######## design 1 ########
<file path="src/rtl/hpdcache_downsize_arb.sv">
// Packet-locked arbiter, tag FIFO and narrow-read sequencer in front of a shared refill downsize buffer.
// Define HPDCACHE_DOWNSIZE_ARB_FIXED_PRIO_EN for fixed-priority (lowest index) grant instead of round-robin.
module hpdcache_downsize_arb #(
    parameter  int N_REQ    = 2,
    parameter  int WR_WIDTH = 256,
    parameter  int RD_WIDTH = 64,
    parameter  int DEPTH    = 2,
    localparam int RD_WORDS = WR_WIDTH / RD_WIDTH,
    localparam int ID_W     = (N_REQ > 1) ? $clog2(N_REQ) : 1
) (
    input  logic                      clk_i,
    input  logic                      rst_i,
    input  logic [N_REQ-1:0]          req_valid_i,
    output logic [N_REQ-1:0]          req_ready_o,
    input  logic [N_REQ*WR_WIDTH-1:0] req_data_i,
    input  logic [N_REQ-1:0]          req_last_i,
    output logic                      buf_w_o,
    input  logic                      buf_wok_i,
    output logic [WR_WIDTH-1:0]       buf_wdata_o,
    output logic                      buf_r_o,
    input  logic                      buf_rok_i,
    input  logic [RD_WIDTH-1:0]       buf_rdata_i,
    output logic                      cons_valid_o,
    input  logic                      cons_ready_i,
    output logic [RD_WIDTH-1:0]       cons_data_o,
    output logic [ID_W-1:0]           cons_id_o,
    output logic                      cons_last_o
);
    localparam int PTR_W = (DEPTH > 1) ? $clog2(DEPTH) : 1;
    localparam int CNT_W = $clog2(DEPTH + 1);
    localparam int WC_W  = (RD_WORDS > 1) ? $clog2(RD_WORDS) : 1;

    typedef enum logic {IDLE, LOCKED} state_t;

    state_t            r_state;
    logic [ID_W-1:0]   r_owner;
    logic [ID_W-1:0]   w_rr_base;
    logic [N_REQ-1:0]  w_vld_rot;
    logic [ID_W:0]     w_sum;
    logic              w_idle_vld;
    logic [ID_W-1:0]   w_gnt;
    logic              w_gnt_vld;
    logic              w_gvalid;
    logic              w_glast;
    logic [WR_WIDTH-1:0] w_wdata;
    logic              w_can_w;
    logic              w_push;
    logic              w_pop;

    logic [ID_W:0]     r_tag_mem [DEPTH];
    logic [PTR_W-1:0]  r_wptr;
    logic [PTR_W-1:0]  r_rptr;
    logic [CNT_W-1:0]  r_tag_cnt;
    logic              w_tag_full;
    logic              w_tag_empty;
    logic [WC_W-1:0]   r_wcnt;
    logic              w_wlast;

`ifdef HPDCACHE_DOWNSIZE_ARB_FIXED_PRIO_EN
    assign w_rr_base = '0;
`else
    logic [ID_W-1:0] r_rr_ptr;
    logic [ID_W-1:0] w_rr_nxt;
    assign w_rr_base = r_rr_ptr;
    assign w_rr_nxt  = (w_gnt == ID_W'(N_REQ - 1)) ? '0 : w_gnt + 1'b1;
`endif

    // Rotate so bit 0 is the producer at the priority pointer; first set bit wins.
    assign w_vld_rot = N_REQ'({req_valid_i, req_valid_i} >> w_rr_base);

    always_comb begin
        w_idle_vld = 1'b0;
        w_sum      = '0;
        for (int i = N_REQ - 1; i >= 0; i--) begin
            if (w_vld_rot[i]) begin
                w_idle_vld = 1'b1;
                w_sum      = {1'b0, w_rr_base} + (ID_W + 1)'(i);
            end
        end
    end

    always_comb begin
        w_gnt_vld = 1'b0;
        w_gnt     = '0;
        if (r_state == LOCKED) begin
            w_gnt_vld = 1'b1;
            w_gnt     = r_owner;
        end else if (w_idle_vld) begin
            w_gnt_vld = 1'b1;
            w_gnt     = ID_W'((w_sum >= (ID_W + 1)'(N_REQ)) ? w_sum - (ID_W + 1)'(N_REQ) : w_sum);
        end
    end

    always_comb begin
        w_gvalid = 1'b0;
        w_glast  = 1'b0;
        w_wdata  = '0;
        for (int i = 0; i < N_REQ; i++) begin
            if (w_gnt == ID_W'(i)) begin
                w_gvalid = req_valid_i[i];
                w_glast  = req_last_i[i];
                w_wdata  = req_data_i[i*WR_WIDTH +: WR_WIDTH];
            end
        end
    end

    assign w_can_w = buf_wok_i & ~w_tag_full;

    always_comb begin
        req_ready_o = '0;
        for (int i = 0; i < N_REQ; i++) begin
            req_ready_o[i] = ~rst_i & w_can_w & w_gnt_vld & (w_gnt == ID_W'(i));
        end
    end

    assign w_push      = ~rst_i & w_can_w & w_gnt_vld & w_gvalid;
    assign buf_w_o     = w_push;
    assign buf_wdata_o = w_wdata;

    always_ff @(posedge clk_i or posedge rst_i) begin
        if (rst_i) begin
            r_state  <= IDLE;
            r_owner  <= '0;
`ifndef HPDCACHE_DOWNSIZE_ARB_FIXED_PRIO_EN
            r_rr_ptr <= '0;
`endif
        end else if (w_push) begin
            if (w_glast) begin
                r_state  <= IDLE;
`ifndef HPDCACHE_DOWNSIZE_ARB_FIXED_PRIO_EN
                r_rr_ptr <= w_rr_nxt;
`endif
            end else begin
                r_state <= LOCKED;
                r_owner <= w_gnt;
            end
        end
    end

    // Full is judged on registered occupancy only, mirroring the buffer's own full flag.
    assign w_tag_full  = (r_tag_cnt == CNT_W'(DEPTH));
    assign w_tag_empty = (r_tag_cnt == '0);

    always_ff @(posedge clk_i) begin
        if (w_push) r_tag_mem[r_wptr] <= {w_gnt, w_glast};
    end

    always_ff @(posedge clk_i or posedge rst_i) begin
        if (rst_i) begin
            r_wptr    <= '0;
            r_rptr    <= '0;
            r_tag_cnt <= '0;
        end else begin
            if (w_push) r_wptr <= (r_wptr == PTR_W'(DEPTH - 1)) ? '0 : r_wptr + 1'b1;
            if (w_pop)  r_rptr <= (r_rptr == PTR_W'(DEPTH - 1)) ? '0 : r_rptr + 1'b1;
            case ({w_push, w_pop})
                2'b10:   r_tag_cnt <= r_tag_cnt + 1'b1;
                2'b01:   r_tag_cnt <= r_tag_cnt - 1'b1;
                default: r_tag_cnt <= r_tag_cnt;
            endcase
        end
    end

    assign cons_valid_o = ~rst_i & buf_rok_i & ~w_tag_empty;
    assign buf_r_o      = cons_valid_o & cons_ready_i;
    assign w_wlast      = (r_wcnt == WC_W'(RD_WORDS - 1));
    assign w_pop        = buf_r_o & w_wlast;

    always_ff @(posedge clk_i or posedge rst_i) begin
        if (rst_i)        r_wcnt <= '0;
        else if (buf_r_o) r_wcnt <= w_wlast ? '0 : r_wcnt + 1'b1;
    end

    assign cons_data_o = buf_rdata_i;
    assign cons_id_o   = r_tag_mem[r_rptr][ID_W:1];
    assign cons_last_o = r_tag_mem[r_rptr][0] & w_wlast;

endmodule

</file>
<file path="config.mk">
export PLATFORM = sky130hd
export DESIGN_NAME = hpdcache_downsize_arb
export DESIGN_NICKNAME = d
export VERILOG_FILES = /design/src/rtl/hpdcache_downsize_arb.sv
export SDC_FILE = /design/constraint.sdc
export NUM_CORES = 1
export LEC_CHECK = 0
export ABC_CLOCK_PERIOD_IN_PS = 5150
export CORE_AREA = 4 4 350 352
export DETAILED_ROUTE_END_ITERATION = 16
export DIE_AREA = 0 0 354 356
export MAX_ROUTING_LAYER = met4
export SYNTH_ARGS = -nofsm -noshare
export SYNTH_HDL_FRONTEND = slang
export SYNTH_SLANG_ARGS = --single-unit
export TNS_END_PERCENT = 10
</file>
<file path="constraint.sdc">
create_clock -name clk_i -period 5.15 [get_ports clk_i]
set_input_delay 1.545 -clock clk_i [delete_from_list [all_inputs] [get_ports clk_i]]
set_output_delay 1.545 -clock clk_i [all_outputs]
set_load 0.02 [all_outputs]
</file>
==> flow_metrics.tcl <==
# place-and-route summary
set metrics [dict create \
    coreArea_mm2 0.119 \
    aoi_share_pct 1.53 \
    rr_startpoint "r_state$_DFFE_PP0P_" \
    outcome "finished, final reports clean" \
    placed_cell_area_mm2 0.0137 \
    slew_violations 0 \
    hold_depth 1 \
    post_cts_resize_count 76 \
    largest_register_ffs 4 \
    nClkBuffers 4 \
    slowest_stage "clkdlybuf4s50_1" \
    internal_power_w 0.00246 \
    die_h_um 356 \
    min-delay-start "r_wptr$_DFFE_PP0P_" \
    grt_usage_pct 13.3 \
    worstPathCellList "clkdlybuf4s50_1, nor2b_2, o21a_4, buf_12, nand2_1, nand2_1, clkdlybuf4s50_1" \
    clk_pin_slew_ns 0.04 \
    met1_usage_pct 14.8 \
    ys_sh_simple_pct 66.3 \
    hp-class "reg -> reg" \
]
design_1/final_congestion.png
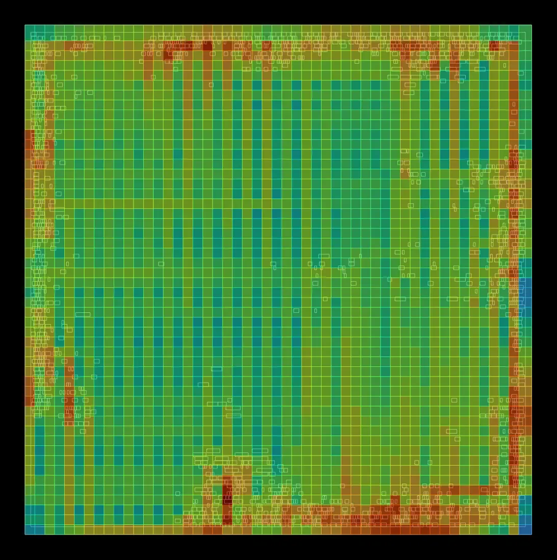
final core occ: 11.7%
met2 Use GR: 20.5%
met3 Use GR: 9.16%

design_1/port_nets.png
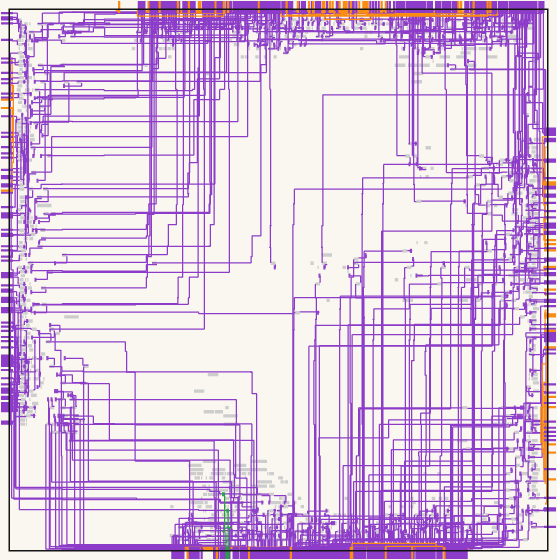
cons_data_o: drawn in orange, direction output, end cells 0, buffers 0, wire 1830 µm. req_ready_o: drawn in green, direction output, end cells 2, buffers 2, wire 64.8 µm. req_data_i: drawn in purple, direction input, end cells 512, buffers 512, wire 44.8 mm.


######## design 2 ########
## src/rtl/icache_l1_pkg.sv

```systemverilog
// Shared definitions for the L1 I-cache set memory: FSM encoding, default geometry
// and a width helper used by every file of the block.
package icache_l1_pkg;

   localparam int unsigned DefSets  = 16;
   localparam int unsigned DefWays  = 2;
   localparam int unsigned DefLineW = 16;
   localparam int unsigned DefTagW  = 20;

   typedef enum logic {
      StIdle  = 1'b0,
      StFlush = 1'b1
   } state_e;

   function automatic int unsigned clog2(input int unsigned value);
      int unsigned res;
      int unsigned v;
      res = 0;
      v   = (value > 0) ? value - 1 : 0;
      while (v > 0) begin
         res = res + 1;
         v   = v >> 1;
      end
      return res;
   endfunction

   // Select fields never shrink to zero bits, even for a direct-mapped cache.
   function automatic int unsigned sel_width(input int unsigned n);
      return (n > 1) ? clog2(n) : 1;
   endfunction

endpackage

```

## src/rtl/icache_l1_set_mem_if.sv

```systemverilog
// Request/response bundle between the I-cache controller (master) and the set memory (slave).
interface icache_l1_set_mem_if
   import icache_l1_pkg::*;
#(
   parameter int unsigned SETS   = DefSets,
   parameter int unsigned WAYS   = DefWays,
   parameter int unsigned LINE_W = DefLineW,
   parameter int unsigned TAG_W  = DefTagW
) ();

   localparam int unsigned IDX_W = clog2(SETS);
   localparam int unsigned WAY_W = sel_width(WAYS);

   logic              req_valid;
   logic              req_ready;
   logic              req_wr;
   logic [IDX_W-1:0]  req_index;
   logic [TAG_W-1:0]  req_tag;
   logic [WAY_W-1:0]  req_way;
   logic [LINE_W-1:0] req_data;
   logic              flush;
   logic              flush_busy;
   logic              rsp_valid;
   logic              rsp_hit;
   logic [WAY_W-1:0]  rsp_way;
   logic [LINE_W-1:0] rsp_data;

   modport master (
      output req_valid, req_wr, req_index, req_tag, req_way, req_data, flush,
      input  req_ready, flush_busy, rsp_valid, rsp_hit, rsp_way, rsp_data
   );

   modport slave (
      input  req_valid, req_wr, req_index, req_tag, req_way, req_data, flush,
      output req_ready, flush_busy, rsp_valid, rsp_hit, rsp_way, rsp_data
   );

endinterface

```

## src/rtl/icache_l1_way_array.sv

```systemverilog
// One cache way: data, tag and valid arrays with a combinational tag compare on the read index.
module icache_l1_way_array
   import icache_l1_pkg::*;
#(
   parameter int unsigned SETS   = DefSets,
   parameter int unsigned LINE_W = DefLineW,
   parameter int unsigned TAG_W  = DefTagW,
   localparam int unsigned IDX_W = clog2(SETS)
) (
   input  logic              clk,
   input  logic              rst,
   input  logic              wr_en,
   input  logic [IDX_W-1:0]  wr_index,
   input  logic [TAG_W-1:0]  wr_tag,
   input  logic [LINE_W-1:0] wr_data,
   input  logic              clr_en,
   input  logic [IDX_W-1:0]  clr_index,
   input  logic [IDX_W-1:0]  rd_index,
   input  logic [TAG_W-1:0]  rd_tag,
   output logic              rd_hit,
   output logic [LINE_W-1:0] rd_data
);

   logic [LINE_W-1:0] data_mem [SETS];
   logic [TAG_W-1:0]  tag_mem  [SETS];
   logic [SETS-1:0]   valid_q;

   // Payload arrays are plain storage; only the valid bits need a defined reset value.
   always_ff @(posedge clk) begin
      if (wr_en) begin
         data_mem[wr_index] <= wr_data;
         tag_mem[wr_index]  <= wr_tag;
      end
   end

   always_ff @(posedge clk or posedge rst) begin
      if (rst) begin
         valid_q <= '0;
      end else if (clr_en) begin
         valid_q[clr_index] <= 1'b0;
      end else if (wr_en) begin
         valid_q[wr_index] <= 1'b1;
      end
   end

   always_comb begin
      rd_hit  = valid_q[rd_index] && (tag_mem[rd_index] == rd_tag);
      rd_data = data_mem[rd_index];
   end

endmodule

```

## src/rtl/icache_l1_set_mem.sv

```systemverilog
// N-way set-associative I-cache storage: parallel tag lookup with a registered result,
// single-way fills, and a one-set-per-cycle flush sweep.
module icache_l1_set_mem
   import icache_l1_pkg::*;
#(
   parameter int unsigned SETS   = DefSets,
   parameter int unsigned WAYS   = DefWays,
   parameter int unsigned LINE_W = DefLineW,
   parameter int unsigned TAG_W  = DefTagW
) (
   input logic               clk,
   input logic               rst,
   icache_l1_set_mem_if.slave bus
);

   localparam int unsigned IDX_W = clog2(SETS);
   localparam int unsigned WAY_W = sel_width(WAYS);
   localparam logic [IDX_W-1:0] LastSet = IDX_W'(SETS - 1);

   state_e            state;
   logic [IDX_W-1:0]  cnt;
   logic              flush_busy_q;
   logic              rsp_valid_q;
   logic              rsp_hit_q;
   logic [WAY_W-1:0]  rsp_way_q;
   logic [LINE_W-1:0] rsp_data_q;

   logic              accept;
   logic              lookup;
   logic              sweeping;
   logic [WAYS-1:0]   fill_en;
   logic [WAYS-1:0]   way_hit;
   logic [LINE_W-1:0] way_data [WAYS];
   logic              hit_any;
   logic [WAY_W-1:0]  hit_way;
   logic [LINE_W-1:0] hit_data;

   assign bus.req_ready = (state == StIdle) && !bus.flush;
   assign accept        = bus.req_valid && bus.req_ready;
   assign lookup        = accept && !bus.req_wr;
   assign sweeping      = (state == StFlush);

   // A fill naming a non-existent way matches no fill_en bit and is silently dropped.
   for (genvar g = 0; g < WAYS; g++) begin : g_way
      assign fill_en[g] = accept && bus.req_wr && (bus.req_way == WAY_W'(g));

      icache_l1_way_array #(
         .SETS   (SETS),
         .LINE_W (LINE_W),
         .TAG_W  (TAG_W)
      ) u_way (
         .clk       (clk),
         .rst       (rst),
         .wr_en     (fill_en[g]),
         .wr_index  (bus.req_index),
         .wr_tag    (bus.req_tag),
         .wr_data   (bus.req_data),
         .clr_en    (sweeping),
         .clr_index (cnt),
         .rd_index  (bus.req_index),
         .rd_tag    (bus.req_tag),
         .rd_hit    (way_hit[g]),
         .rd_data   (way_data[g])
      );
   end

   // Walk from the top way down so the lowest matching way ends up selected.
   always_comb begin
      hit_any  = |way_hit;
      hit_way  = '0;
      hit_data = '0;
      for (int w = int'(WAYS) - 1; w >= 0; w--) begin
         if (way_hit[w]) begin
            hit_way  = WAY_W'(w);
            hit_data = way_data[w];
         end
      end
   end

   always_ff @(posedge clk or posedge rst) begin
      if (rst) begin
         rsp_valid_q <= 1'b0;
         rsp_hit_q   <= 1'b0;
         rsp_way_q   <= '0;
         rsp_data_q  <= '0;
      end else begin
         rsp_valid_q <= lookup;
         if (lookup) begin
            rsp_hit_q  <= hit_any;
            rsp_way_q  <= hit_way;
            rsp_data_q <= hit_data;
         end
      end
   end

   always_ff @(posedge clk or posedge rst) begin
      if (rst) begin
         state        <= StIdle;
         cnt          <= '0;
         flush_busy_q <= 1'b0;
      end else begin
         case (state)
            StIdle: begin
               if (bus.flush) begin
                  state        <= StFlush;
                  flush_busy_q <= 1'b1;
               end
            end
            StFlush: begin
               if (cnt == LastSet) begin
                  cnt          <= '0;
                  state        <= StIdle;
                  flush_busy_q <= 1'b0;
               end else begin
                  cnt <= cnt + 1'b1;
               end
            end
            default: begin
               state        <= StIdle;
               flush_busy_q <= 1'b0;
            end
         endcase
      end
   end

   assign bus.flush_busy = flush_busy_q;
   assign bus.rsp_valid  = rsp_valid_q;
   assign bus.rsp_hit    = rsp_hit_q;
   assign bus.rsp_way    = rsp_way_q;
   assign bus.rsp_data   = rsp_data_q;

endmodule
```

## src/flat_wrapper.sv

```systemverilog
// flat-port wrapper written by rule: the top's interface ports become plain ports
module icache_l1_set_mem_flat import icache_l1_pkg::*;
#(
   parameter int unsigned SETS   = DefSets,
   parameter int unsigned WAYS   = DefWays,
   parameter int unsigned LINE_W = DefLineW,
   parameter int unsigned TAG_W  = DefTagW
)
  (clk, rst, bus_req_valid, bus_req_wr, bus_req_index, bus_req_tag, bus_req_way, bus_req_data, bus_flush, bus_req_ready, bus_flush_busy, bus_rsp_valid, bus_rsp_hit, bus_rsp_way, bus_rsp_data);
  icache_l1_set_mem_if #(.SETS(SETS), .WAYS(WAYS), .LINE_W(LINE_W), .TAG_W(TAG_W)) bus_i ();
  input logic clk;
  input logic rst;
  input wire logic [$bits(bus_i.req_valid)-1:0] bus_req_valid;
  input wire logic [$bits(bus_i.req_wr)-1:0] bus_req_wr;
  input wire logic [$bits(bus_i.req_index)-1:0] bus_req_index;
  input wire logic [$bits(bus_i.req_tag)-1:0] bus_req_tag;
  input wire logic [$bits(bus_i.req_way)-1:0] bus_req_way;
  input wire logic [$bits(bus_i.req_data)-1:0] bus_req_data;
  input wire logic [$bits(bus_i.flush)-1:0] bus_flush;
  output wire logic [$bits(bus_i.req_ready)-1:0] bus_req_ready;
  output wire logic [$bits(bus_i.flush_busy)-1:0] bus_flush_busy;
  output wire logic [$bits(bus_i.rsp_valid)-1:0] bus_rsp_valid;
  output wire logic [$bits(bus_i.rsp_hit)-1:0] bus_rsp_hit;
  output wire logic [$bits(bus_i.rsp_way)-1:0] bus_rsp_way;
  output wire logic [$bits(bus_i.rsp_data)-1:0] bus_rsp_data;
  assign bus_i.req_valid = bus_req_valid;
  assign bus_i.req_wr = bus_req_wr;
  assign bus_i.req_index = bus_req_index;
  assign bus_i.req_tag = bus_req_tag;
  assign bus_i.req_way = bus_req_way;
  assign bus_i.req_data = bus_req_data;
  assign bus_i.flush = bus_flush;
  assign bus_req_ready = bus_i.req_ready;
  assign bus_flush_busy = bus_i.flush_busy;
  assign bus_rsp_valid = bus_i.rsp_valid;
  assign bus_rsp_hit = bus_i.rsp_hit;
  assign bus_rsp_way = bus_i.rsp_way;
  assign bus_rsp_data = bus_i.rsp_data;
  icache_l1_set_mem #(.SETS(SETS), .WAYS(WAYS), .LINE_W(LINE_W), .TAG_W(TAG_W)) u_core (.clk(clk), .rst(rst), .bus(bus_i));
endmodule
```

## config.mk

```make
export PLATFORM = sky130hd
export DESIGN_NAME = icache_l1_set_mem_flat
export DESIGN_NICKNAME = d
export VERILOG_FILES = /design/src/rtl/icache_l1_pkg.sv /design/src/rtl/icache_l1_set_mem_if.sv /design/src/rtl/icache_l1_way_array.sv /design/src/rtl/icache_l1_set_mem.sv /design/src/flat_wrapper.sv
export SDC_FILE = /design/constraint.sdc
export NUM_CORES = 1
export LEC_CHECK = 0
export CORE_AREA = 2 2 286 429
export CTS_CLUSTER_SIZE = 24
export DETAILED_ROUTE_END_ITERATION = 10
export DIE_AREA = 0 0 288 431
export PLACE_DENSITY_LB_ADDON = 0.3
export SLEW_MARGIN = 25
export SYNTH_ARGS = -nofsm -noshare
export SYNTH_HDL_FRONTEND = slang
export SYNTH_SLANG_ARGS = --single-unit
```

## constraint.sdc

```tcl
create_clock -name clk -period 3.93 [get_ports clk]
set_input_delay 0.5895 -clock clk [delete_from_list [all_inputs] [get_ports clk]]
set_output_delay 0.5895 -clock clk [all_outputs]
set_load 0.01 [all_outputs]
```

==> flow_metrics.tcl <==
# place-and-route summary
set metrics [dict create \
    min_period_ns 3.38 \
    clock_area_share_pct 6.64 \
    gp_congestion 0.882 \
    post-route-cell-area_mm2 0.0555 \
    overflow 0 \
    syn_area_mm2 0.0478 \
    rr_startpoint "u_core.state$_DFF_PP0_" \
    regToRegSetupSlack_ns 0.86 \
    synth.distinct_cells 75 \
    top_area_cell "edfxtp_1" \
    wl_met1_um 46700 \
    drt_iter0_drc 2401 \
    aoi_share_pct 3.30 \
    drc_errors 0 \
    clk_pin_slew_ns 0.07 \
    coreArea_mm2 0.120 \
    grt_use_met2_pct 37.2 \
    n_antenna_cell 1 \
    antenna_found_initial 1 \
    timing.fmax_mhz 296 \
    top_regs "u_core.g_way.u_way.tag_mem x640, u_core.g_way.u_way.data_mem x512, u_core.g_way.u_way.valid_q x32" \
    mux_share_pct 16.6 \
    fp.dieW_um 288 \
    fp-utilization_pct 39.8 \
    worstPathCellList "buf_6, and2_1, buf_4, a22o_1, nor3_1, a2111oi_1, a32o_1, and4bb_1, nand3_4, buf_12, o31ai_2" \
    cts_root_buf "clkbuf_16" \
    outcome "finished, final reports clean" \
    skew_ns 0.0580 \
    post_cts_resize_count 0 \
    nClkBuffers 120 \
    placedCellCount 3962 \
    grt_start_max_net_pins 44 \
    rsz0062_at_grt "no" \
    logic_area_mm2 0.0113 \
    synth-edff-count 1152 \
    adder_share_pct 0.105 \
    synth.cellmix.xorXnorShare_pct 0.879 \
    synth.avg_cell_area_um2 21.3 \
    top_layer_used "met4" \
    cap_violations 0 \
    ys.flops 1209 \
    topCombFamilyByArea "multiplexers" \
    grt_pass1_vias 25190 \
    placed_cell_area_mm2 0.0519 \
    reg2regPathDepth 6 \
    synth_seq_share_pct 75.3 \
    swShare_pct 22.0 \
    worstMarginPinSlew_ns 1.07 \
    largest_register_ffs 640 \
    via_per_inst 5.73 \
    setup_slack_ns 0.550 \
    clockBufferDepth 3 \
    p_sw_w 0.00593 \
    dpl_worst_slack_ns -0.167 \
    seq_share_pct 64.9 \
    register_area_mm2 0.0360 \
]
design_2/port_nets.png
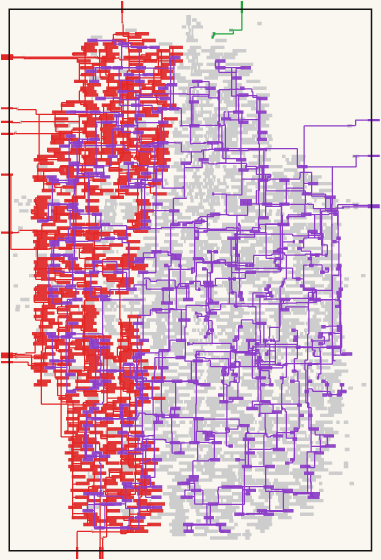
bus_req_index: drawn in purple, direction input, end cells 459, buffers 48, wire 12900 µm. bus_req_way: drawn in green, direction input, end cells 2, buffers 1, wire 46.5 µm. bus_req_data: drawn in red, direction input, end cells 512, buffers 16, wire 5880 µm.
PortBufs: 66
I/O pins: 67

design_2/wire_density.png
Scale bar: 100 µm. 14 x 22 tiles, from dark purple (low) to yellow (high), scaled to the fullest tile. Values are wire area over tile area, all layers added.
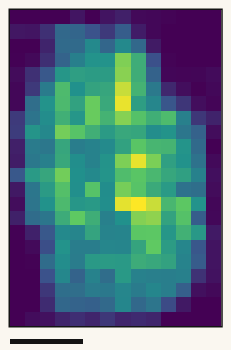
The mean over all tiles is 0.17. The densest ninth of the die: center. 17% of the tiles are nearly empty. The fullest tile reaches 0.47.
gr usage total: 20.7%
Routed WL: 128000 µm
routed vias: 23868
routed len/inst: 30.6 µm


######## design 3 ########
design_3/drive_strength.png
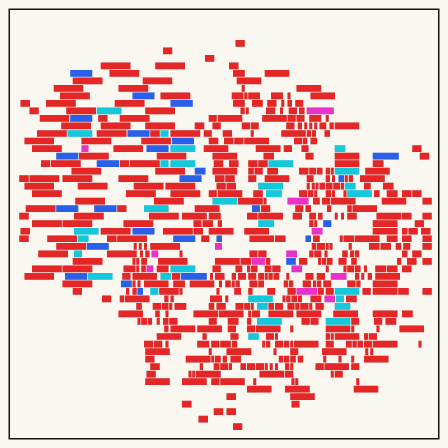
design_3/cell_classes.png
Scale bar: 50 µm.
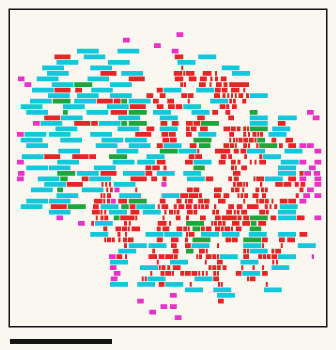
<file path="config.mk">
export PLATFORM = sky130hd
export DESIGN_NAME = uart_tx_fifo
export DESIGN_NICKNAME = d
export VERILOG_FILES = /design/src/rtl/uart_tx_fifo_pkg.sv /design/src/rtl/uart_tx_fifo_sync_fifo.sv /design/src/rtl/uart_tx_fifo.sv
export SDC_FILE = /design/constraint.sdc
export NUM_CORES = 1
export LEC_CHECK = 0
export CORE_MARGIN = 2
export CORE_UTILIZATION = 30
export DETAILED_ROUTE_END_ITERATION = 8
export MAX_ROUTING_LAYER = met4
export PLACE_DENSITY = 0.57
export RECOVER_POWER = 50
export SLEW_MARGIN = 20
export SYNTH_ARGS = -nofsm -noshare
export SYNTH_HDL_FRONTEND = slang
export SYNTH_SLANG_ARGS = --single-unit
</file>
<file path="constraint.sdc">
create_clock -name clk -period 5.8 [get_ports clk]
set_input_delay 0.58 -clock clk [delete_from_list [all_inputs] [get_ports clk]]
set_output_delay 0.58 -clock clk [all_outputs]
set_load 0.1 [all_outputs]
</file>
<file path="src/rtl/uart_tx_fifo_pkg.sv">
// Shared UART types and constants: TX state encoding, data_bits codes, minimum bit time.
// BREAK exists only when TX_BREAK_EN is defined.
package uart_pkg;

  typedef enum logic [2:0] {
    IDLE,
    START,
    DATA,
    PARITY,
    STOP
`ifdef TX_BREAK_EN
    , BREAK
`endif
  } tx_state_t;

  localparam logic [1:0] DB5 = 2'b00;
  localparam logic [1:0] DB6 = 2'b01;
  localparam logic [1:0] DB7 = 2'b10;
  localparam logic [1:0] DB8 = 2'b11;

  localparam int unsigned MIN_K = 2;

  // Data bits per frame, saturated to the datapath width.
  function automatic int unsigned frame_bits(input logic [1:0] db, input int unsigned max_bits);
    int unsigned n;
    unique case (db)
      DB5:     n = 5;
      DB6:     n = 6;
      DB7:     n = 7;
      DB8:     n = 8;
      default: n = 8;
    endcase
    return (n > max_bits) ? max_bits : n;
  endfunction

  function automatic logic data_parity(input logic [31:0] d, input int unsigned n);
    logic p;
    p = 1'b0;
    for (int unsigned i = 0; i < 32; i++) begin
      if (i < n) p ^= d[i];
    end
    return p;
  endfunction

endpackage

</file>
<file path="src/rtl/uart_tx_fifo_sync_fifo.sv">
// Synchronous FIFO with registered occupancy; writes into a full FIFO are dropped
// even when a pop happens in the same cycle.
module sync_fifo #(
  parameter int unsigned DATA_W = 8,
  parameter int unsigned DEPTH  = 8
) (
  input  logic                     clk,
  input  logic                     rst,
  input  logic                     wr_en,
  input  logic [DATA_W-1:0]        wr_data,
  input  logic                     rd_en,
  output logic [DATA_W-1:0]        rd_data,
  output logic [$clog2(DEPTH):0]   level,
  output logic                     full,
  output logic                     empty
);

  localparam int unsigned AW = $clog2(DEPTH);

  logic [DATA_W-1:0] r_mem [DEPTH];
  logic [AW-1:0]     r_wptr;
  logic [AW-1:0]     r_rptr;
  logic [AW:0]       r_level;
  logic              w_push;
  logic              w_pop;

  assign full    = (r_level == (AW+1)'(DEPTH));
  assign empty   = (r_level == '0);
  assign w_push  = wr_en && !full;
  assign w_pop   = rd_en && !empty;
  assign rd_data = r_mem[r_rptr];
  assign level   = r_level;

  always_ff @(posedge clk or negedge rst) begin
    if (!rst) begin
      r_wptr  <= '0;
      r_rptr  <= '0;
      r_level <= '0;
    end else begin
      if (w_push) r_wptr <= r_wptr + AW'(1);
      if (w_pop)  r_rptr <= r_rptr + AW'(1);
      unique case ({w_push, w_pop})
        2'b10:   r_level <= r_level + (AW+1)'(1);
        2'b01:   r_level <= r_level - (AW+1)'(1);
        default: r_level <= r_level;
      endcase
    end
  end

  always_ff @(posedge clk) begin
    if (w_push) r_mem[r_wptr] <= wr_data;
  end

endmodule

</file>
<file path="src/rtl/uart_tx_fifo.sv">
// UART transmitter fed by a FIFO; frame format is latched per entry at pop time.
// Optional macro TX_BREAK_EN adds send_break and the BREAK/mark-after-break sequence.
module uart_tx_fifo
  import uart_pkg::*;
#(
  parameter int unsigned DATA_W = 8,
  parameter int unsigned DEPTH  = 8,
  parameter int unsigned DIV_W  = 19
) (
  input  logic                   clk,
  input  logic                   rst,
  input  logic                   wr_en,
  input  logic [DATA_W-1:0]      wr_data,
  input  logic [1:0]             data_bits,
  input  logic                   pen,
  input  logic                   ohel,
  input  logic                   stop2,
  input  logic [DIV_W-1:0]       k,
`ifdef TX_BREAK_EN
  input  logic                   send_break,
`endif
  output logic                   tx_rdy,
  output logic                   overflow,
  output logic [$clog2(DEPTH):0] level,
  output logic                   tx_busy,
  output logic                   tx
);

  localparam int unsigned BW = $clog2(DATA_W + 1);

  tx_state_t         r_state;
  logic              r_tx;
  logic              r_busy;
  logic              r_overflow;
  logic [DIV_W-1:0]  r_cnt;
  logic [DIV_W-1:0]  r_keff;
  logic [DATA_W-1:0] r_shift;
  logic [BW-1:0]     r_nbits;
  logic [BW-1:0]     r_bitidx;
  logic              r_pen;
  logic              r_par;
  logic              r_stop2;
  logic              r_stopidx;
`ifdef TX_BREAK_EN
  logic              r_mark;
`endif

  logic              w_full;
  logic              w_empty;
  logic [DATA_W-1:0] w_rd_data;
  logic [DIV_W-1:0]  w_keff;
  logic              w_tick;
  logic              w_frame_end;
  logic              w_brk;
  logic              w_pop;
  logic              w_cnt_hold;

  sync_fifo #(
    .DATA_W (DATA_W),
    .DEPTH  (DEPTH)
  ) u_fifo (
    .clk     (clk),
    .rst     (rst),
    .wr_en   (wr_en),
    .wr_data (wr_data),
    .rd_en   (w_pop),
    .rd_data (w_rd_data),
    .level   (level),
    .full    (w_full),
    .empty   (w_empty)
  );

  assign w_keff   = (k < DIV_W'(MIN_K)) ? DIV_W'(MIN_K) : k;
  assign w_tick   = (r_cnt == r_keff - DIV_W'(1));
  assign tx_rdy   = !w_full;
  assign overflow = r_overflow;
  assign tx_busy  = r_busy;
  assign tx       = r_tx;

  always_comb begin
    w_frame_end = (r_state == STOP) && w_tick && (!r_stop2 || r_stopidx);
    w_brk       = 1'b0;
    w_cnt_hold  = (r_state == IDLE);
`ifdef TX_BREAK_EN
    w_brk       = send_break && ((r_state == IDLE) || w_frame_end);
    w_cnt_hold  = w_cnt_hold || ((r_state == BREAK) && !r_mark);
`endif
    w_pop       = !w_empty && !w_brk && ((r_state == IDLE) || w_frame_end);
  end

  always_ff @(posedge clk or negedge rst) begin
    if (!rst) begin
      r_state    <= IDLE;
      r_tx       <= 1'b1;
      r_busy     <= 1'b0;
      r_overflow <= 1'b0;
      r_cnt      <= '0;
      r_keff     <= DIV_W'(MIN_K);
      r_shift    <= '0;
      r_nbits    <= '0;
      r_bitidx   <= '0;
      r_pen      <= 1'b0;
      r_par      <= 1'b0;
      r_stop2    <= 1'b0;
      r_stopidx  <= 1'b0;
`ifdef TX_BREAK_EN
      r_mark     <= 1'b0;
`endif
    end else begin
      r_overflow <= wr_en && w_full;

      // Line level follows the state one clock later, so the start bit begins the edge after the pop.
      unique case (r_state)
        START:   r_tx <= 1'b0;
        DATA:    r_tx <= r_shift[0];
        PARITY:  r_tx <= r_par;
`ifdef TX_BREAK_EN
        BREAK:   r_tx <= r_mark;
`endif
        default: r_tx <= 1'b1;
      endcase

      if (w_cnt_hold || w_tick) r_cnt <= '0;
      else                      r_cnt <= r_cnt + DIV_W'(1);

      unique case (r_state)
        START: if (w_tick) begin
          r_state  <= DATA;
          r_bitidx <= '0;
        end
        DATA: if (w_tick) begin
          r_shift  <= r_shift >> 1;
          r_bitidx <= r_bitidx + BW'(1);
          if (r_bitidx == r_nbits - BW'(1)) r_state <= r_pen ? PARITY : STOP;
        end
        PARITY: if (w_tick) r_state <= STOP;
        STOP: if (w_tick) begin
          r_stopidx <= 1'b1;
          if (w_frame_end) begin
            r_state <= IDLE;
            r_busy  <= 1'b0;
          end
        end
`ifdef TX_BREAK_EN
        BREAK: begin
          if (!r_mark) begin
            r_mark <= !send_break;
          end else if (w_tick) begin
            r_state <= IDLE;
            r_mark  <= 1'b0;
            r_busy  <= 1'b0;
          end
        end
`endif
        default: r_state <= IDLE;
      endcase

`ifdef TX_BREAK_EN
      if (w_brk) begin
        r_state <= BREAK;
        r_busy  <= 1'b1;
        r_mark  <= 1'b0;
        r_keff  <= w_keff;
      end
`endif

      if (w_pop) begin
        r_state   <= START;
        r_busy    <= 1'b1;
        r_shift   <= w_rd_data;
        r_nbits   <= BW'(frame_bits(data_bits, DATA_W));
        r_pen     <= pen;
        r_par     <= data_parity(32'(w_rd_data), frame_bits(data_bits, DATA_W)) ^ ohel;
        r_stop2   <= stop2;
        r_stopidx <= 1'b0;
        r_keff    <= w_keff;
      end
    end
  end

endmodule

</file>
==> flow_metrics.tcl <==
# place-and-route summary
set metrics [dict create \
    outcome "finished, violations left" \
    violations "capacitance limit, slew limit" \
    gp_congestion 0.836 \
    synth_cells 533 \
    n_antenna_cell 0 \
    clock_area_share_pct 7.29 \
    rr_startpoint "r_keff[0]$_DFFE_PN0N_" \
    seq_share_pct 46.4 \
    overflow 0 \
    vias 4290 \
    synth.cellmix.xorXnorShare_pct 7.96 \
    top_cells_by_area "edfxtp_1 (28%), dfrtp_1 (26%), mux4_2 (5.3%)" \
    syn_nets 582 \
    grtUsageMet3_pct 3.28 \
    powerClk_w 0.00108 \
    grt_start_max_net_pins 75 \
    worstMarginPinSlew_ns 4.07 \
    crit_type "reg -> reg" \
    register_area_mm2 0.00378 \
    final_nets 630 \
    layout-drive-gt1-share_pct 12.0 \
    leakagePower_nw 3.11 \
    met1_usage_pct 16.3 \
    cap_violations 1 \
    clk_pin_slew_ns 0.07 \
    post_cts_resize_count 0 \
    ir_drop_uv 224 \
    hold_depth 1 \
    regToRegSetupSlack_ns 1.58 \
    grt_pass1_vias 4510 \
    slew_violations 75 \
]
Notes on design_3/drive_strength.png above:
drive 2: drawn in blue, cells 27, most used mux4_2. drive 1 or less: drawn in red, cells 523, most used dfrtp_1. drive 6 and up: drawn in cyan, cells 31, most used clkbuf_16. drive 3 to 4: drawn in magenta, cells 13, most used buf_4.
fin area: 0.00813 mm²
area grow syn2layout: 19.1%

Notes on design_3/cell_classes.png above:
all other logic: drawn in red, cells 379, share of their area 38%. other buffers and delay cells: drawn in magenta, cells 45, share of their area 5.6%. clock drivers and dummy loads: drawn in green, cells 32, share of their area 7.6%. flip-flops: drawn in cyan, cells 138, share of their area 49%.


######## design 4 ########
$ cat config.mk
export PLATFORM = sky130hd
export DESIGN_NAME = rst_release_seq
export DESIGN_NICKNAME = d
export VERILOG_FILES = /design/src/rtl/rst_release_seq.sv
export SDC_FILE = /design/constraint.sdc
export NUM_CORES = 1
export LEC_CHECK = 0
export ABC_AREA = 1
export CAP_MARGIN = 10
export CORE_MARGIN = 10
export CORE_UTILIZATION = 59
export DETAILED_ROUTE_END_ITERATION = 10
export PLACE_DENSITY = 0.93
export RECOVER_POWER = 100
export SYNTH_ARGS = -nofsm -noshare
export SYNTH_HDL_FRONTEND = slang
export SYNTH_SLANG_ARGS = --single-unit
$ cat constraint.sdc
create_clock -name CLK -period 4 [get_ports CLK]
set_clock_uncertainty 0.15 [all_clocks]
set_input_delay 0.6 -clock CLK [delete_from_list [all_inputs] [get_ports CLK]]
set_output_delay 0.6 -clock CLK [all_outputs]
set_load 0.01 [all_outputs]
$ cat src/rtl/rst_release_seq.sv
// rst_release_seq: asserts NUM_STAGES active-low reset domains asynchronously, releases them in order synchronously to CLK
// Ports: CLK rising-edge clock; R async active-low reset; sw_req synchronous soft reset request (level)
//        rst_n_out sequenced active-low resets, bit 0 first; stage_idx count of released stages
//        seq_busy high while any stage is held; seq_done high once every stage is released
module rst_release_seq #(
  parameter int NUM_STAGES  = 4,
  parameter int SYNC_STAGES = 2,
  parameter int HOLD_CYCLES = 8,
  parameter int GAP_CYCLES  = 4,
  parameter int CNT_W       = 8
) (
  input  logic                               CLK,
  input  logic                               R,
  input  logic                               sw_req,
  output logic [NUM_STAGES-1:0]              rst_n_out,
  output logic [$clog2(NUM_STAGES+1)-1:0]    stage_idx,
  output logic                               seq_busy,
  output logic                               seq_done
);
  localparam int IW = $clog2(NUM_STAGES + 1);
  localparam logic [NUM_STAGES-1:0] LSB = NUM_STAGES'(1);
  typedef enum logic [1:0] {HOLD, GAP, DONE} state_t;
  state_t               r_state;
  logic [SYNC_STAGES-1:0] r_sync;
  logic [CNT_W-1:0]     r_cnt;
  logic                 w_rst_sync;
  logic                 w_last;
  assign w_rst_sync = r_sync[SYNC_STAGES-1];
  assign w_last     = stage_idx == IW'(NUM_STAGES - 1);
  always_ff @(posedge CLK or negedge R)
    if (!R) r_sync <= '0;
    else    r_sync <= {r_sync[SYNC_STAGES-2:0], 1'b1};
  // Outputs are flops only: they feed async pins downstream and must not glitch.
  always_ff @(posedge CLK or negedge R)
    if (!R) begin
      r_state   <= HOLD;
      r_cnt     <= '0;
      rst_n_out <= '0;
      stage_idx <= '0;
      seq_busy  <= 1'b1;
      seq_done  <= 1'b0;
    end else if (w_rst_sync) begin
      if (sw_req) begin
        r_state   <= HOLD;
        r_cnt     <= '0;
        rst_n_out <= '0;
        stage_idx <= '0;
        seq_busy  <= 1'b1;
        seq_done  <= 1'b0;
      end else begin
        case (r_state)
          HOLD:
            if (r_cnt == CNT_W'(HOLD_CYCLES - 1)) begin
              r_cnt     <= '0;
              rst_n_out <= LSB;
              stage_idx <= IW'(1);
              r_state   <= (NUM_STAGES == 1) ? DONE : GAP;
              seq_busy  <= NUM_STAGES != 1;
              seq_done  <= NUM_STAGES == 1;
            end else r_cnt <= r_cnt + 1'b1;
          GAP:
            if (r_cnt == CNT_W'(GAP_CYCLES - 1)) begin
              r_cnt     <= '0;
              // rst_n_out is a thermometer code, so releasing the next bit is a shift-in of 1
              rst_n_out <= (rst_n_out << 1) | LSB;
              stage_idx <= stage_idx + 1'b1;
              r_state   <= w_last ? DONE : GAP;
              seq_busy  <= !w_last;
              seq_done  <= w_last;
            end else r_cnt <= r_cnt + 1'b1;
          default: ;
        endcase
      end
    end
endmodule

design_4/port_nets.png
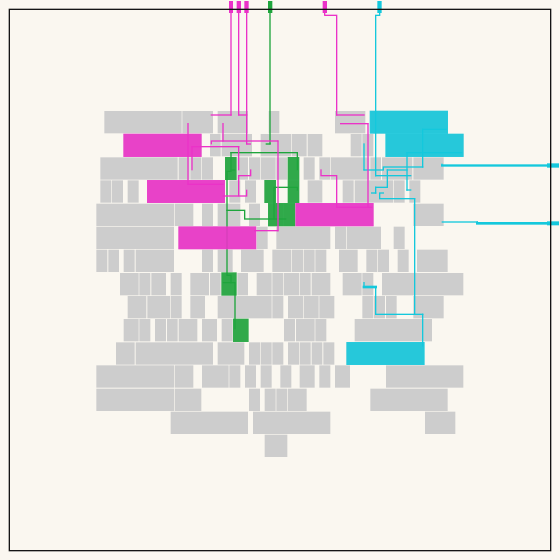
sw_req: drawn in green, direction input, end cells 8, buffers 1, wire 64.1 µm. stage_idx: drawn in cyan, direction output, end cells 3, buffers 3, wire 118 µm. rst_n_out: drawn in magenta, direction output, end cells 4, buffers 4, wire 137 µm.

design_4/cell_classes.png
Scale bar: 20 µm.
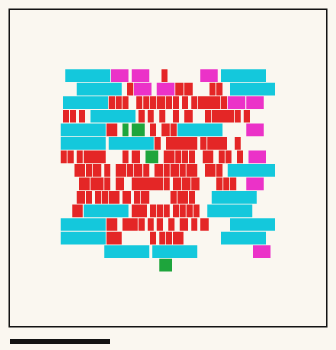
clock drivers and dummy loads: drawn in green, cells 4, share of their area 2.2%. flip-flops: drawn in cyan, cells 20, share of their area 42%. all other logic: drawn in red, cells 115, share of their area 47%. other buffers and delay cells: drawn in magenta, cells 11, share of their area 9.1%.

==> flow_metrics.tcl <==
# place-and-route summary
set metrics [dict create \
    htree_num_levels 1 \
    fp-utilization_pct 63.3 \
    rsz0062_at_grt "no" \
    relSlewSlack_pct 43.4 \
    timing.fmax_mhz 359 \
    cp.depth 6 \
    yosys-top-cells-count "nand2_1 (44), dfrtp_1 (19), nor2_1 (12)" \
    outcome "finished, final reports clean" \
    synth_seq_share_pct 44.9 \
    topCombFamilyByArea "simple AND/OR/NAND/NOR gates" \
    async_flop_share_pct 100 \
    ant_nets 0 \
    swShare_pct 25.2 \
    slew_violations 0 \
    slowest_stage "dlygate4sd3_1" \
    grtUsageMet3_pct 3.36 \
    clockBufferDepth 2 \
    grt_use_met2_pct 20.6 \
    cts_buffers 3 \
    via_per_inst 5.22 \
    syn_nets 143 \
    power_frac_clock_pct 28.1 \
    regToRegSetupSlack_ns 1.71 \
    endpoint "r_cnt[4]$_DFFE_PN0P_" \
    top_regs "r_cnt x8, rst_n_out x4, stage_idx x3" \
    hp-class "reg -> reg" \
    layout-drive-gt1-share_pct 10.7 \
    synth_cells 137 \
    aoi_share_pct 4.82 \
    seq_cells 20 \
    cp_num_buf_inv 3 \
    overflow 0 \
    logic_gate_count 98 \
    post-route-cell-area_mm2 0.00124 \
    rr_endpoint "r_cnt[4]$_DFFE_PN0P_" \
    post-cts-setup-buffers 0 \
    most_common_cell "nand2_1" \
    rows 15 \
    dr.pass1.iters 4 \
    n_all_inverters 17 \
    placed_cell_area_mm2 0.00124 \
    rr_startpoint "seq_done$_DFFE_PN0P_" \
    p_per_area_mw_per_mm2 281 \
    ys_area_mm2 0.00112 \
    comb_power_share_pct 9.9 \
    register_area_um2 502 \
    setup_slack_ns 1.22 \
]
design_4/drive_strength.png
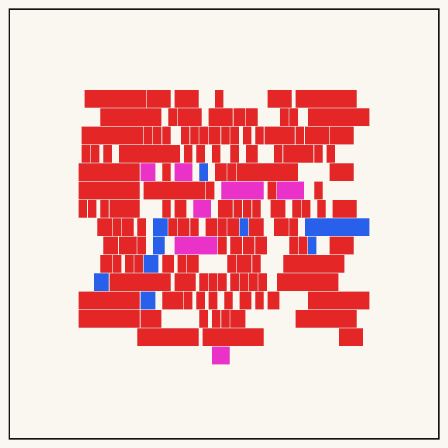
drive 1 or less: drawn in red, cells 134, most used nand2_1. drive 2: drawn in blue, cells 9, most used nor2_2. drive 3 to 4: drawn in magenta, cells 7, most used clkbuf_4.


######## design 5 ########
design_5/final_congestion.png
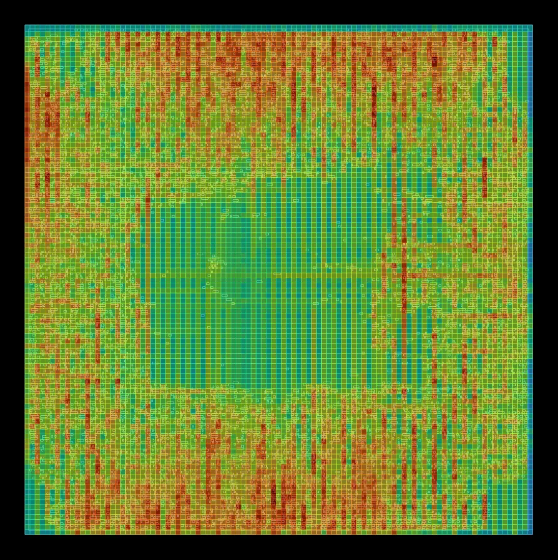
$ cat config.mk
export PLATFORM = sky130hd
export DESIGN_NAME = mont_modexp_ctrl
export DESIGN_NICKNAME = d
export VERILOG_FILES = /design/src/rtl/mont_pkg.sv /design/src/rtl/mont_modexp_ctrl.sv
export SDC_FILE = /design/constraint.sdc
export NUM_CORES = 2
export LEC_CHECK = 0
export ABC_AREA = 1
export CAP_MARGIN = 0
export CELL_PAD_IN_SITES_DETAIL_PLACEMENT = 2
export CELL_PAD_IN_SITES_GLOBAL_PLACEMENT = 2
export CORE_AREA = 5 5 692 694
export DETAILED_ROUTE_END_ITERATION = 16
export DIE_AREA = 0 0 697 699
export PLACE_DENSITY_LB_ADDON = 0.1
export SETUP_SLACK_MARGIN = 0.15
export SYNTH_ARGS = -nofsm -noshare
export SYNTH_HDL_FRONTEND = slang
export SYNTH_SLANG_ARGS = --single-unit
$ cat constraint.sdc
create_clock -name clk -period 2.85 [get_ports clk]
set_clock_uncertainty 0.2 [all_clocks]
set_input_delay 0.57 -clock clk [delete_from_list [all_inputs] [get_ports clk]]
set_output_delay 0.57 -clock clk [all_outputs]
set_load 0.01 [all_outputs]
$ cat src/rtl/mont_pkg.sv
// Shared definitions for the Montgomery exponentiation control path.
//   - default operand/exponent widths (256), reduced to 4 when the
//     MODEXP_TEST macro is defined, for small test builds
//   - FSM state encoding of mont_modexp_ctrl
package mont_pkg;

`ifdef MODEXP_TEST
  localparam int WID_DEF  = 4;
  localparam int EWID_DEF = 4;
`else
  localparam int WID_DEF  = 256;
  localparam int EWID_DEF = 256;
`endif

  localparam logic [2:0] ST_IDLE     = 3'd0;
  localparam logic [2:0] ST_SQR_REQ  = 3'd1;
  localparam logic [2:0] ST_SQR_WAIT = 3'd2;
  localparam logic [2:0] ST_MUL_REQ  = 3'd3;
  localparam logic [2:0] ST_MUL_WAIT = 3'd4;
  localparam logic [2:0] ST_NEXT     = 3'd5;
  localparam logic [2:0] ST_FIN      = 3'd6;

  typedef enum logic [2:0] {
    IDLE     = ST_IDLE,
    SQR_REQ  = ST_SQR_REQ,
    SQR_WAIT = ST_SQR_WAIT,
    MUL_REQ  = ST_MUL_REQ,
    MUL_WAIT = ST_MUL_WAIT,
    NEXT     = ST_NEXT,
    FIN      = ST_FIN
  } state_t;

endpackage

$ cat src/rtl/mont_modexp_ctrl.sv
// Left-to-right square-and-multiply sequencer for the Montgomery product
// unit. Computes base^expo in the Montgomery domain, scanning expo from
// bit EWID-1 down to bit 0. Domain conversion happens outside this block.
//
// Ports:
//   clk, rst      clock (rising edge), asynchronous active-low reset
//   start         one-cycle request, accepted only while idle (busy=0)
//   base/expo/one_m  operands, captured when start is accepted
//   busy          high from the cycle after acceptance until completion
//   done          one-cycle pulse, result valid
//   result        final accumulator, held until the next accepted start
//   mm_start      one-cycle request to the Montgomery multiplier
//   mm_a/mm_b     registered multiplier operands, stable until next mm_start
//   mm_r/mm_done  multiplier product and completion pulse
//
// Configuration:
//   MODEXP_CT_EN  constant-time mode: a multiply is issued for every
//                 exponent bit; its product is kept only when the bit is 1.
module mont_modexp_ctrl
  import mont_pkg::*;
#(
  parameter int WID  = WID_DEF,
  parameter int EWID = EWID_DEF
) (
  input  logic            clk,
  input  logic            rst,
  input  logic            start,
  input  logic [WID-1:0]  base,
  input  logic [EWID-1:0] expo,
  input  logic [WID-1:0]  one_m,
  output logic            busy,
  output logic            done,
  output logic [WID-1:0]  result,
  output logic            mm_start,
  output logic [WID-1:0]  mm_a,
  output logic [WID-1:0]  mm_b,
  input  logic [WID-1:0]  mm_r,
  input  logic            mm_done
);

  localparam int IW = (EWID > 1) ? $clog2(EWID) : 1;

  state_t          state, state_d;
  logic [WID-1:0]  base_q, base_d;
  logic [EWID-1:0] expo_q, expo_d;
  logic [WID-1:0]  acc, acc_d;
  logic [IW-1:0]   idx, idx_d;
  logic            busy_d, done_d, mm_start_d;
  logic [WID-1:0]  result_d, mm_a_d, mm_b_d;

  always_ff @(posedge clk or negedge rst) begin
    if (!rst) begin
      state    <= IDLE;
      base_q   <= '0;
      expo_q   <= '0;
      acc      <= '0;
      idx      <= '0;
      busy     <= 1'b0;
      done     <= 1'b0;
      result   <= '0;
      mm_start <= 1'b0;
      mm_a     <= '0;
      mm_b     <= '0;
    end else begin
      state    <= state_d;
      base_q   <= base_d;
      expo_q   <= expo_d;
      acc      <= acc_d;
      idx      <= idx_d;
      busy     <= busy_d;
      done     <= done_d;
      result   <= result_d;
      mm_start <= mm_start_d;
      mm_a     <= mm_a_d;
      mm_b     <= mm_b_d;
    end
  end

  // The *_REQ states load operands and raise mm_start in the same edge, so
  // the multiplier sees a request whose operands are already settled; they
  // then hold until the next request, covering the whole wait window.
  always_comb begin
    state_d    = state;
    base_d     = base_q;
    expo_d     = expo_q;
    acc_d      = acc;
    idx_d      = idx;
    busy_d     = busy;
    done_d     = 1'b0;
    result_d   = result;
    mm_start_d = 1'b0;
    mm_a_d     = mm_a;
    mm_b_d     = mm_b;
    case (state)
      IDLE: begin
        if (start) begin
          base_d  = base;
          expo_d  = expo;
          acc_d   = one_m;
          idx_d   = IW'(EWID - 1);
          busy_d  = 1'b1;
          state_d = SQR_REQ;
        end
      end
      SQR_REQ: begin
        mm_a_d     = acc;
        mm_b_d     = acc;
        mm_start_d = 1'b1;
        state_d    = SQR_WAIT;
      end
      SQR_WAIT: begin
        if (mm_done) begin
          acc_d = mm_r;
`ifdef MODEXP_CT_EN
          state_d = MUL_REQ;
`else
          state_d = expo_q[idx] ? MUL_REQ : NEXT;
`endif
        end
      end
      MUL_REQ: begin
        mm_a_d     = acc;
        mm_b_d     = base_q;
        mm_start_d = 1'b1;
        state_d    = MUL_WAIT;
      end
      MUL_WAIT: begin
        if (mm_done) begin
`ifdef MODEXP_CT_EN
          // Dummy multiply on zero bits keeps timing independent of expo.
          if (expo_q[idx]) acc_d = mm_r;
`else
          acc_d = mm_r;
`endif
          state_d = NEXT;
        end
      end
      NEXT: begin
        // Test before decrementing so the index never wraps.
        if (idx == '0) begin
          state_d = FIN;
        end else begin
          idx_d   = idx - IW'(1);
          state_d = SQR_REQ;
        end
      end
      FIN: begin
        result_d = acc;
        done_d   = 1'b1;
        busy_d   = 1'b0;
        state_d  = IDLE;
      end
      default: state_d = IDLE;
    endcase
  end

endmodule

==> flow_metrics.tcl <==
# place-and-route summary
set metrics [dict create \
    fp.dieW_um 697 \
    cts_root_buf "clkbuf_16" \
    fp-utilization_pct 13.7 \
    rr_startpoint "idx[0]$_DFFE_PN0P_" \
    top_cells_by_area "dfrtp_1 (60%), nand2_1 (13%), o21ai_0 (7.7%)" \
    top_power_group "combinational logic" \
    reg2regPathDepth 14 \
    outcome "finished, final reports clean" \
    grt_usage_pct 18.1 \
    synth.cellmix.xorXnorShare_pct 0 \
    regToRegSetupSlack_ns 0.30 \
    cap_violations 0 \
    nWellTaps 6247 \
    clock_area_share_pct 6.80 \
    p_seq_share_pct 32.5 \
    post-route-cell-area_mm2 0.102 \
    yosys-top-cells-count "nand2_1 (2303), dfrtp_1 (1550), o21ai_0 (999)" \
]
Notes on design_5/final_congestion.png above:
final core occ: 21.7%
GRT met1 Usage: 20.3%
routed len/inst: 28.2 µm


######## design 6 ########
design_6/cell_classes.png
Scale bar: 20 µm.
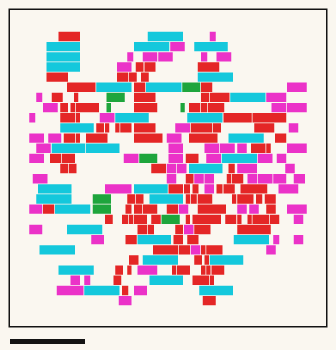
design_6/port_nets.png
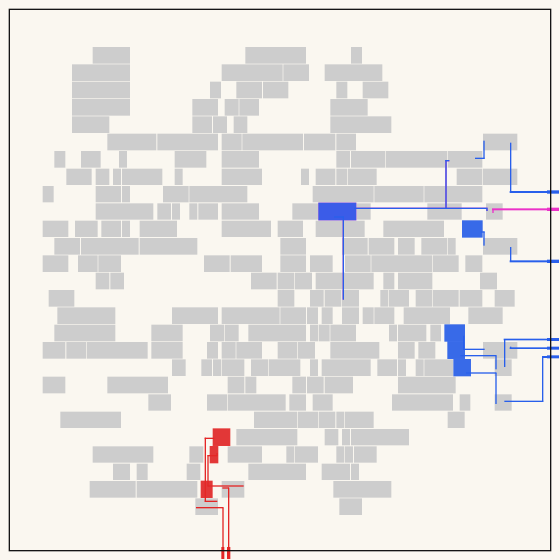
File: src/rtl/phase_seq_pkg.sv
// Shared types and constants for the phase sequencer and its helpers.
package phase_seq_pkg;

    typedef enum logic [2:0] {
        IDLE,
        RUN,
        STEP_INSTR,
        STEP_PHASE,
        HALTED
    } state_t;

    localparam logic [1:0] MODE_RUN   = 2'b00;
    localparam logic [1:0] MODE_ISTEP = 2'b01;
    localparam logic [1:0] MODE_PSTEP = 2'b10;

    // Active state entered from IDLE/HALTED on a press; mode 11 behaves as instruction step
    function automatic state_t start_state(input logic by_exec, input logic [1:0] mode);
        state_t next;
        case (mode)
            MODE_RUN:   next = by_exec ? RUN : STEP_INSTR;
            MODE_ISTEP: next = STEP_INSTR;
            MODE_PSTEP: next = STEP_PHASE;
            default:    next = STEP_INSTR;
        endcase
        return next;
    endfunction

endpackage

File: src/rtl/phase_sequencer_button_sync.sv
// Two-flop synchroniser for an active-low front-panel button, followed by a
// falling-edge detector that yields exactly one press pulse per press.
module button_sync (
    input  logic clock,
    input  logic reset,
    input  logic button,
    output logic press
);

    logic sync_a;
    logic sync_b;
    logic prev;

    // Synchronise the raw button and remember its previous synchronised level
    always_ff @(posedge clock or negedge reset) begin
        if (!reset) begin
            sync_a <= 1'b1;
            sync_b <= 1'b1;
            prev   <= 1'b1;
        end else begin
            sync_a <= button;
            sync_b <= sync_a;
            prev   <= sync_b;
        end
    end

    assign press = prev & ~sync_b;

endmodule

File: src/rtl/phase_sequencer.sv
// Instruction phase sequencer: owns the phase counter, drives one-hot phase
// enables and supports continuous run, instruction step, phase step and halt.
module phase_sequencer
    import phase_seq_pkg::*;
#(
    parameter int NUM_PHASES = 5,
    parameter int PHASE_W    = 3,
    parameter int CNT_W      = 16
) (
    input  logic                  clock,
    input  logic                  reset,
    input  logic                  exec,
    input  logic                  step,
    input  logic [1:0]            mode,
    input  logic                  halt,
    output logic                  register_reset,
    output logic [PHASE_W-1:0]    phase,
    output logic [NUM_PHASES-1:0] phase_en,
    output logic                  running,
    output logic                  halted,
    output logic                  instr_done,
    output logic [CNT_W-1:0]      instr_count
);

    localparam logic [PHASE_W-1:0] LAST_PHASE = PHASE_W'(NUM_PHASES - 1);

    state_t             state;
    logic [PHASE_W-1:0] step_cnt;
    logic [PHASE_W-1:0] next_phase;
    logic               pending_stop;
    logic               halt_pending;
    logic               exec_press;
    logic               step_press;
    logic               active;
    logic               at_last;
    logic               halt_now;

    button_sync u_exec_sync (
        .clock  (clock),
        .reset  (reset),
        .button (exec),
        .press  (exec_press)
    );

    button_sync u_step_sync (
        .clock  (clock),
        .reset  (reset),
        .button (step),
        .press  (step_press)
    );

    assign register_reset = reset;
    assign active         = (state == RUN) || (state == STEP_INSTR) || (state == STEP_PHASE);
    assign at_last        = active && (phase == LAST_PHASE);
    assign halt_now       = halt_pending || halt;
    assign next_phase     = (phase == LAST_PHASE) ? '0 : phase + PHASE_W'(1);
    assign running        = active;
    assign halted         = (state == HALTED);
    assign instr_done     = at_last;

    // Decode the registered phase into a one-hot enable while sequencing
    always_comb begin
        phase_en = '0;
        for (int i = 0; i < NUM_PHASES; i++) begin
            if (active && (phase == PHASE_W'(i))) begin
                phase_en[i] = 1'b1;
            end
        end
    end

    // Main controller: state, phase counter, stop/halt requests and retire count
    always_ff @(posedge clock or negedge reset) begin
        if (!reset) begin
            state        <= IDLE;
            phase        <= '0;
            step_cnt     <= '0;
            pending_stop <= 1'b0;
            halt_pending <= 1'b0;
            instr_count  <= '0;
        end else begin
            if (active && halt) begin
                halt_pending <= 1'b1;
            end
            if (at_last) begin
                instr_count <= instr_count + CNT_W'(1);
            end
            case (state)
                IDLE: begin
                    if (exec_press || step_press) begin
                        state    <= start_state(exec_press, mode);
                        step_cnt <= '0;
                    end
                end
                RUN: begin
                    if (at_last && halt_now) begin
                        state        <= HALTED;
                        phase        <= '0;
                        pending_stop <= 1'b0;
                    end else if (at_last && pending_stop) begin
                        state        <= IDLE;
                        phase        <= '0;
                        pending_stop <= 1'b0;
                    end else begin
                        phase <= next_phase;
                        if (exec_press) begin
                            pending_stop <= 1'b1;
                        end
                    end
                end
                STEP_INSTR: begin
                    if (at_last && halt_now) begin
                        state <= HALTED;
                        phase <= '0;
                    end else if (step_cnt == LAST_PHASE) begin
                        state <= IDLE;
                        phase <= '0;
                    end else begin
                        phase    <= next_phase;
                        step_cnt <= step_cnt + PHASE_W'(1);
                    end
                end
                STEP_PHASE: begin
                    if (at_last && halt_now) begin
                        state <= HALTED;
                        phase <= '0;
                    end else begin
                        state <= IDLE;
                        phase <= next_phase;
                    end
                end
                HALTED: begin
                    if (exec_press || step_press) begin
                        state        <= start_state(exec_press, mode);
                        phase        <= '0;
                        step_cnt     <= '0;
                        halt_pending <= 1'b0;
                        pending_stop <= 1'b0;
                    end
                end
                default: begin
                    state <= IDLE;
                    phase <= '0;
                end
            endcase
        end
    end

endmodule

File: config.mk
export PLATFORM = sky130hd
export DESIGN_NAME = phase_sequencer
export DESIGN_NICKNAME = d
export VERILOG_FILES = /design/src/rtl/phase_seq_pkg.sv /design/src/rtl/phase_sequencer_button_sync.sv /design/src/rtl/phase_sequencer.sv
export SDC_FILE = /design/constraint.sdc
export NUM_CORES = 1
export LEC_CHECK = 0
export CORE_MARGIN = 5
export CORE_UTILIZATION = 30
export DETAILED_ROUTE_END_ITERATION = 10
export GPL_ROUTABILITY_DRIVEN = 0
export GPL_TIMING_DRIVEN = 0
export HOLD_SLACK_MARGIN = 0.03
export PLACE_DENSITY = 0.48
export SETUP_SLACK_MARGIN = 0.4
export SYNTH_ARGS = -nofsm -noshare
export SYNTH_HDL_FRONTEND = slang
export SYNTH_SLANG_ARGS = --single-unit
File: constraint.sdc
create_clock -name clock -period 2.12 [get_ports clock]
set_clock_uncertainty 0.05 [all_clocks]
set_input_delay 0.53 -clock clock [delete_from_list [all_inputs] [get_ports clock]]
set_output_delay 0.53 -clock clock [all_outputs]
set_load 0.05 [all_outputs]
==> flow_metrics.tcl <==
# place-and-route summary
set metrics [dict create \
    async_flop_share_pct 100 \
    cts_tree "built" \
    endpoint_kind "output pin" \
    antenna_found_initial 0 \
    routedWlPerCell_um 14.0 \
    finalCritPeriodShare_pct 108 \
    fin_cells 294 \
    finish.utilization_pct 50.3 \
    grt_use_met2_pct 18.9 \
    final_common_cell "buf_4" \
    most_common_cell "dfrtp_1" \
    outcome "finished, violations left" \
    largest_register_ffs 16 \
    nClkBuffers 8 \
    violations "setup timing" \
    cts.sink_count 33 \
    ir_drop_uv 574 \
    power_frac_clock_pct 14.7 \
    ant_nets 0 \
    top_register "instr_count" \
    clk_pin_slew_ns 0.07 \
    comb_power_share_pct 56.9 \
    hold_buffers 2 \
    swShare_pct 42.9 \
    aoi_share_pct 8.91 \
    ys_sh_simple_pct 20.4 \
    setup_viol 3 \
    setup_slack_ns -0.177 \
    rsz0062_at_grt "yes" \
    synth_cells 151 \
    reg2regPathDepth 9 \
    ys_area_mm2 0.00167 \
    grt_usage_pct 11.5 \
    syn_nets 166 \
]
## Picture notes: design_6/cell_classes.png
all other logic: drawn in red, cells 114, share of their area 40%. other buffers and delay cells: drawn in magenta, cells 67, share of their area 25%. clock drivers and dummy loads: drawn in green, cells 8, share of their area 3.4%. flip-flops: drawn in cyan, cells 33, share of their area 32%.

## Picture notes: design_6/port_nets.png
instr_done: drawn in magenta, direction output, end cells 1, buffers 1, wire 52.3 µm. mode: drawn in red, direction input, end cells 3, buffers 2, wire 45.8 µm. phase_en: drawn in blue, direction output, end cells 5, buffers 6, wire 124 µm.
PortBufs: 34
I/O pins: 35


######## design 7 ########
design_7/cell_classes.png
Scale bar: 50 µm.
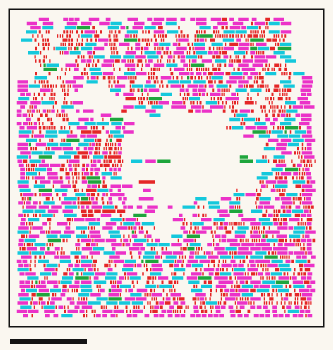
design_7/wire_density.png
Scale bar: 50 µm. 20 x 21 tiles, from dark purple (low) to yellow (high), scaled to the fullest tile. Values are wire area over tile area, all layers added.
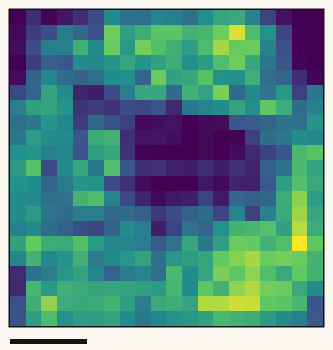
design_7/final_congestion.png
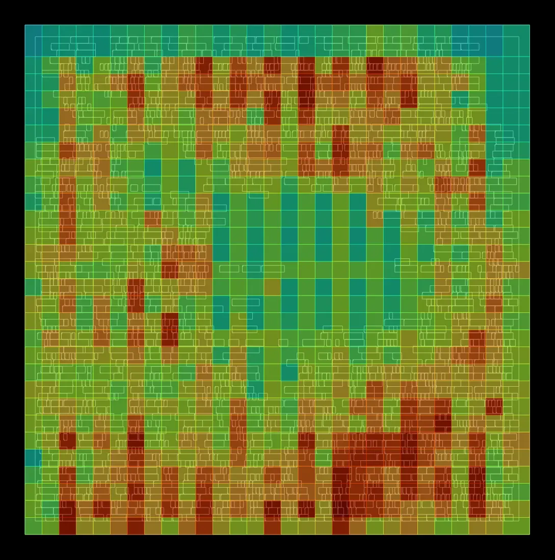
[src/rtl/ysyx_22040931_mem_arbiter_pkg.sv]
// Shared types and defaults for the core memory-port arbiter.
//   arb_state_e  : transaction FSM states (S_IDLE -> S_REQ -> S_RESP -> S_DONE)
//   arb_owner_e  : which requester owns the in-flight transaction
//   pick_word    : selects the 32-bit instruction word out of a 64-bit beat
package ysyx_22040931_mem_arbiter_pkg;

  typedef enum logic [1:0] {
    S_IDLE = 2'd0,
    S_REQ  = 2'd1,
    S_RESP = 2'd2,
    S_DONE = 2'd3
  } arb_state_e;

  typedef enum logic {
    OWNER_IF  = 1'b0,
    OWNER_MEM = 1'b1
  } arb_owner_e;

  localparam int MAX_D_STREAK_DEF = 4;
  localparam int TIMEOUT_DEF      = 255;

  // Instruction words are 4-byte aligned inside an 8-byte beat; addr[2]
  // picks the upper half.
  function automatic logic [31:0] pick_word(input logic [63:0] dword, input logic hi);
    return hi ? dword[63:32] : dword[31:0];
  endfunction

endpackage

[src/rtl/ysyx_22040931_arb_grant.sv]
// Grant select with IF forward-progress guarantee.
//   clock, reset   : clock, synchronous active-low reset
//   if_valid       : IF request pending
//   d_valid        : MEM request pending
//   idle           : arbiter can accept a request this cycle
//   handshake      : a request is being accepted this cycle
//   grant          : requester that would be accepted this cycle
// MEM normally wins; after MAX_D_STREAK consecutive MEM grants taken while
// IF was waiting, the next grant goes to IF.
module ysyx_22040931_arb_grant
  import ysyx_22040931_mem_arbiter_pkg::*;
#(
  parameter int MAX_D_STREAK = MAX_D_STREAK_DEF
) (
  input  logic       clock,
  input  logic       reset,
  input  logic       if_valid,
  input  logic       d_valid,
  input  logic       idle,
  input  logic       handshake,
  output arb_owner_e grant
);

  localparam int SW = $clog2(MAX_D_STREAK + 1);

  logic [SW-1:0] streak;
  logic          if_turn;

  assign if_turn = if_valid && (streak == SW'(MAX_D_STREAK));

  always_comb begin
    grant = OWNER_IF;
    if (d_valid && !if_turn) grant = OWNER_MEM;
  end

  // The streak only counts MEM wins that actually made IF wait; an idle
  // cycle without an IF request forgets the history.
  always_ff @(posedge clock) begin
    if (!reset) begin
      streak <= '0;
    end else if (idle) begin
      if (!if_valid) begin
        streak <= '0;
      end else if (handshake) begin
        if (grant == OWNER_MEM) begin
          if (streak != SW'(MAX_D_STREAK)) streak <= streak + 1'b1;
        end else begin
          streak <= '0;
        end
      end
    end
  end

endmodule

[src/rtl/ysyx_22040931_mem_arbiter.sv]
// Shares the single core memory port between instruction fetch (IF) and
// data access (MEM). One outstanding transaction at a time.
//   clock, reset                      : clock, synchronous active-low reset
//   if_req_valid/ready, if_addr       : IF fetch request
//   if_resp_valid, if_rdata           : IF response pulse + instruction word
//   d_req_valid/ready, d_wr, d_addr,
//   d_wdata, d_wmask                  : MEM load/store request
//   d_resp_valid, d_rdata             : MEM response pulse + load data (0 for stores)
//   m_req_valid/ready, m_wr, m_addr,
//   m_wdata, m_wmask                  : request to the memory interface
//   m_resp_valid, m_rdata             : memory response
//   err                               : one-cycle pulse on timeout abort
//   busy                              : a transaction is in flight
//   dbg_state                         : current FSM state
//
// Handshakes: a request transfers on a cycle where valid and ready are both
// high. Requesters hold valid and their fields stable until ready; the
// arbiter holds m_req_valid and m_* stable until m_req_ready. Responses are
// single-cycle pulses with no back-pressure.
module ysyx_22040931_mem_arbiter
  import ysyx_22040931_mem_arbiter_pkg::*;
#(
  parameter int ADDR_W       = 64,
  parameter int DATA_W       = 64,
  parameter int MAX_D_STREAK = MAX_D_STREAK_DEF,
  parameter int TIMEOUT      = TIMEOUT_DEF
) (
  input  logic              clock,
  input  logic              reset,
  input  logic              if_req_valid,
  output logic              if_req_ready,
  input  logic [ADDR_W-1:0] if_addr,
  output logic              if_resp_valid,
  output logic [31:0]       if_rdata,
  input  logic              d_req_valid,
  output logic              d_req_ready,
  input  logic              d_wr,
  input  logic [ADDR_W-1:0] d_addr,
  input  logic [DATA_W-1:0] d_wdata,
  input  logic [7:0]        d_wmask,
  output logic              d_resp_valid,
  output logic [DATA_W-1:0] d_rdata,
  output logic              m_req_valid,
  input  logic              m_req_ready,
  output logic              m_wr,
  output logic [ADDR_W-1:0] m_addr,
  output logic [DATA_W-1:0] m_wdata,
  output logic [7:0]        m_wmask,
  input  logic              m_resp_valid,
  input  logic [DATA_W-1:0] m_rdata,
  output logic              err,
  output logic              busy,
  output logic [1:0]        dbg_state
);

  localparam int TW = (TIMEOUT > 1) ? $clog2(TIMEOUT) : 1;

  arb_state_e        state, state_nxt;
  arb_owner_e        owner, grant;
  logic [TW-1:0]     tcnt;
  logic              accept;
  logic              timeout_hit;
  logic              resp_take;
  logic [DATA_W-1:0] rdata_in;

  ysyx_22040931_arb_grant #(
    .MAX_D_STREAK (MAX_D_STREAK)
  ) u_grant (
    .clock     (clock),
    .reset     (reset),
    .if_valid  (if_req_valid),
    .d_valid   (d_req_valid),
    .idle      (state == S_IDLE),
    .handshake (accept),
    .grant     (grant)
  );

  assign accept      = if_req_ready | d_req_ready;
  assign timeout_hit = (TIMEOUT != 0) && (state == S_RESP) && !m_resp_valid &&
                       (tcnt == TW'(TIMEOUT - 1));
  assign resp_take   = (state == S_RESP) && (m_resp_valid || timeout_hit);
  // An aborted transaction reports zero data.
  assign rdata_in    = m_resp_valid ? m_rdata : '0;
  assign dbg_state   = state;

  always_ff @(posedge clock) begin
    if (!reset) state <= S_IDLE;
    else        state <= state_nxt;
  end

  always_comb begin
    state_nxt    = state;
    if_req_ready = 1'b0;
    d_req_ready  = 1'b0;
    m_req_valid  = 1'b0;
    busy         = (state != S_IDLE);
    case (state)
      S_IDLE: begin
        // Gated by reset so nothing is accepted while reset is held.
        if (reset) begin
          d_req_ready  = (grant == OWNER_MEM);
          if_req_ready = (grant == OWNER_IF) && if_req_valid;
        end
        if (if_req_ready || d_req_ready) state_nxt = S_REQ;
      end
      S_REQ: begin
        m_req_valid = 1'b1;
        if (m_req_ready) state_nxt = S_RESP;
      end
      S_RESP: begin
        if (m_resp_valid)     state_nxt = S_DONE;
        else if (timeout_hit) state_nxt = S_IDLE;
      end
      S_DONE:  state_nxt = S_IDLE;
      default: state_nxt = S_IDLE;
    endcase
  end

  always_ff @(posedge clock) begin
    if (!reset) begin
      owner         <= OWNER_IF;
      m_wr          <= 1'b0;
      m_addr        <= '0;
      m_wdata       <= '0;
      m_wmask       <= '0;
      tcnt          <= '0;
      if_resp_valid <= 1'b0;
      d_resp_valid  <= 1'b0;
      err           <= 1'b0;
      if_rdata      <= '0;
      d_rdata       <= '0;
    end else begin
      if_resp_valid <= 1'b0;
      d_resp_valid  <= 1'b0;
      err           <= 1'b0;

      if (accept) begin
        owner <= grant;
        if (grant == OWNER_MEM) begin
          m_wr    <= d_wr;
          m_addr  <= d_addr;
          m_wdata <= d_wdata;
          m_wmask <= d_wmask;
        end else begin
          m_wr    <= 1'b0;
          m_addr  <= if_addr;
          m_wdata <= '0;
          m_wmask <= 8'h00;
        end
      end

      if (state == S_REQ && m_req_ready) tcnt <= '0;
      else if (state == S_RESP)          tcnt <= tcnt + 1'b1;

      // Response pulses are registered: they land in S_DONE for a normal
      // completion, or in the first S_IDLE cycle after a timeout abort.
      if (resp_take) begin
        err <= !m_resp_valid;
        if (owner == OWNER_MEM) begin
          d_resp_valid <= 1'b1;
          d_rdata      <= m_wr ? '0 : rdata_in;
        end else begin
          if_resp_valid <= 1'b1;
          if_rdata      <= pick_word(64'(rdata_in), m_addr[2]);
        end
      end
    end
  end

  // A memory response is only meaningful while waiting for one.
  a_resp_in_resp: assert property (@(posedge clock) disable iff (!reset)
                                   m_resp_valid |-> (state == S_RESP));

endmodule

[config.mk]
export PLATFORM = sky130hd
export DESIGN_NAME = ysyx_22040931_mem_arbiter
export DESIGN_NICKNAME = d
export VERILOG_FILES = /design/src/rtl/ysyx_22040931_mem_arbiter_pkg.sv /design/src/rtl/ysyx_22040931_arb_grant.sv /design/src/rtl/ysyx_22040931_mem_arbiter.sv
export SDC_FILE = /design/constraint.sdc
export NUM_CORES = 1
export LEC_CHECK = 0
export ABC_AREA = 1
export CAP_MARGIN = 20
export CORE_AREA = 4 4 200 202
export DETAILED_ROUTE_END_ITERATION = 8
export DIE_AREA = 0 0 204 206
export GPL_ROUTABILITY_DRIVEN = 0
export SYNTH_ARGS = -nofsm -noshare
export SYNTH_HDL_FRONTEND = slang
export SYNTH_SLANG_ARGS = --single-unit
export TNS_END_PERCENT = 10
[constraint.sdc]
create_clock -name clock -period 1.6 [get_ports clock]
set_clock_uncertainty 0.1 [all_clocks]
set_input_delay 0.48 -clock clock [delete_from_list [all_inputs] [get_ports clock]]
set_output_delay 0.48 -clock clock [all_outputs]
set_load 0.1 [all_outputs]
==> flow_metrics.tcl <==
# place-and-route summary
set metrics [dict create \
    wl_met3_um 4000 \
    n_antenna_cell 10 \
    critical_path.max_stage_delay_ns 0.33 \
    htree_num_levels 1 \
    synth_cells 1677 \
    slew_violations 0 \
    finalCritPeriodShare_pct 147 \
    fillers 3275 \
    setup_viol 485 \
    violations "setup timing" \
    drt_iter0_drc 672 \
    synth.cellmix.xorXnorShare_pct 0.232 \
    die_area_mm2 0.0420 \
    timing.setup.tns_ns -72.97 \
    crit_path_start_kind "register" \
    worstPathCellList "inv_2, ha_4, nand3_2, nand2_4, nor3_4, buf_6, buf_12" \
    clock_latency_ns 0.58 \
    comb_area_share_pct 26.9 \
    buffer_area_share_pct 41.6 \
    cp-startpoint "u_grant.streak[0]$_SDFFE_PN0P_" \
    post_cts_resize_count 204 \
    wirelength_um 53900 \
    top_power_group "combinational logic" \
    final_nets 2498 \
    leakagePower_nw 9.35 \
    grt_usage_pct 22.9 \
    min-delay-start "reset" \
    largestClassByArea "non-clock buffers" \
    p_per_area_mw_per_mm2 1110 \
    met1_usage_pct 27.1 \
    outcome "finished, violations left" \
    setup_slack_ns -0.751 \
    power_frac_clock_pct 25.0 \
    powerClk_w 0.00629 \
    power_w 0.0252 \
    cts_tree "built" \
    grt_start_max_net_pins 129 \
    placedCellCount 2655 \
    top_regs "d_rdata x64, m_addr x64, m_wdata x64" \
    ir_drop_uv 990 \
    fin_cells 2770 \
    hold_depth 3 \
    grt_pass1_vias 12692 \
    cts.sink_count 250 \
    timing.fmax_mhz 425 \
    coreArea_mm2 0.0383 \
    topCombFamilyByArea "simple AND/OR/NAND/NOR gates" \
    ys_cells 1677 \
    ys.flops 250 \
    yosys-top-cells-count "nand2_1 (660), dfxtp_1 (250), a21oi_1 (245)" \
    logic_area_mm2 0.00610 \
    nWellTaps 518 \
    clock_area_share_pct 3.87 \
    dpl.hpwl_um 35500 \
    adder_share_pct 0.441 \
    rsz0062_at_grt "yes" \
    antenna_found_initial 10 \
]
Notes on design_7/cell_classes.png above:
other buffers and delay cells: drawn in magenta, cells 649, share of their area 43%. clock drivers and dummy loads: drawn in green, cells 51, share of their area 4.0%. all other logic: drawn in red, cells 1292, share of their area 29%. flip-flops: drawn in cyan, cells 250, share of their area 24%.

Notes on design_7/wire_density.png above:
The mean over all tiles is 0.21. The densest ninth of the die: south-east. 5.7% of the tiles are nearly empty.

Notes on design_7/final_congestion.png above:
final core occ: 59.3%
met2 Use GR: 39.0%
routed len/inst: 19.5 µm


######## design 8 ########
==> src/rtl/ahb3lite_pkg.sv <==
// Shared AHB3-Lite encodings used by the interconnect blocks.
package ahb3lite_pkg;
  localparam logic [1:0] HTRANS_IDLE   = 2'b00;
  localparam logic [1:0] HTRANS_BUSY   = 2'b01;
  localparam logic [1:0] HTRANS_NONSEQ = 2'b10;
  localparam logic [1:0] HTRANS_SEQ    = 2'b11;

  localparam logic [2:0] HBURST_SINGLE = 3'b000;
  localparam logic [2:0] HBURST_INCR   = 3'b001;
  localparam logic [2:0] HBURST_WRAP4  = 3'b010;
  localparam logic [2:0] HBURST_INCR4  = 3'b011;
  localparam logic [2:0] HBURST_WRAP8  = 3'b100;
  localparam logic [2:0] HBURST_INCR8  = 3'b101;
  localparam logic [2:0] HBURST_WRAP16 = 3'b110;
  localparam logic [2:0] HBURST_INCR16 = 3'b111;

  localparam logic HRESP_OKAY  = 1'b0;
  localparam logic HRESP_ERROR = 1'b1;
endpackage

==> src/rtl/ahb3lite_interconnect_slave_arbiter.sv <==
// Combinational winner selection: highest priority requester wins.
// AHB3LITE_SLVPORT_RR_EN selects round-robin tie breaking; otherwise the lowest index wins ties.
module ahb3lite_interconnect_slave_arbiter
  import ahb3lite_pkg::*;
#(
  parameter int MASTERS = 3,
  localparam int MASTER_BITS = (MASTERS > 1) ? $clog2(MASTERS) : 1
) (
  input  logic [MASTERS-1:0]     req_i,
  input  logic [MASTER_BITS-1:0] prio_i [MASTERS],
  input  logic [MASTER_BITS-1:0] owner_i,
  input  logic                   owner_valid_i,
  output logic [MASTER_BITS-1:0] winner_o,
  output logic                   any_req_o
);

  logic [MASTER_BITS-1:0] best;
  logic                   found;

`ifdef AHB3LITE_SLVPORT_RR_EN
  int                     base_i;
  int                     idx_i;
  logic [MASTER_BITS-1:0] idx;
  logic                   done;

  always_comb begin
    winner_o  = '0;
    any_req_o = |req_i;
    best      = '0;
    found     = 1'b0;
    base_i    = 0;
    idx_i     = 0;
    idx       = '0;
    done      = 1'b0;
    for (int i = 0; i < MASTERS; i++) begin
      if (req_i[i] && (!found || prio_i[i] > best)) begin
        best  = prio_i[i];
        found = 1'b1;
      end
    end
    // Search starts just past the current owner, so the owner is the last tied candidate.
    base_i = owner_valid_i ? int'(owner_i) + 1 : 0;
    if (base_i >= MASTERS) base_i = 0;
    for (int j = 0; j < MASTERS; j++) begin
      idx_i = base_i + j;
      if (idx_i >= MASTERS) idx_i = idx_i - MASTERS;
      idx = MASTER_BITS'(idx_i);
      if (!done && req_i[idx] && prio_i[idx] == best) begin
        winner_o = idx;
        done     = 1'b1;
      end
    end
  end
`else
  logic unused_owner;
  assign unused_owner = ^{owner_i, owner_valid_i};

  always_comb begin
    winner_o  = '0;
    any_req_o = |req_i;
    best      = '0;
    found     = 1'b0;
    // Strict compare keeps the lowest index on equal priority.
    for (int i = 0; i < MASTERS; i++) begin
      if (req_i[i] && (!found || prio_i[i] > best)) begin
        best     = prio_i[i];
        found    = 1'b1;
        winner_o = MASTER_BITS'(i);
      end
    end
  end
`endif

endmodule

==> src/rtl/ahb3lite_interconnect_slave_port.sv <==
// Slave-side stage of the AHB3-Lite switch: arbitrates masters, muxes address/data, broadcasts responses.
// Tie breaking is round-robin when AHB3LITE_SLVPORT_RR_EN is defined, fixed lowest-index otherwise.
module ahb3lite_interconnect_slave_port
  import ahb3lite_pkg::*;
#(
  parameter int HADDR_SIZE = 32,
  parameter int HDATA_SIZE = 32,
  parameter int MASTERS    = 3,
  localparam int MASTER_BITS = (MASTERS > 1) ? $clog2(MASTERS) : 1
) (
  input  logic                   HRESETn,
  input  logic                   HCLK,
  input  logic [MASTER_BITS-1:0] mstpriority [MASTERS],
  input  logic [MASTERS-1:0]     mstHSEL,
  input  logic [HADDR_SIZE-1:0]  mstHADDR    [MASTERS],
  input  logic [HDATA_SIZE-1:0]  mstHWDATA   [MASTERS],
  input  logic [MASTERS-1:0]     mstHWRITE,
  input  logic [2:0]             mstHSIZE    [MASTERS],
  input  logic [2:0]             mstHBURST   [MASTERS],
  input  logic [3:0]             mstHPROT    [MASTERS],
  input  logic [1:0]             mstHTRANS   [MASTERS],
  input  logic [MASTERS-1:0]     mstHMASTLOCK,
  input  logic [MASTERS-1:0]     mstHREADY,
  input  logic [MASTERS-1:0]     can_switch,
  output logic [MASTERS-1:0]     mstgnt,
  output logic [HDATA_SIZE-1:0]  mstHRDATA,
  output logic                   mstHREADYOUT,
  output logic                   mstHRESP,
  output logic                   slv_HSEL,
  output logic [HADDR_SIZE-1:0]  slv_HADDR,
  output logic [HDATA_SIZE-1:0]  slv_HWDATA,
  output logic                   slv_HWRITE,
  output logic [2:0]             slv_HSIZE,
  output logic [2:0]             slv_HBURST,
  output logic [3:0]             slv_HPROT,
  output logic [1:0]             slv_HTRANS,
  output logic                   slv_HMASTLOCK,
  output logic                   slv_HREADY,
  input  logic                   slv_HREADYOUT,
  input  logic                   slv_HRESP,
  input  logic [HDATA_SIZE-1:0]  slv_HRDATA
);

  logic [MASTER_BITS-1:0] owner_q, owner_d;
  logic [MASTER_BITS-1:0] data_owner_q, data_owner_d;
  logic                   owner_valid_q, owner_valid_d;
  logic [MASTER_BITS-1:0] winner;
  logic                   any_req;
  logic                   switch_ok;

  ahb3lite_interconnect_slave_arbiter #(
    .MASTERS (MASTERS)
  ) u_arbiter (
    .req_i         (mstHSEL),
    .prio_i        (mstpriority),
    .owner_i       (owner_q),
    .owner_valid_i (owner_valid_q),
    .winner_o      (winner),
    .any_req_o     (any_req)
  );

  assign switch_ok = ~owner_valid_q | can_switch[owner_q];

  // A slave wait state freezes both owners; the data owner always inherits the pre-switch owner.
  always_comb begin
    owner_d       = owner_q;
    owner_valid_d = owner_valid_q;
    data_owner_d  = data_owner_q;
    if (slv_HREADYOUT) begin
      data_owner_d = owner_q;
      if (switch_ok && any_req) begin
        owner_d       = winner;
        owner_valid_d = 1'b1;
      end
    end
  end

  always_ff @(posedge HCLK or negedge HRESETn) begin
    if (!HRESETn) begin
      owner_q       <= '0;
      owner_valid_q <= 1'b0;
      data_owner_q  <= '0;
    end else begin
      owner_q       <= owner_d;
      owner_valid_q <= owner_valid_d;
      data_owner_q  <= data_owner_d;
    end
  end

  always_comb begin
    mstgnt = '0;
    if (owner_valid_q) mstgnt[owner_q] = 1'b1;
  end

  assign slv_HSEL      = owner_valid_q & mstHSEL[owner_q];
  assign slv_HADDR     = mstHADDR[owner_q];
  assign slv_HWRITE    = mstHWRITE[owner_q];
  assign slv_HSIZE     = mstHSIZE[owner_q];
  assign slv_HBURST    = mstHBURST[owner_q];
  assign slv_HPROT     = mstHPROT[owner_q];
  assign slv_HTRANS    = slv_HSEL ? mstHTRANS[owner_q] : HTRANS_IDLE;
  assign slv_HMASTLOCK = mstHMASTLOCK[owner_q];
  assign slv_HREADY    = owner_valid_q ? mstHREADY[owner_q] : 1'b1;
  assign slv_HWDATA    = mstHWDATA[data_owner_q];

  assign mstHRDATA    = slv_HRDATA;
  assign mstHREADYOUT = slv_HREADYOUT;
  assign mstHRESP     = slv_HRESP;

endmodule

==> config.mk <==
export PLATFORM = sky130hd
export DESIGN_NAME = ahb3lite_interconnect_slave_port
export DESIGN_NICKNAME = d
export VERILOG_FILES = /design/src/rtl/ahb3lite_pkg.sv /design/src/rtl/ahb3lite_interconnect_slave_arbiter.sv /design/src/rtl/ahb3lite_interconnect_slave_port.sv
export SDC_FILE = /design/constraint.sdc
export NUM_CORES = 1
export LEC_CHECK = 0
export CAP_MARGIN = 20
export CORE_AREA = 5 5 155 157
export CTS_CLUSTER_DIAMETER = 60
export DETAILED_ROUTE_END_ITERATION = 10
export DIE_AREA = 0 0 160 162
export SETUP_SLACK_MARGIN = 0.2
export SLEW_MARGIN = 10
export SYNTH_ARGS = -nofsm -noshare
export SYNTH_HDL_FRONTEND = slang
export SYNTH_HIERARCHICAL = 1
export SYNTH_SLANG_ARGS = --single-unit
==> constraint.sdc <==
create_clock -name HCLK -period 2.8 [get_ports HCLK]
set_input_delay 0.56 -clock HCLK [delete_from_list [all_inputs] [get_ports HCLK]]
set_output_delay 0.56 -clock HCLK [all_outputs]
set_load 0.01 [all_outputs]
design_8/drive_strength.png
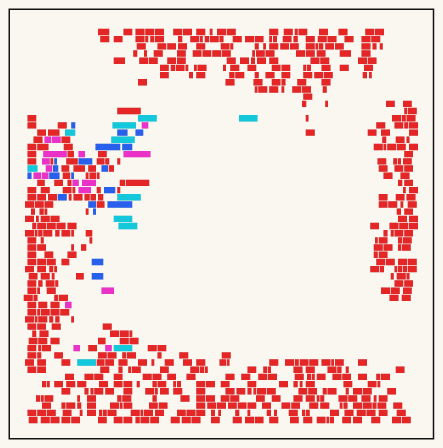
drive 1 or less: drawn in red, cells 600, most used clkdlybuf4s50_1. drive 6 and up: drawn in cyan, cells 11, most used buf_12. drive 3 to 4: drawn in magenta, cells 17, most used buf_4. drive 2: drawn in blue, cells 19, most used inv_2.

==> flow_metrics.tcl <==
# place-and-route summary
set metrics [dict create \
    cp_num_buf_inv 3 \
    logic_area_mm2 0.00190 \
    top_power_group "combinational logic" \
    p_seq_share_pct 4.6 \
    critPathMaxFanout 2 \
    ys_area_mm2 0.00244 \
    cp.depth 14 \
    rsz0062_at_grt "yes" \
    layout-drive-gt1-share_pct 7.26 \
    fp.dieW_um 160 \
    die_area_mm2 0.0259 \
    lay_top_cells "clkdlybuf4s50_1 (324), mux2i_1 (80), nand2_1 (79)" \
    top_regs "data_owner_q x2, owner_q x2, owner_valid_q x1" \
    ys_sh_simple_pct 18.1 \
    endpoint_kind "register" \
    synth_cells 353 \
    grt_pass1_wl_um 21300 \
    nClkBuffers 4 \
    cp-startpoint "mstpriority[5]" \
    areaGrowthSynthToFinish_pct 147 \
    clock_area_share_pct 1.31 \
    hold_ws_ns 0.569 \
    power_frac_clock_pct 5.2 \
    overflow 0 \
    endpoint "owner_q[1]$_DFFE_PN0P_" \
    dpl_worst_slack_ns -0.409 \
    yosys_warnings 6 \
    largestClassByArea "non-clock buffers" \
    rr_endpoint "owner_q[1]$_DFFE_PN0P_" \
    synth_seq_share_pct 5.13 \
    cts_root_buf "clkbuf_16" \
    adder_share_pct 2.05 \
    relSlewSlack_pct 75.2 \
    dpl.hpwl_um 12200 \
    logic_gate_count 281 \
    vias 3548 \
    setup_slack_ns 0.153 \
    num-nonclk-buffers 351 \
    p_per_area_mw_per_mm2 747 \
    setup_viol 0 \
    seq_cells 5 \
    clockBufferDepth 2 \
    syn_area_mm2 0.00244 \
    min_period_ns 2.65 \
    synth.avg_cell_area_um2 6.92 \
    top_area_cell "mux2i_1" \
    top_usage_layer "met2" \
    ir_drop_uv 304 \
    cap_violations 0 \
    io_pins 402 \
    flop_cell "dfrtp_1" \
    timing.setup.tns_ns 0 \
    syn_nets 642 \
    fp-utilization_pct 10.9 \
    mux_share_pct 34.3 \
    outcome "finished, final reports clean" \
    drt_iter0_drc 137 \
    die_h_um 162 \
    antenna_found_initial 0 \
    hold_viol 0 \
    hp-class "in -> async" \
    ant_nets 0 \
]

######## design 9 ########
design_9/drive_strength.png
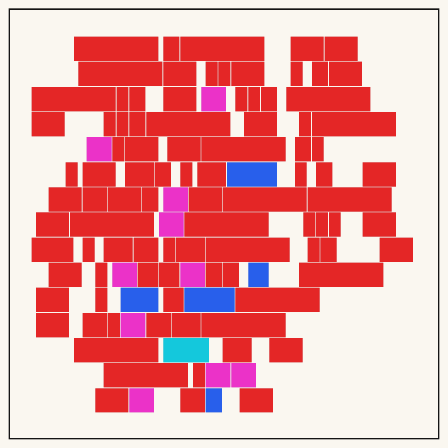
design_9/final_congestion.png
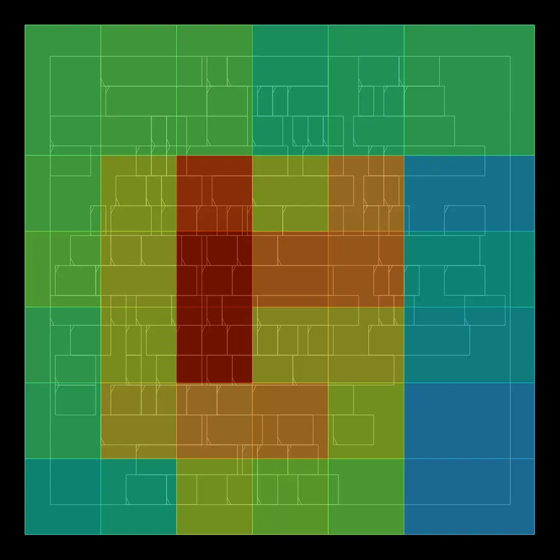
design_9/port_nets.png
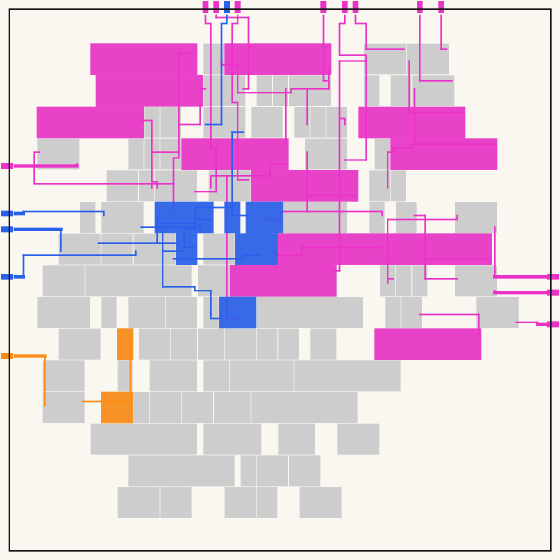
--- src/rtl/bcd_digit_packer.sv ---
`default_nettype none
// ============================================================================
// Module   : bcd_digit_packer
// Purpose  : Collects decimal digits (most significant first, one per
//            valid/ready handshake) into an N-digit right-aligned packed-BCD
//            word and presents it with a digit count and an error flag.
// Options  : BCD_DIGIT_PACKER_ASCII_EN - when defined, i_digit is an 8-bit
//            ASCII character ('0'..'9'); otherwise a 4-bit binary digit.
// Revision : 1.0 - initial release
// ============================================================================
module bcd_digit_packer #(
    parameter int N = 3
) (
    input  logic                   i_clock,
    input  logic                   i_aresetn,
`ifdef BCD_DIGIT_PACKER_ASCII_EN
    input  logic [7:0]             i_digit,
`else
    input  logic [3:0]             i_digit,
`endif
    input  logic                   i_last,
    input  logic                   i_valid,
    output logic                   o_ready,
    output logic [4*N-1:0]         o_bcd,
    output logic [$clog2(N+1)-1:0] o_ndigits,
    output logic                   o_error,
    output logic                   o_valid,
    input  logic                   i_ready
);

    // Internal count must reach N+1 so overflowed words stay distinguishable.
    localparam int NW = $clog2(N + 1);
    localparam int CW = $clog2(N + 2);
    localparam logic [CW-1:0] c_N   = CW'(N);
    localparam logic [CW-1:0] c_NP1 = CW'(N + 1);

    typedef enum logic [1:0] {
        S_IDLE    = 2'd0,
        S_COLLECT = 2'd1,
        S_OUTPUT  = 2'd2
    } state_t;

    state_t            r_state;
    state_t            w_state_next;
    logic [4*N-1:0]    r_shift;
    logic [4*N-1:0]    w_shift_next;
    logic [CW-1:0]     r_count;
    logic [CW-1:0]     w_ndig;
    logic              r_err;
    logic [3:0]        w_dval;
    logic              w_dvalid;
    logic              w_accept;
    logic              w_release;

    // Decode the incoming digit; anything outside 0..9 becomes 0 and is flagged.
`ifdef BCD_DIGIT_PACKER_ASCII_EN
    always_comb begin
        w_dvalid = (i_digit >= 8'h30) && (i_digit <= 8'h39);
        w_dval   = w_dvalid ? i_digit[3:0] : 4'd0;
    end
`else
    always_comb begin
        w_dvalid = (i_digit <= 4'd9);
        w_dval   = w_dvalid ? i_digit : 4'd0;
    end
`endif

    // A single-digit word simply replaces its only digit.
    generate
        if (N == 1) begin : g_shift_single
            assign w_shift_next = w_dval;
        end else begin : g_shift_multi
            assign w_shift_next = {r_shift[4*N-5:0], w_dval};
        end
    endgenerate

    assign w_accept  = i_valid && o_ready;
    assign w_release = o_valid && i_ready;

    // State register.
    always_ff @(posedge i_clock or negedge i_aresetn) begin
        if (!i_aresetn) begin
            r_state <= S_IDLE;
        end else begin
            r_state <= w_state_next;
        end
    end

    // Next-state and handshake outputs; ready/valid depend on state alone.
    always_comb begin
        w_state_next = r_state;
        o_ready      = 1'b0;
        o_valid      = 1'b0;
        case (r_state)
            S_IDLE, S_COLLECT: begin
                o_ready = 1'b1;
                if (i_valid) begin
                    w_state_next = i_last ? S_OUTPUT : S_COLLECT;
                end
            end
            S_OUTPUT: begin
                o_valid = 1'b1;
                if (i_ready) begin
                    w_state_next = S_IDLE;
                end
            end
            default: begin
                w_state_next = S_IDLE;
            end
        endcase
    end

    // Word datapath: shift digits in, track count and sticky error, clear on release.
    always_ff @(posedge i_clock or negedge i_aresetn) begin
        if (!i_aresetn) begin
            r_shift <= '0;
            r_count <= '0;
            r_err   <= 1'b0;
        end else if (w_accept) begin
            r_shift <= w_shift_next;
            if (r_count < c_NP1) begin
                r_count <= r_count + 1'b1;
            end
            // Losing the leading digit once the word is full is an error.
            r_err   <= r_err || !w_dvalid || (r_count >= c_N);
        end else if (w_release) begin
            r_shift <= '0;
            r_count <= '0;
            r_err   <= 1'b0;
        end
    end

    assign w_ndig    = (r_count > c_N) ? c_N : r_count;
    assign o_ndigits = NW'(w_ndig);
    assign o_bcd     = r_shift;
    assign o_error   = r_err;

endmodule
`default_nettype wire

--- config.mk ---
export PLATFORM = sky130hd
export DESIGN_NAME = bcd_digit_packer
export DESIGN_NICKNAME = d
export VERILOG_FILES = /design/src/rtl/bcd_digit_packer.sv
export SDC_FILE = /design/constraint.sdc
export NUM_CORES = 1
export LEC_CHECK = 0
export CORE_MARGIN = 2
export CORE_UTILIZATION = 43
export CTS_CLUSTER_DIAMETER = 100
export CTS_CLUSTER_SIZE = 28
export DETAILED_ROUTE_END_ITERATION = 7
export GPL_ROUTABILITY_DRIVEN = 1
export PLACE_DENSITY = 0.8
export SYNTH_ARGS = -nofsm -noshare
export SYNTH_HDL_FRONTEND = slang
export SYNTH_SLANG_ARGS = --single-unit
--- constraint.sdc ---
create_clock -name i_clock -period 1.6 [get_ports i_clock]
set_input_delay 0.16 -clock i_clock [delete_from_list [all_inputs] [get_ports i_clock]]
set_output_delay 0.16 -clock i_clock [all_outputs]
set_load 0.01 [all_outputs]
==> flow_metrics.tcl <==
# place-and-route summary
set metrics [dict create \
    outcome "finished, final reports clean" \
    synth.cellmix.xorXnorShare_pct 0 \
    cts.sink_count 18 \
    power_w 0.00128 \
    syn_nets 86 \
    topCombFamilyByArea "simple AND/OR/NAND/NOR gates" \
    largestClassByArea "flip-flops and latches" \
    cap_violations 0 \
    gp_congestion 0.789 \
    synth_cells 75 \
    clock_latency_ns 0.29 \
    dpl.hpwl_um 1240 \
    mux_share_pct 1.46 \
    clock_area_share_pct 3.20 \
    port_buffers 25 \
    synth.distinct_cells 24 \
    critPathRequiredTime_ns 1.44 \
    fp.dieW_um 46.4 \
    internal_power_w 0.000901 \
    comb_area_share_pct 27.2 \
    placed_cell_area_mm2 0.00109 \
    power_frac_clock_pct 22.4 \
    ir_drop_uv 717 \
    buffer_area_share_pct 26.5 \
    pg_seq_w 0.000591 \
    top_area_cell "dfrtp_1" \
    powerClk_w 0.000287 \
    setup_viol 0 \
    hp-class "in -> async" \
    logic_area_um2 309 \
    finalCritPeriodShare_pct 95.6 \
    layout-drive-gt1-share_pct 14.7 \
    worstPathCellList "buf_4, or2_2, clkdlybuf4s15_1" \
    hold_viol 0 \
]
Notes on design_9/drive_strength.png above:
drive 1 or less: drawn in red, cells 93, most used clkdlybuf4s50_1. drive 6 and up: drawn in cyan, cells 1, most used clkbuf_8. drive 2: drawn in blue, cells 5, most used ha_2. drive 3 to 4: drawn in magenta, cells 10, most used buf_4.
Signal buffers: 32
final setup margin: 0.0701 ns
fin area: 0.00113 mm²

Notes on design_9/final_congestion.png above:
gr usage total: 19.4%
GRT met1 Usage: 25.4%
met3 Use GR: 4.71%
routed len/inst: 13.3 µm
gr busiest metal: met2

Notes on design_9/port_nets.png above:
o_bcd: drawn in magenta, direction output, end cells 12, buffers 12, wire 309 µm. i_last: drawn in orange, direction input, end cells 2, buffers 1, wire 16.0 µm. i_digit: drawn in blue, direction input, end cells 7, buffers 4, wire 98.2 µm.


######## design 10 ########
design_10/cell_classes.png
Scale bar: 20 µm.
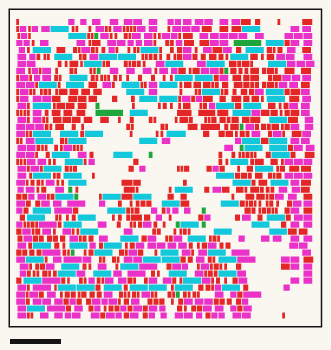
===== src/rtl/lsu_io_bridge.sv =====
// lsu_io_bridge: single-outstanding LSU bridge to data memory and memory-mapped IO
module lsu_io_bridge #(
  parameter logic [31:0] IO_BASE = 32'h8000_0000,
  parameter logic [31:0] IO_MASK = 32'h8000_0000
) (
  input  logic        clk,
  input  logic        reset,
  input  logic        req_valid,
  output logic        req_ready,
  input  logic        req_we,
  input  logic [31:0] req_addr,
  input  logic [1:0]  req_size,
  input  logic        req_unsigned,
  input  logic [31:0] req_wdata,
  output logic        resp_valid,
  output logic [31:0] resp_rdata,
  output logic        resp_err,
  output logic [31:0] dmem_addr,
  output logic        dmem_we,
  output logic [3:0]  dmem_be,
  output logic [31:0] dmem_wdata,
  input  logic [31:0] dmem_rdata,
  output logic [31:0] io_addr,
  output logic        io_we,
  output logic [3:0]  io_be,
  output logic [31:0] io_wdata,
  input  logic [31:0] io_rdata
);
  typedef enum logic [1:0] {IDLE, ISSUE, WAIT, RESP} state_t;
  state_t      state_q, state_d;
  logic [31:0] addr_q, addr_d, wdata_q, wdata_d, rdata_q, rdata_d;
  logic [1:0]  size_q, size_d;
  logic        we_q, we_d, uns_q, uns_d, io_q, io_d, err_q, err_d;
  logic        bad, issue_io, issue_dm;
  logic [3:0]  be;
  logic [31:0] wrep, raw, lane, ext;
  assign bad = (req_size == 2'd3) || (req_size == 2'd1 && req_addr[0]) ||
               (req_size == 2'd2 && req_addr[1:0] != 2'd0);
  assign be = size_q == 2'd0 ? 4'b0001 << addr_q[1:0] :
              size_q == 2'd1 ? (addr_q[1] ? 4'b1100 : 4'b0011) : 4'b1111;
  assign wrep = size_q == 2'd0 ? {4{wdata_q[7:0]}} :
                size_q == 2'd1 ? {2{wdata_q[15:0]}} : wdata_q;
  assign raw  = io_q ? io_rdata : dmem_rdata;
  assign lane = size_q == 2'd0 ? raw >> {addr_q[1:0], 3'b000} : raw >> {addr_q[1], 4'b0000};
  assign ext  = size_q == 2'd0 ? {{24{~uns_q & lane[7]}}, lane[7:0]} :
                size_q == 2'd1 ? {{16{~uns_q & lane[15]}}, lane[15:0]} : raw;
  assign issue_io   = state_q == ISSUE && io_q;
  assign issue_dm   = state_q == ISSUE && !io_q;
  assign req_ready  = state_q == IDLE;
  assign resp_valid = state_q == RESP;
  assign resp_rdata = resp_valid ? rdata_q : 32'd0;
  assign resp_err   = resp_valid && err_q;
  assign io_addr    = issue_io ? addr_q : 32'd0;
  assign io_we      = issue_io && we_q;
  assign io_be      = issue_io ? be : 4'd0;
  assign io_wdata   = issue_io ? wrep : 32'd0;
  assign dmem_addr  = issue_dm ? {addr_q[31:2], 2'b00} : 32'd0;
  assign dmem_we    = issue_dm && we_q;
  assign dmem_be    = issue_dm ? be : 4'd0;
  assign dmem_wdata = issue_dm ? wrep : 32'd0;
  // next state: capture on accept, extract load data while waiting, single-cycle response
  always_comb begin
    state_d = state_q;
    addr_d  = addr_q;
    wdata_d = wdata_q;
    rdata_d = rdata_q;
    size_d  = size_q;
    we_d    = we_q;
    uns_d   = uns_q;
    io_d    = io_q;
    err_d   = err_q;
    case (state_q)
      IDLE: if (req_valid) begin
        addr_d  = req_addr;
        wdata_d = req_wdata;
        size_d  = req_size;
        we_d    = req_we;
        uns_d   = req_unsigned;
        io_d    = (req_addr & IO_MASK) == IO_BASE;
        err_d   = bad;
        rdata_d = 32'd0;
        state_d = bad ? RESP : ISSUE;
      end
      ISSUE: state_d = we_q ? RESP : WAIT;
      WAIT: begin
        rdata_d = ext;
        state_d = RESP;
      end
      default: state_d = IDLE;
    endcase
  end
  // state and request registers, cleared by synchronous reset
  always_ff @(posedge clk) begin
    if (reset) begin
      state_q <= IDLE;
      addr_q  <= '0;
      wdata_q <= '0;
      rdata_q <= '0;
      size_q  <= '0;
      we_q    <= 1'b0;
      uns_q   <= 1'b0;
      io_q    <= 1'b0;
      err_q   <= 1'b0;
    end else begin
      state_q <= state_d;
      addr_q  <= addr_d;
      wdata_q <= wdata_d;
      rdata_q <= rdata_d;
      size_q  <= size_d;
      we_q    <= we_d;
      uns_q   <= uns_d;
      io_q    <= io_d;
      err_q   <= err_d;
    end
  end
endmodule


===== config.mk =====
export PLATFORM = sky130hd
export DESIGN_NAME = lsu_io_bridge
export DESIGN_NICKNAME = d
export VERILOG_FILES = /design/src/rtl/lsu_io_bridge.sv
export SDC_FILE = /design/constraint.sdc
export NUM_CORES = 1
export LEC_CHECK = 0
export CORE_AREA = 2 2 119 121
export CTS_BUF_LIST = sky130_fd_sc_hd__clkbuf_2
export DETAILED_ROUTE_END_ITERATION = 7
export DIE_AREA = 0 0 121 123
export GPL_TIMING_DRIVEN = 1
export PLACE_DENSITY = 0.95
export SLEW_MARGIN = 20
export SYNTH_ARGS = -nofsm -noshare
export SYNTH_HDL_FRONTEND = slang
export SYNTH_SLANG_ARGS = --single-unit

===== constraint.sdc =====
create_clock -name clk -period 4.2 [get_ports clk]
set_clock_uncertainty 0.05 [all_clocks]
set_input_delay 0.42 -clock clk [delete_from_list [all_inputs] [get_ports clk]]
set_output_delay 0.42 -clock clk [all_outputs]
set_load 0.05 [all_outputs]

==> flow_metrics.tcl <==
# place-and-route summary
set metrics [dict create \
    timing.setup.tns_ns 0 \
    synth.distinct_cells 38 \
    ant_nets 0 \
    top_layer_used "met4" \
    clock_latency_ns 0.64 \
    rr_startpoint "addr_q[31]$_SDFFE_PP0P_" \
    yosys_warnings 0 \
    slew_violations 0 \
    reg2regPathDepth 6 \
    fp.dieW_um 121 \
    die_h_um 123 \
    p_sw_w 0.00149 \
    die_area_mm2 0.0149 \
    yosys-top-cells-count "nand2_1 (181), a21oi_1 (103), dfxtp_1 (103)" \
    logic_area_mm2 0.00356 \
    nWellTaps 180 \
    outcome "finished, final reports clean" \
    cp.depth 7 \
    power_w 0.00340 \
    coreArea_mm2 0.0136 \
    seq_cells 103 \
    ys_cells 802 \
    n_antenna_cell 3 \
    placed_cell_area_mm2 0.00901 \
    clk_pin_slew_ns 0.29 \
    setup_slack_ns 0.348 \
    critPathRequiredTime_ns 3.73 \
    cts_root_buf "clkbuf_2" \
    topCombFamilyByArea "simple AND/OR/NAND/NOR gates" \
    grt_use_met2_pct 48.8 \
    overflow 0 \
]
## Picture notes: design_10/cell_classes.png
clock drivers and dummy loads: drawn in green, cells 16, share of their area 1.5%. flip-flops: drawn in cyan, cells 103, share of their area 23%. other buffers and delay cells: drawn in magenta, cells 316, share of their area 35%. all other logic: drawn in red, cells 628, share of their area 40%.
fin area: 0.00915 mm²
final core occ: 67.2%


######## design 11 ########
## config.mk

```make
export PLATFORM = sky130hd
export DESIGN_NAME = seven_seg_frame_decoder
export DESIGN_NICKNAME = d
export VERILOG_FILES = /design/src/rtl/seven_seg_frame_decoder.sv
export SDC_FILE = /design/constraint.sdc
export NUM_CORES = 1
export LEC_CHECK = 0
export ABC_AREA = 1
export CORE_ASPECT_RATIO = 0.9
export CORE_MARGIN = 2
export CORE_UTILIZATION = 60
export DETAILED_ROUTE_END_ITERATION = 8
export HOLD_SLACK_MARGIN = 0.05
export PLACE_DENSITY = 0.95
export SLEW_MARGIN = 20
export SYNTH_ARGS = -nofsm -noshare
export SYNTH_HDL_FRONTEND = slang
export SYNTH_SLANG_ARGS = --single-unit
```

## constraint.sdc

```tcl
create_clock -name clk_pi -period 4.7 [get_ports clk_pi]
set_input_delay 0.94 -clock clk_pi [delete_from_list [all_inputs] [get_ports clk_pi]]
set_output_delay 0.94 -clock clk_pi [all_outputs]
set_load 0.1 [all_outputs]
```

## src/rtl/seven_seg_frame_decoder.sv

```systemverilog
// rtl/seven_seg_frame_decoder.sv - decodes a multiplexed 7-segment scan back into frames
//
// Watches the active-low segment/anode bus of a four-digit multiplexed
// seven-segment driver and rebuilds each digit0..digit3 scan into either a
// 16-bit hex value or a parity message ("EVEN" / " Odd").
//
// Ports:
//   clk_pi          in   clock, rising edge
//   rst_pi          in   synchronous active-high reset
//   seg_pi[6:0]     in   segments, active low, bit0 = top, bit6 = middle
//   dp_pi           in   decimal point, active low, expected high
//   an_pi[3:0]      in   anode select, active low, bit0 = digit0
//   num_po[15:0]    out  last accepted numeric frame, digit3 in [15:12]
//   msg_po          out  last accepted frame was a parity message
//   parity_po       out  message value, 1 = EVEN, 0 = Odd
//   frame_valid_po  out  one-cycle pulse per accepted frame
//   change_po       out  pulse with frame_valid_po when the frame differs
//   err_po          out  one-cycle pulse on protocol/decode error
//   err_cnt_po      out  saturating count of err_po pulses
module seven_seg_frame_decoder #(
  parameter int ERR_W    = 8,
  parameter int CHECK_DP = 1
) (
  input  logic             clk_pi,
  input  logic             rst_pi,
  input  logic [6:0]       seg_pi,
  input  logic             dp_pi,
  input  logic [3:0]       an_pi,
  output logic [15:0]      num_po,
  output logic             msg_po,
  output logic             parity_po,
  output logic             frame_valid_po,
  output logic             change_po,
  output logic             err_po,
  output logic [ERR_W-1:0] err_cnt_po
);

  typedef enum logic [1:0] {WAIT, D0, D1, D2} state_t;

  // Symbol codes: 0..15 are hex digits (bit4 clear), the rest are letters.
  localparam logic [4:0] SYM_BLANK = 5'd16;
  localparam logic [4:0] SYM_U     = 5'd17;
  localparam logic [4:0] SYM_N     = 5'd18;
  localparam logic [4:0] SYM_ILL   = 5'd31;

  function automatic logic [4:0] decode(input logic [6:0] lit);
    case (lit)
      7'h3F: decode = 5'd0;
      7'h06: decode = 5'd1;
      7'h5B: decode = 5'd2;
      7'h4F: decode = 5'd3;
      7'h66: decode = 5'd4;
      7'h6D: decode = 5'd5;
      7'h7D: decode = 5'd6;
      7'h07: decode = 5'd7;
      7'h7F: decode = 5'd8;
      7'h6F: decode = 5'd9;
      7'h77: decode = 5'd10;
      7'h7C: decode = 5'd11;
      7'h39: decode = 5'd12;
      7'h5E: decode = 5'd13;
      7'h79: decode = 5'd14;
      7'h71: decode = 5'd15;
      7'h00: decode = SYM_BLANK;
      7'h3E: decode = SYM_U;
      7'h37: decode = SYM_N;
      default: decode = SYM_ILL;
    endcase
  endfunction

  state_t      state, state_next;
  logic [3:0]  prev_an;
  logic [4:0]  sym0, sym1, sym2;
  logic [4:0]  sym0_next, sym1_next, sym2_next;
  logic        have_prev;

  logic [4:0]  sym;
  logic        capture;
  logic        good;
  logic [3:0]  exp_an;
  logic        is_hex, is_even, is_odd;

  logic        accept, acc_msg, acc_par, chg, err;
  logic [15:0] acc_num;

  assign sym     = decode(~seg_pi);
  assign capture = (an_pi != prev_an);
  assign good    = (sym != SYM_ILL) && !((CHECK_DP != 0) && !dp_pi);

  // sym is digit3 when the frame completes; sym0..sym2 hold the earlier digits.
  assign is_hex  = !sym[4] && !sym2[4] && !sym1[4] && !sym0[4];
  assign is_even = (sym == 5'd14) && (sym2 == SYM_U) && (sym1 == 5'd14) && (sym0 == SYM_N);
  assign is_odd  = (sym == SYM_BLANK) && (sym2 == 5'd0) && (sym1 == 5'd13) && (sym0 == 5'd13);

  always_comb begin
    case (state)
      WAIT:    exp_an = 4'b1110;
      D0:      exp_an = 4'b1101;
      D1:      exp_an = 4'b1011;
      default: exp_an = 4'b0111;
    endcase
  end

  always_comb begin
    state_next = state;
    sym0_next  = sym0;
    sym1_next  = sym1;
    sym2_next  = sym2;
    accept     = 1'b0;
    acc_msg    = msg_po;
    acc_par    = parity_po;
    acc_num    = num_po;
    err        = 1'b0;
    if (capture) begin
      if (an_pi == 4'b1111) begin
        state_next = WAIT;
      end else if (an_pi == exp_an && good) begin
        // exp_an is always one-hot, so non-one-hot anodes fall to the error arm.
        case (state)
          WAIT: begin sym0_next = sym; state_next = D0; end
          D0:   begin sym1_next = sym; state_next = D1; end
          D1:   begin sym2_next = sym; state_next = D2; end
          default: begin
            state_next = WAIT;
            if (is_hex) begin
              accept  = 1'b1;
              acc_msg = 1'b0;
              acc_num = {sym[3:0], sym2[3:0], sym1[3:0], sym0[3:0]};
            end else if (is_even || is_odd) begin
              accept  = 1'b1;
              acc_msg = 1'b1;
              acc_par = is_even;
            end else begin
              err = 1'b1;
            end
          end
        endcase
      end else begin
        err = 1'b1;
        // A clean digit0 capture that caused the error still starts a frame.
        if (an_pi == 4'b1110 && good) begin
          sym0_next  = sym;
          state_next = D0;
        end else begin
          state_next = WAIT;
        end
      end
    end
  end

  // Parity is only meaningful for messages, so it is masked out of the key.
  assign chg = accept &&
               (!have_prev ||
                ({acc_msg, acc_msg & acc_par, acc_num} != {msg_po, msg_po & parity_po, num_po}));

  always_ff @(posedge clk_pi) begin
    if (rst_pi) begin
      state          <= WAIT;
      prev_an        <= 4'b1111;
      sym0           <= '0;
      sym1           <= '0;
      sym2           <= '0;
      num_po         <= '0;
      msg_po         <= 1'b0;
      parity_po      <= 1'b0;
      frame_valid_po <= 1'b0;
      change_po      <= 1'b0;
      err_po         <= 1'b0;
      err_cnt_po     <= '0;
      have_prev      <= 1'b0;
    end else begin
      state          <= state_next;
      prev_an        <= an_pi;
      sym0           <= sym0_next;
      sym1           <= sym1_next;
      sym2           <= sym2_next;
      frame_valid_po <= accept;
      change_po      <= chg;
      err_po         <= err;
      if (accept) begin
        num_po    <= acc_num;
        msg_po    <= acc_msg;
        parity_po <= acc_par;
        have_prev <= 1'b1;
      end
      if (err && (err_cnt_po != {ERR_W{1'b1}})) begin
        err_cnt_po <= err_cnt_po + 1'b1;
      end
    end
  end

endmodule

```

design_11/cell_classes.png
Scale bar: 20 µm.
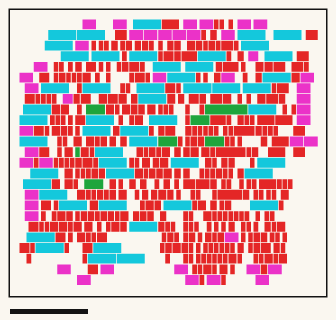
clock drivers and dummy loads: drawn in green, cells 7, share of their area 2.8%. all other logic: drawn in red, cells 418, share of their area 57%. flip-flops: drawn in cyan, cells 51, share of their area 28%. other buffers and delay cells: drawn in magenta, cells 44, share of their area 12%.

design_11/final_congestion.png
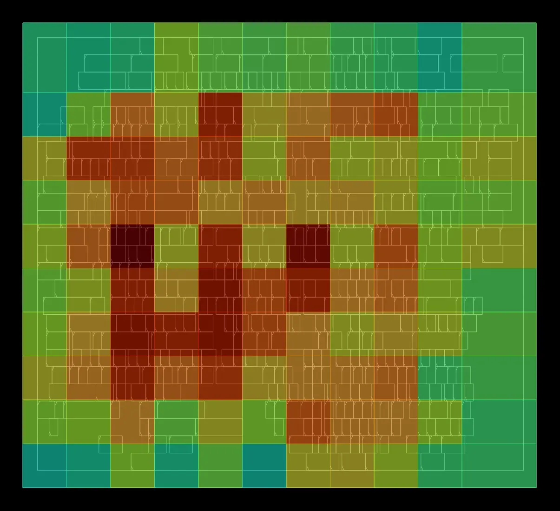
routed len/inst: 15.1 µm
met2 Use GR: 51.2%

==> flow_metrics.tcl <==
# place-and-route summary
set metrics [dict create \
    wl_met2_um 4040 \
    ys_area_mm2 0.00318 \
    num-nonclk-buffers 44 \
    grt_pass1_vias 3236 \
    yosys-top-cells-count "nor2_1 (88), nand2_1 (71), inv_1 (59)" \
    ys_cells 482 \
    cp_num_buf_inv 3 \
    reg2regPathDepth 16 \
    powerClk_w 0.000300 \
    io_pins 43 \
    power_frac_clock_pct 34.2 \
    port_buffers 42 \
    timing.fmax_mhz 284 \
    top_layer_used "met4" \
    power_w 0.000877 \
    critPathRequiredTime_ns 4.95 \
    antenna_found_initial 0 \
    synth_seq_share_pct 32.2 \
    outcome "finished, final reports clean" \
    swShare_pct 28.0 \
    crit_arrival_ns 3.77 \
    cts.sink_count 51 \
    leakagePower_nw 1.50 \
    critPathMaxFanout 34 \
    vias 3577 \
    cp.depth 18 \
    placed_cell_area_mm2 0.00363 \
    hold_buffers 0 \
    placedCellCount 580 \
    largestClassByArea "logic gates" \
    top_area_cell "dfxtp_1" \
    synth-edff-count 0 \
    drt_iter0_drc 491 \
    synth.cellmix.xorXnorShare_pct 2.48 \
    htree_num_levels 2 \
    warning_count 30 \
    n_antenna_cell 0 \
    via_per_inst 6.09 \
    topCombFamilyByArea "simple AND/OR/NAND/NOR gates" \
    seq_cells 51 \
    setup_slack_ns 1.18 \
    skew_ns 0.00549 \
    rows 25 \
    nWellTaps 67 \
    synth.distinct_cells 34 \
    adder_share_pct 2.36 \
    critical_path.max_stage_delay_ns 0.55 \
    syn_area_mm2 0.00318 \
    hp-class "reg -> reg" \
    p_sw_w 0.000245 \
    cts_buffers 5 \
    min-delay-start "have_prev$_SDFFE_PP0P_" \
    cts_tree "built" \
    critPathTopFamily "simple AND/OR/NAND/NOR gates" \
    post-cts-setup-buffers 0 \
    n_all_inverters 64 \
    drc_errors 0 \
    final_common_cell "nor2_1" \
    ys.flops 51 \
    cts_root_buf "clkbuf_8" \
    post-route-cell-area_mm2 0.00373 \
    comb_area_share_pct 49.6 \
    overflow 0 \
    logic_gate_count 354 \
    finish.utilization_pct 71.9 \
    post_cts_resize_count 0 \
    top_register "num_po" \
    met1_usage_pct 41.8 \
]

######## design 12 ########
design_12/final_congestion.png
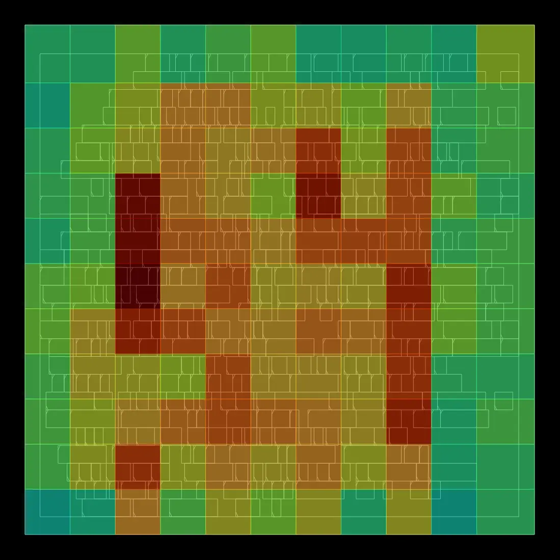
design_12/drive_strength.png
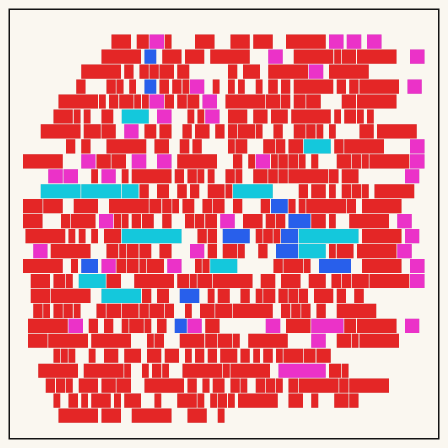
<file path="config.mk">
export PLATFORM = sky130hd
export DESIGN_NAME = decoder_seq
export DESIGN_NICKNAME = d
export VERILOG_FILES = /design/src/rtl/decoder_pkg.sv /design/src/rtl/decoder_seq_onehot.sv /design/src/rtl/decoder_seq.sv
export SDC_FILE = /design/constraint.sdc
export NUM_CORES = 1
export LEC_CHECK = 0
export CORE_MARGIN = 2
export CORE_UTILIZATION = 55
export CTS_CLUSTER_SIZE = 28
export DETAILED_ROUTE_END_ITERATION = 16
export PLACE_DENSITY = 0.8
export SYNTH_ARGS = -nofsm -noshare
export SYNTH_HDL_FRONTEND = slang
export SYNTH_SLANG_ARGS = --single-unit
</file>
<file path="constraint.sdc">
create_clock -name clk -period 2.8 [get_ports clk]
set_clock_uncertainty 0.1 [all_clocks]
set_input_delay 0.84 -clock clk [delete_from_list [all_inputs] [get_ports clk]]
set_output_delay 0.84 -clock clk [all_outputs]
set_load 0.1 [all_outputs]
</file>
<file path="src/rtl/decoder_pkg.sv">
// Shared types for the registered N-to-2^N decoder: transaction modes and FSM states.
package decoder_pkg;

    typedef enum logic [1:0] {
        MODE_ONEHOT = 2'b00,
        MODE_THERM  = 2'b01,
        MODE_SCAN   = 2'b10,
        MODE_CLEAR  = 2'b11
    } mode_e;

    typedef enum logic [1:0] {
        IDLE = 2'b00,
        HOLD = 2'b01,
        SCAN = 2'b10
    } state_e;

endpackage

</file>
<file path="src/rtl/decoder_seq_onehot.sv">
// Combinational N -> 2^N one-hot shift decoder.
module dec_onehot #(
    parameter int N = 4
) (
    input  logic [N-1:0]        code,
    output logic [(1<<N)-1:0]   onehot
);
    localparam int OUT_W = 1 << N;

    assign onehot = OUT_W'(1) << code;

endmodule

</file>
<file path="src/rtl/decoder_seq.sv">
// Registered N-to-2^N decoder with valid/ready intake, global enable and
// one-hot / thermometer / auto-scan output modes.
module decoder_seq
    import decoder_pkg::*;
#(
    parameter  int N       = 4,
    parameter  int DWELL_W = 8,
    localparam int OUT_W   = 1 << N
) (
    input  logic               clk,
    input  logic               rst,
    input  logic               en,
    input  logic               in_valid,
    output logic               in_ready,
    input  logic [N-1:0]       in_code,
    input  logic [1:0]         in_mode,
    input  logic [DWELL_W-1:0] in_dwell,
    output logic [OUT_W-1:0]   F,
    output logic               out_valid,
    output logic               scan_wrap
);

    state_e             state_q, state_d;
    logic [N-1:0]       idx_q, idx_d, idx_inc, scan_sel;
    logic [DWELL_W-1:0] dwell_q, dwell_d, cnt_q, cnt_d;
    logic [OUT_W-1:0]   hold_q, hold_d, f_d;
    logic [OUT_W-1:0]   code_oh, scan_oh, therm;
    logic               wrap_d, accept;

    assign in_ready = en;
    assign accept   = in_valid & en;
    assign idx_inc  = idx_q + 1'b1;
    // Decode whichever index will be current after this edge.
    assign scan_sel = (cnt_q == '0) ? idx_inc : idx_q;

    dec_onehot #(.N(N)) u_code_dec (.code(in_code),  .onehot(code_oh));
    dec_onehot #(.N(N)) u_scan_dec (.code(scan_sel), .onehot(scan_oh));

    always_comb begin
        therm = '0;
        for (int i = 0; i < OUT_W; i++) therm[i] = (in_code >= N'(i));
    end

    always_comb begin
        state_d = state_q;
        idx_d   = idx_q;
        dwell_d = dwell_q;
        cnt_d   = cnt_q;
        hold_d  = hold_q;
        f_d     = '0;
        wrap_d  = 1'b0;
        if (!en) begin
            f_d = '0;
        end else if (accept) begin
            case (mode_e'(in_mode))
                MODE_ONEHOT: begin state_d = HOLD; hold_d = code_oh; f_d = code_oh; end
                MODE_THERM:  begin state_d = HOLD; hold_d = therm;   f_d = therm;   end
                MODE_SCAN: begin
                    state_d = SCAN;
                    idx_d   = in_code;
                    dwell_d = in_dwell;
                    cnt_d   = in_dwell;
                    f_d     = code_oh;
                end
                default: begin state_d = IDLE; f_d = '0; end
            endcase
        end else begin
            case (state_q)
                HOLD: f_d = hold_q;
                SCAN: begin
                    f_d = scan_oh;
                    if (cnt_q == '0) begin
                        idx_d  = idx_inc;
                        cnt_d  = dwell_q;
                        wrap_d = (idx_inc == '0);
                    end else begin
                        cnt_d = cnt_q - 1'b1;
                    end
                end
                default: f_d = '0;
            endcase
        end
    end

    always_ff @(posedge clk) begin
        if (rst) begin
            state_q   <= IDLE;
            idx_q     <= '0;
            dwell_q   <= '0;
            cnt_q     <= '0;
            hold_q    <= '0;
            F         <= '0;
            out_valid <= 1'b0;
            scan_wrap <= 1'b0;
        end else begin
            state_q   <= state_d;
            idx_q     <= idx_d;
            dwell_q   <= dwell_d;
            cnt_q     <= cnt_d;
            hold_q    <= hold_d;
            F         <= f_d;
            out_valid <= (state_d != IDLE);
            scan_wrap <= wrap_d;
        end
    end

endmodule

</file>
==> flow_metrics.tcl <==
# place-and-route summary
set metrics [dict create \
    buffer_area_share_pct 15.2 \
    mux_share_pct 2.88 \
    top_cells_by_area "dfxtp_1 (37%), a21oi_1 (8.3%), nand2_1 (7.5%)" \
    crit_type "in -> out" \
    grt_start_max_net_pins 24 \
    dr.pass1.iters 5 \
    critPathRequiredTime_ns 1.86 \
    critPathTopFamily "buffers and inverters" \
    drc_errors 0 \
    setup_viol 0 \
    grt_pass1_wl_um 13500 \
    p_seq_share_pct 46.5 \
    ys.flops 56 \
    timing.fmax_mhz 394 \
    met1_usage_pct 39.1 \
    synth_top_area_share_pct 37.4 \
    clock_latency_ns 0.32 \
    flop_cell "dfxtp_1" \
    swShare_pct 27.1 \
    top_power_group "registers" \
    yosys-top-cells-count "nand2_1 (60), dfxtp_1 (56), a21oi_1 (50)" \
    wl_met1_um 3510 \
    cp-startpoint "en" \
    power_frac_clock_pct 35.7 \
    final_nets 448 \
    p_sw_w 0.000483 \
    power_w 0.00178 \
    logic_area_mm2 0.00172 \
    die_h_um 77.8 \
    min_period_ns 2.54 \
    wirelength_um 8180 \
    hold_depth 2 \
    warning_count 27 \
    internal_power_w 0.00130 \
    hold_viol 0 \
    nClkBuffers 5 \
    port_buffers 36 \
    clock_area_share_pct 3.79 \
    p_per_area_mw_per_mm2 490 \
    gp_congestion 0.880 \
    ant_nets 0 \
    cp.depth 2 \
    comb_power_share_pct 17.8 \
    grt_use_met2_pct 41.8 \
    wl_met2_um 3790 \
    hold_ws_ns 0.363 \
    vias 3093 \
    synth.avg_cell_area_um2 7.77 \
    cts.sink_count 56 \
    top_area_cell "dfxtp_1" \
    outcome "finished, final reports clean" \
    overflow 0 \
    async_flop_share_pct 0 \
    grt_pass1_vias 2806 \
    placed_cell_area_mm2 0.00350 \
    most_common_cell "nand2_1" \
    worstPathCellList "clkdlybuf4s50_1, buf_12" \
    regToRegSetupSlack_ns 0.26 \
    clk_pin_slew_ns 0.09 \
    wl_met3_um 758 \
    rr_startpoint "cnt_q[0]$_SDFFE_PP0P_" \
    cts_root_buf "clkbuf_8" \
    comb_area_share_pct 47.3 \
    ir_drop_uv 368 \
    die_area_mm2 0.00606 \
    critical_path.max_stage_delay_ns 0.55 \
]
## Picture notes: design_12/final_congestion.png
met3 Use GR: 6.40%
routed len/inst: 16.5 µm
gr usage total: 27.7%

## Picture notes: design_12/drive_strength.png
drive 6 and up: drawn in cyan, cells 12, most used clkbuf_8. drive 3 to 4: drawn in magenta, cells 42, most used buf_4. drive 1 or less: drawn in red, cells 362, most used nand2_1. drive 2: drawn in blue, cells 11, most used or2_2.
final setup margin: 0.263 ns
Signal buffers: 61



==> screenshots <==
Placement by cell class.
(a)
Scale bar: 100 µm.
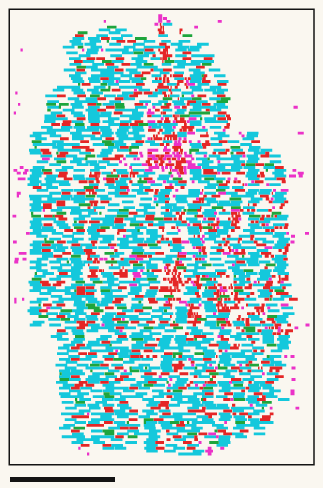
(b)
Scale bar: 100 µm.
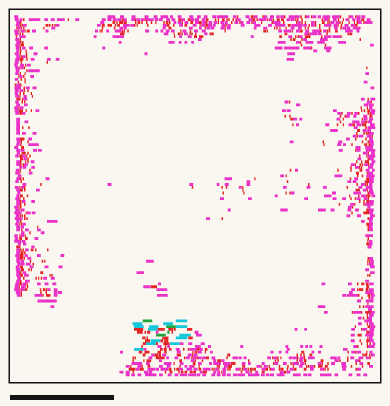
(c)
Scale bar: 200 µm.
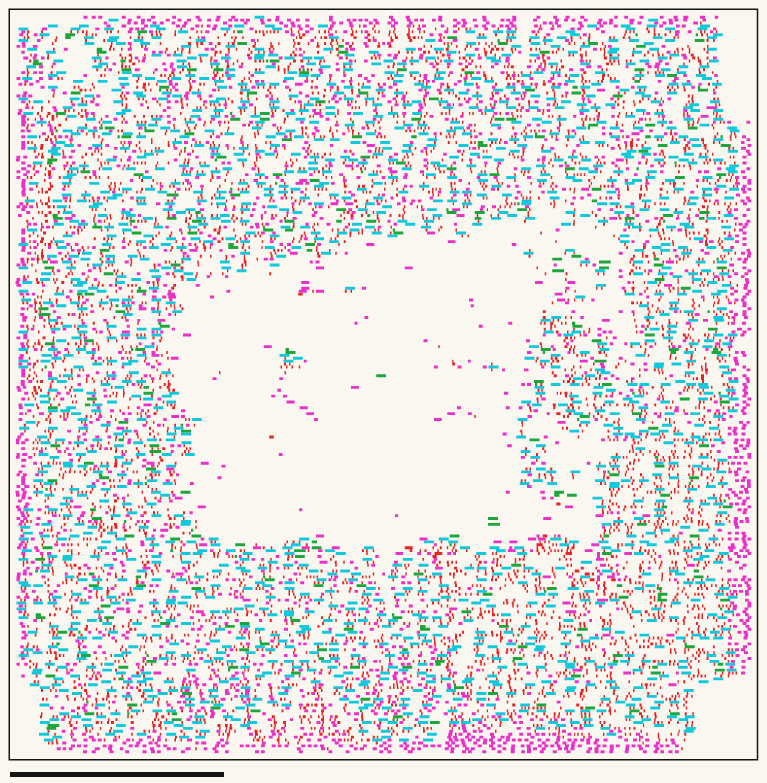
(d)
Scale bar: 10 µm.
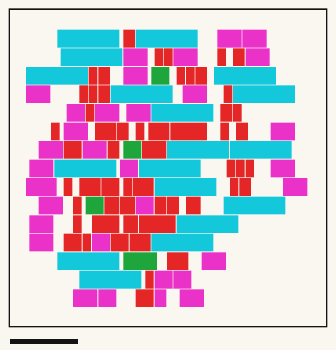
(e)
Scale bar: 20 µm.
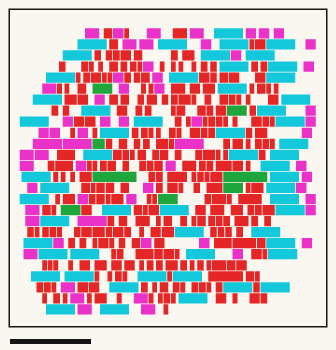
(f)
Scale bar: 50 µm.
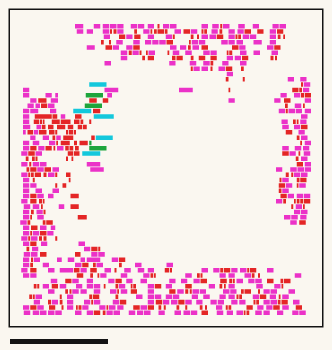
- design 1 = (b)
- design 2 = (a)
- design 8 = (f)
- design 5 = (c)
- design 9 = (d)
- design 12 = (e)
- smallest die: (d)
- lowest utilization: (b)


==> gallery <==
Wires at chosen ports, followed through buffers.
Plate I
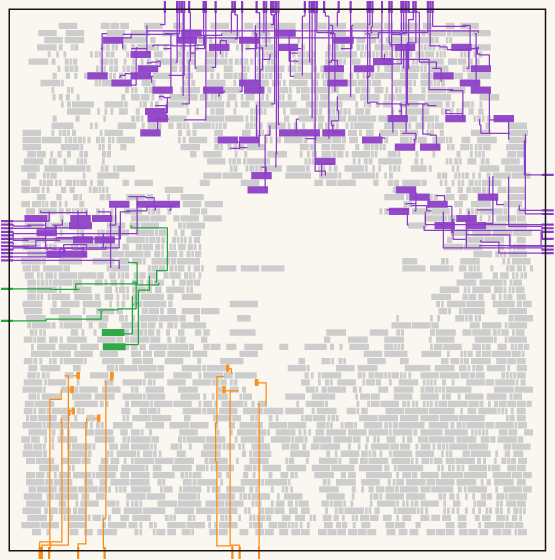
Plate II
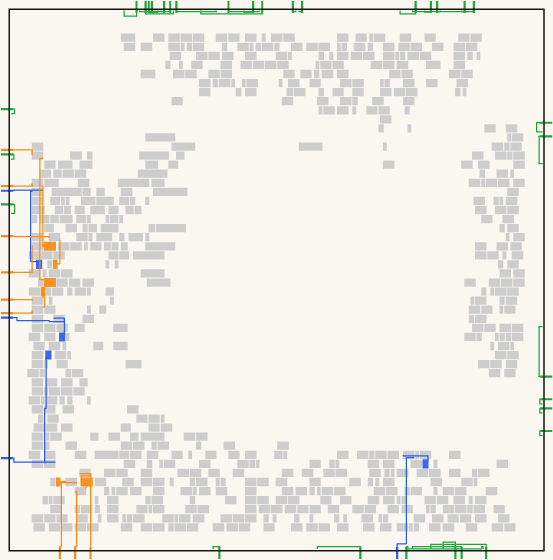
Plate III
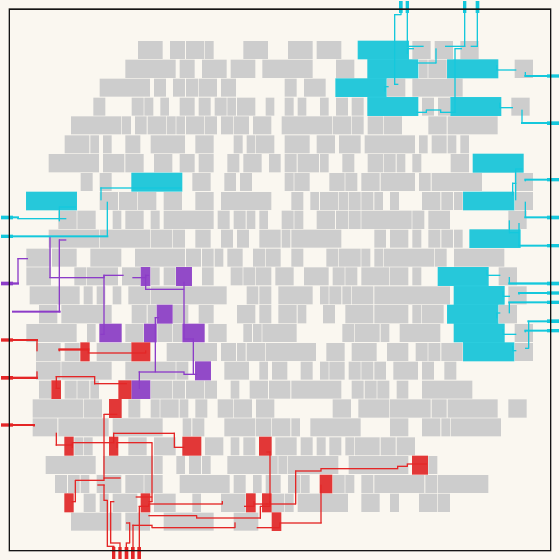
Plate IV
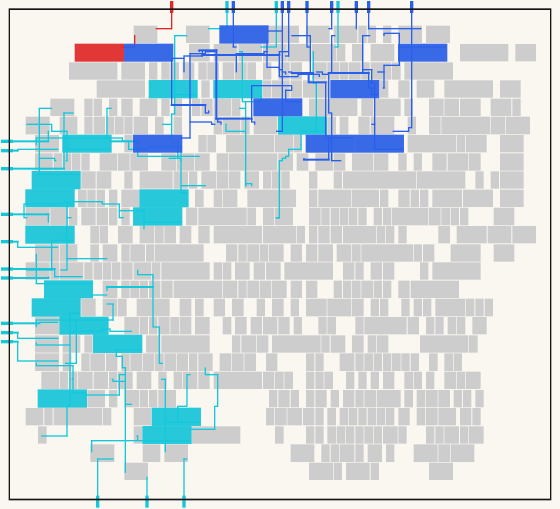
Plate V
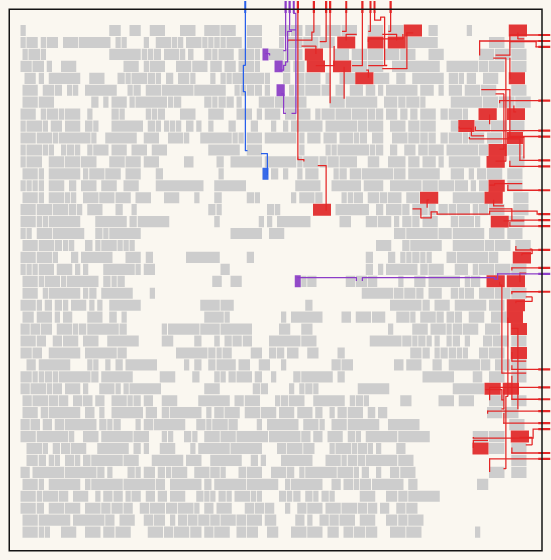
Plate VI
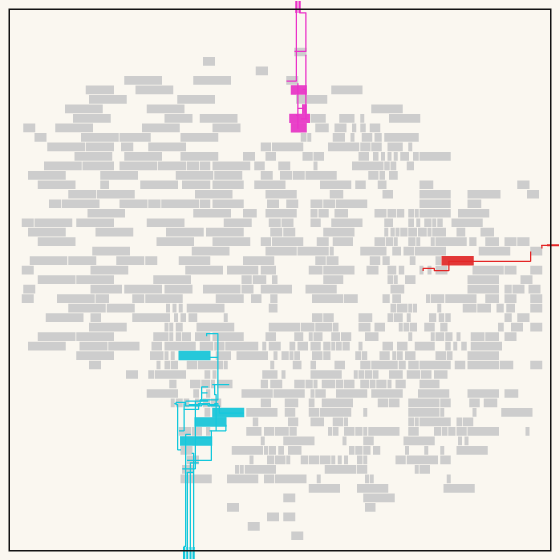
The one with the most cells is Plate I.
| from | picture |
|---|---|
| design 7 | Plate I |
| design 8 | Plate II |
| design 11 | Plate IV |
| design 12 | Plate III |
| design 10 | Plate V |
| design 3 | Plate VI |

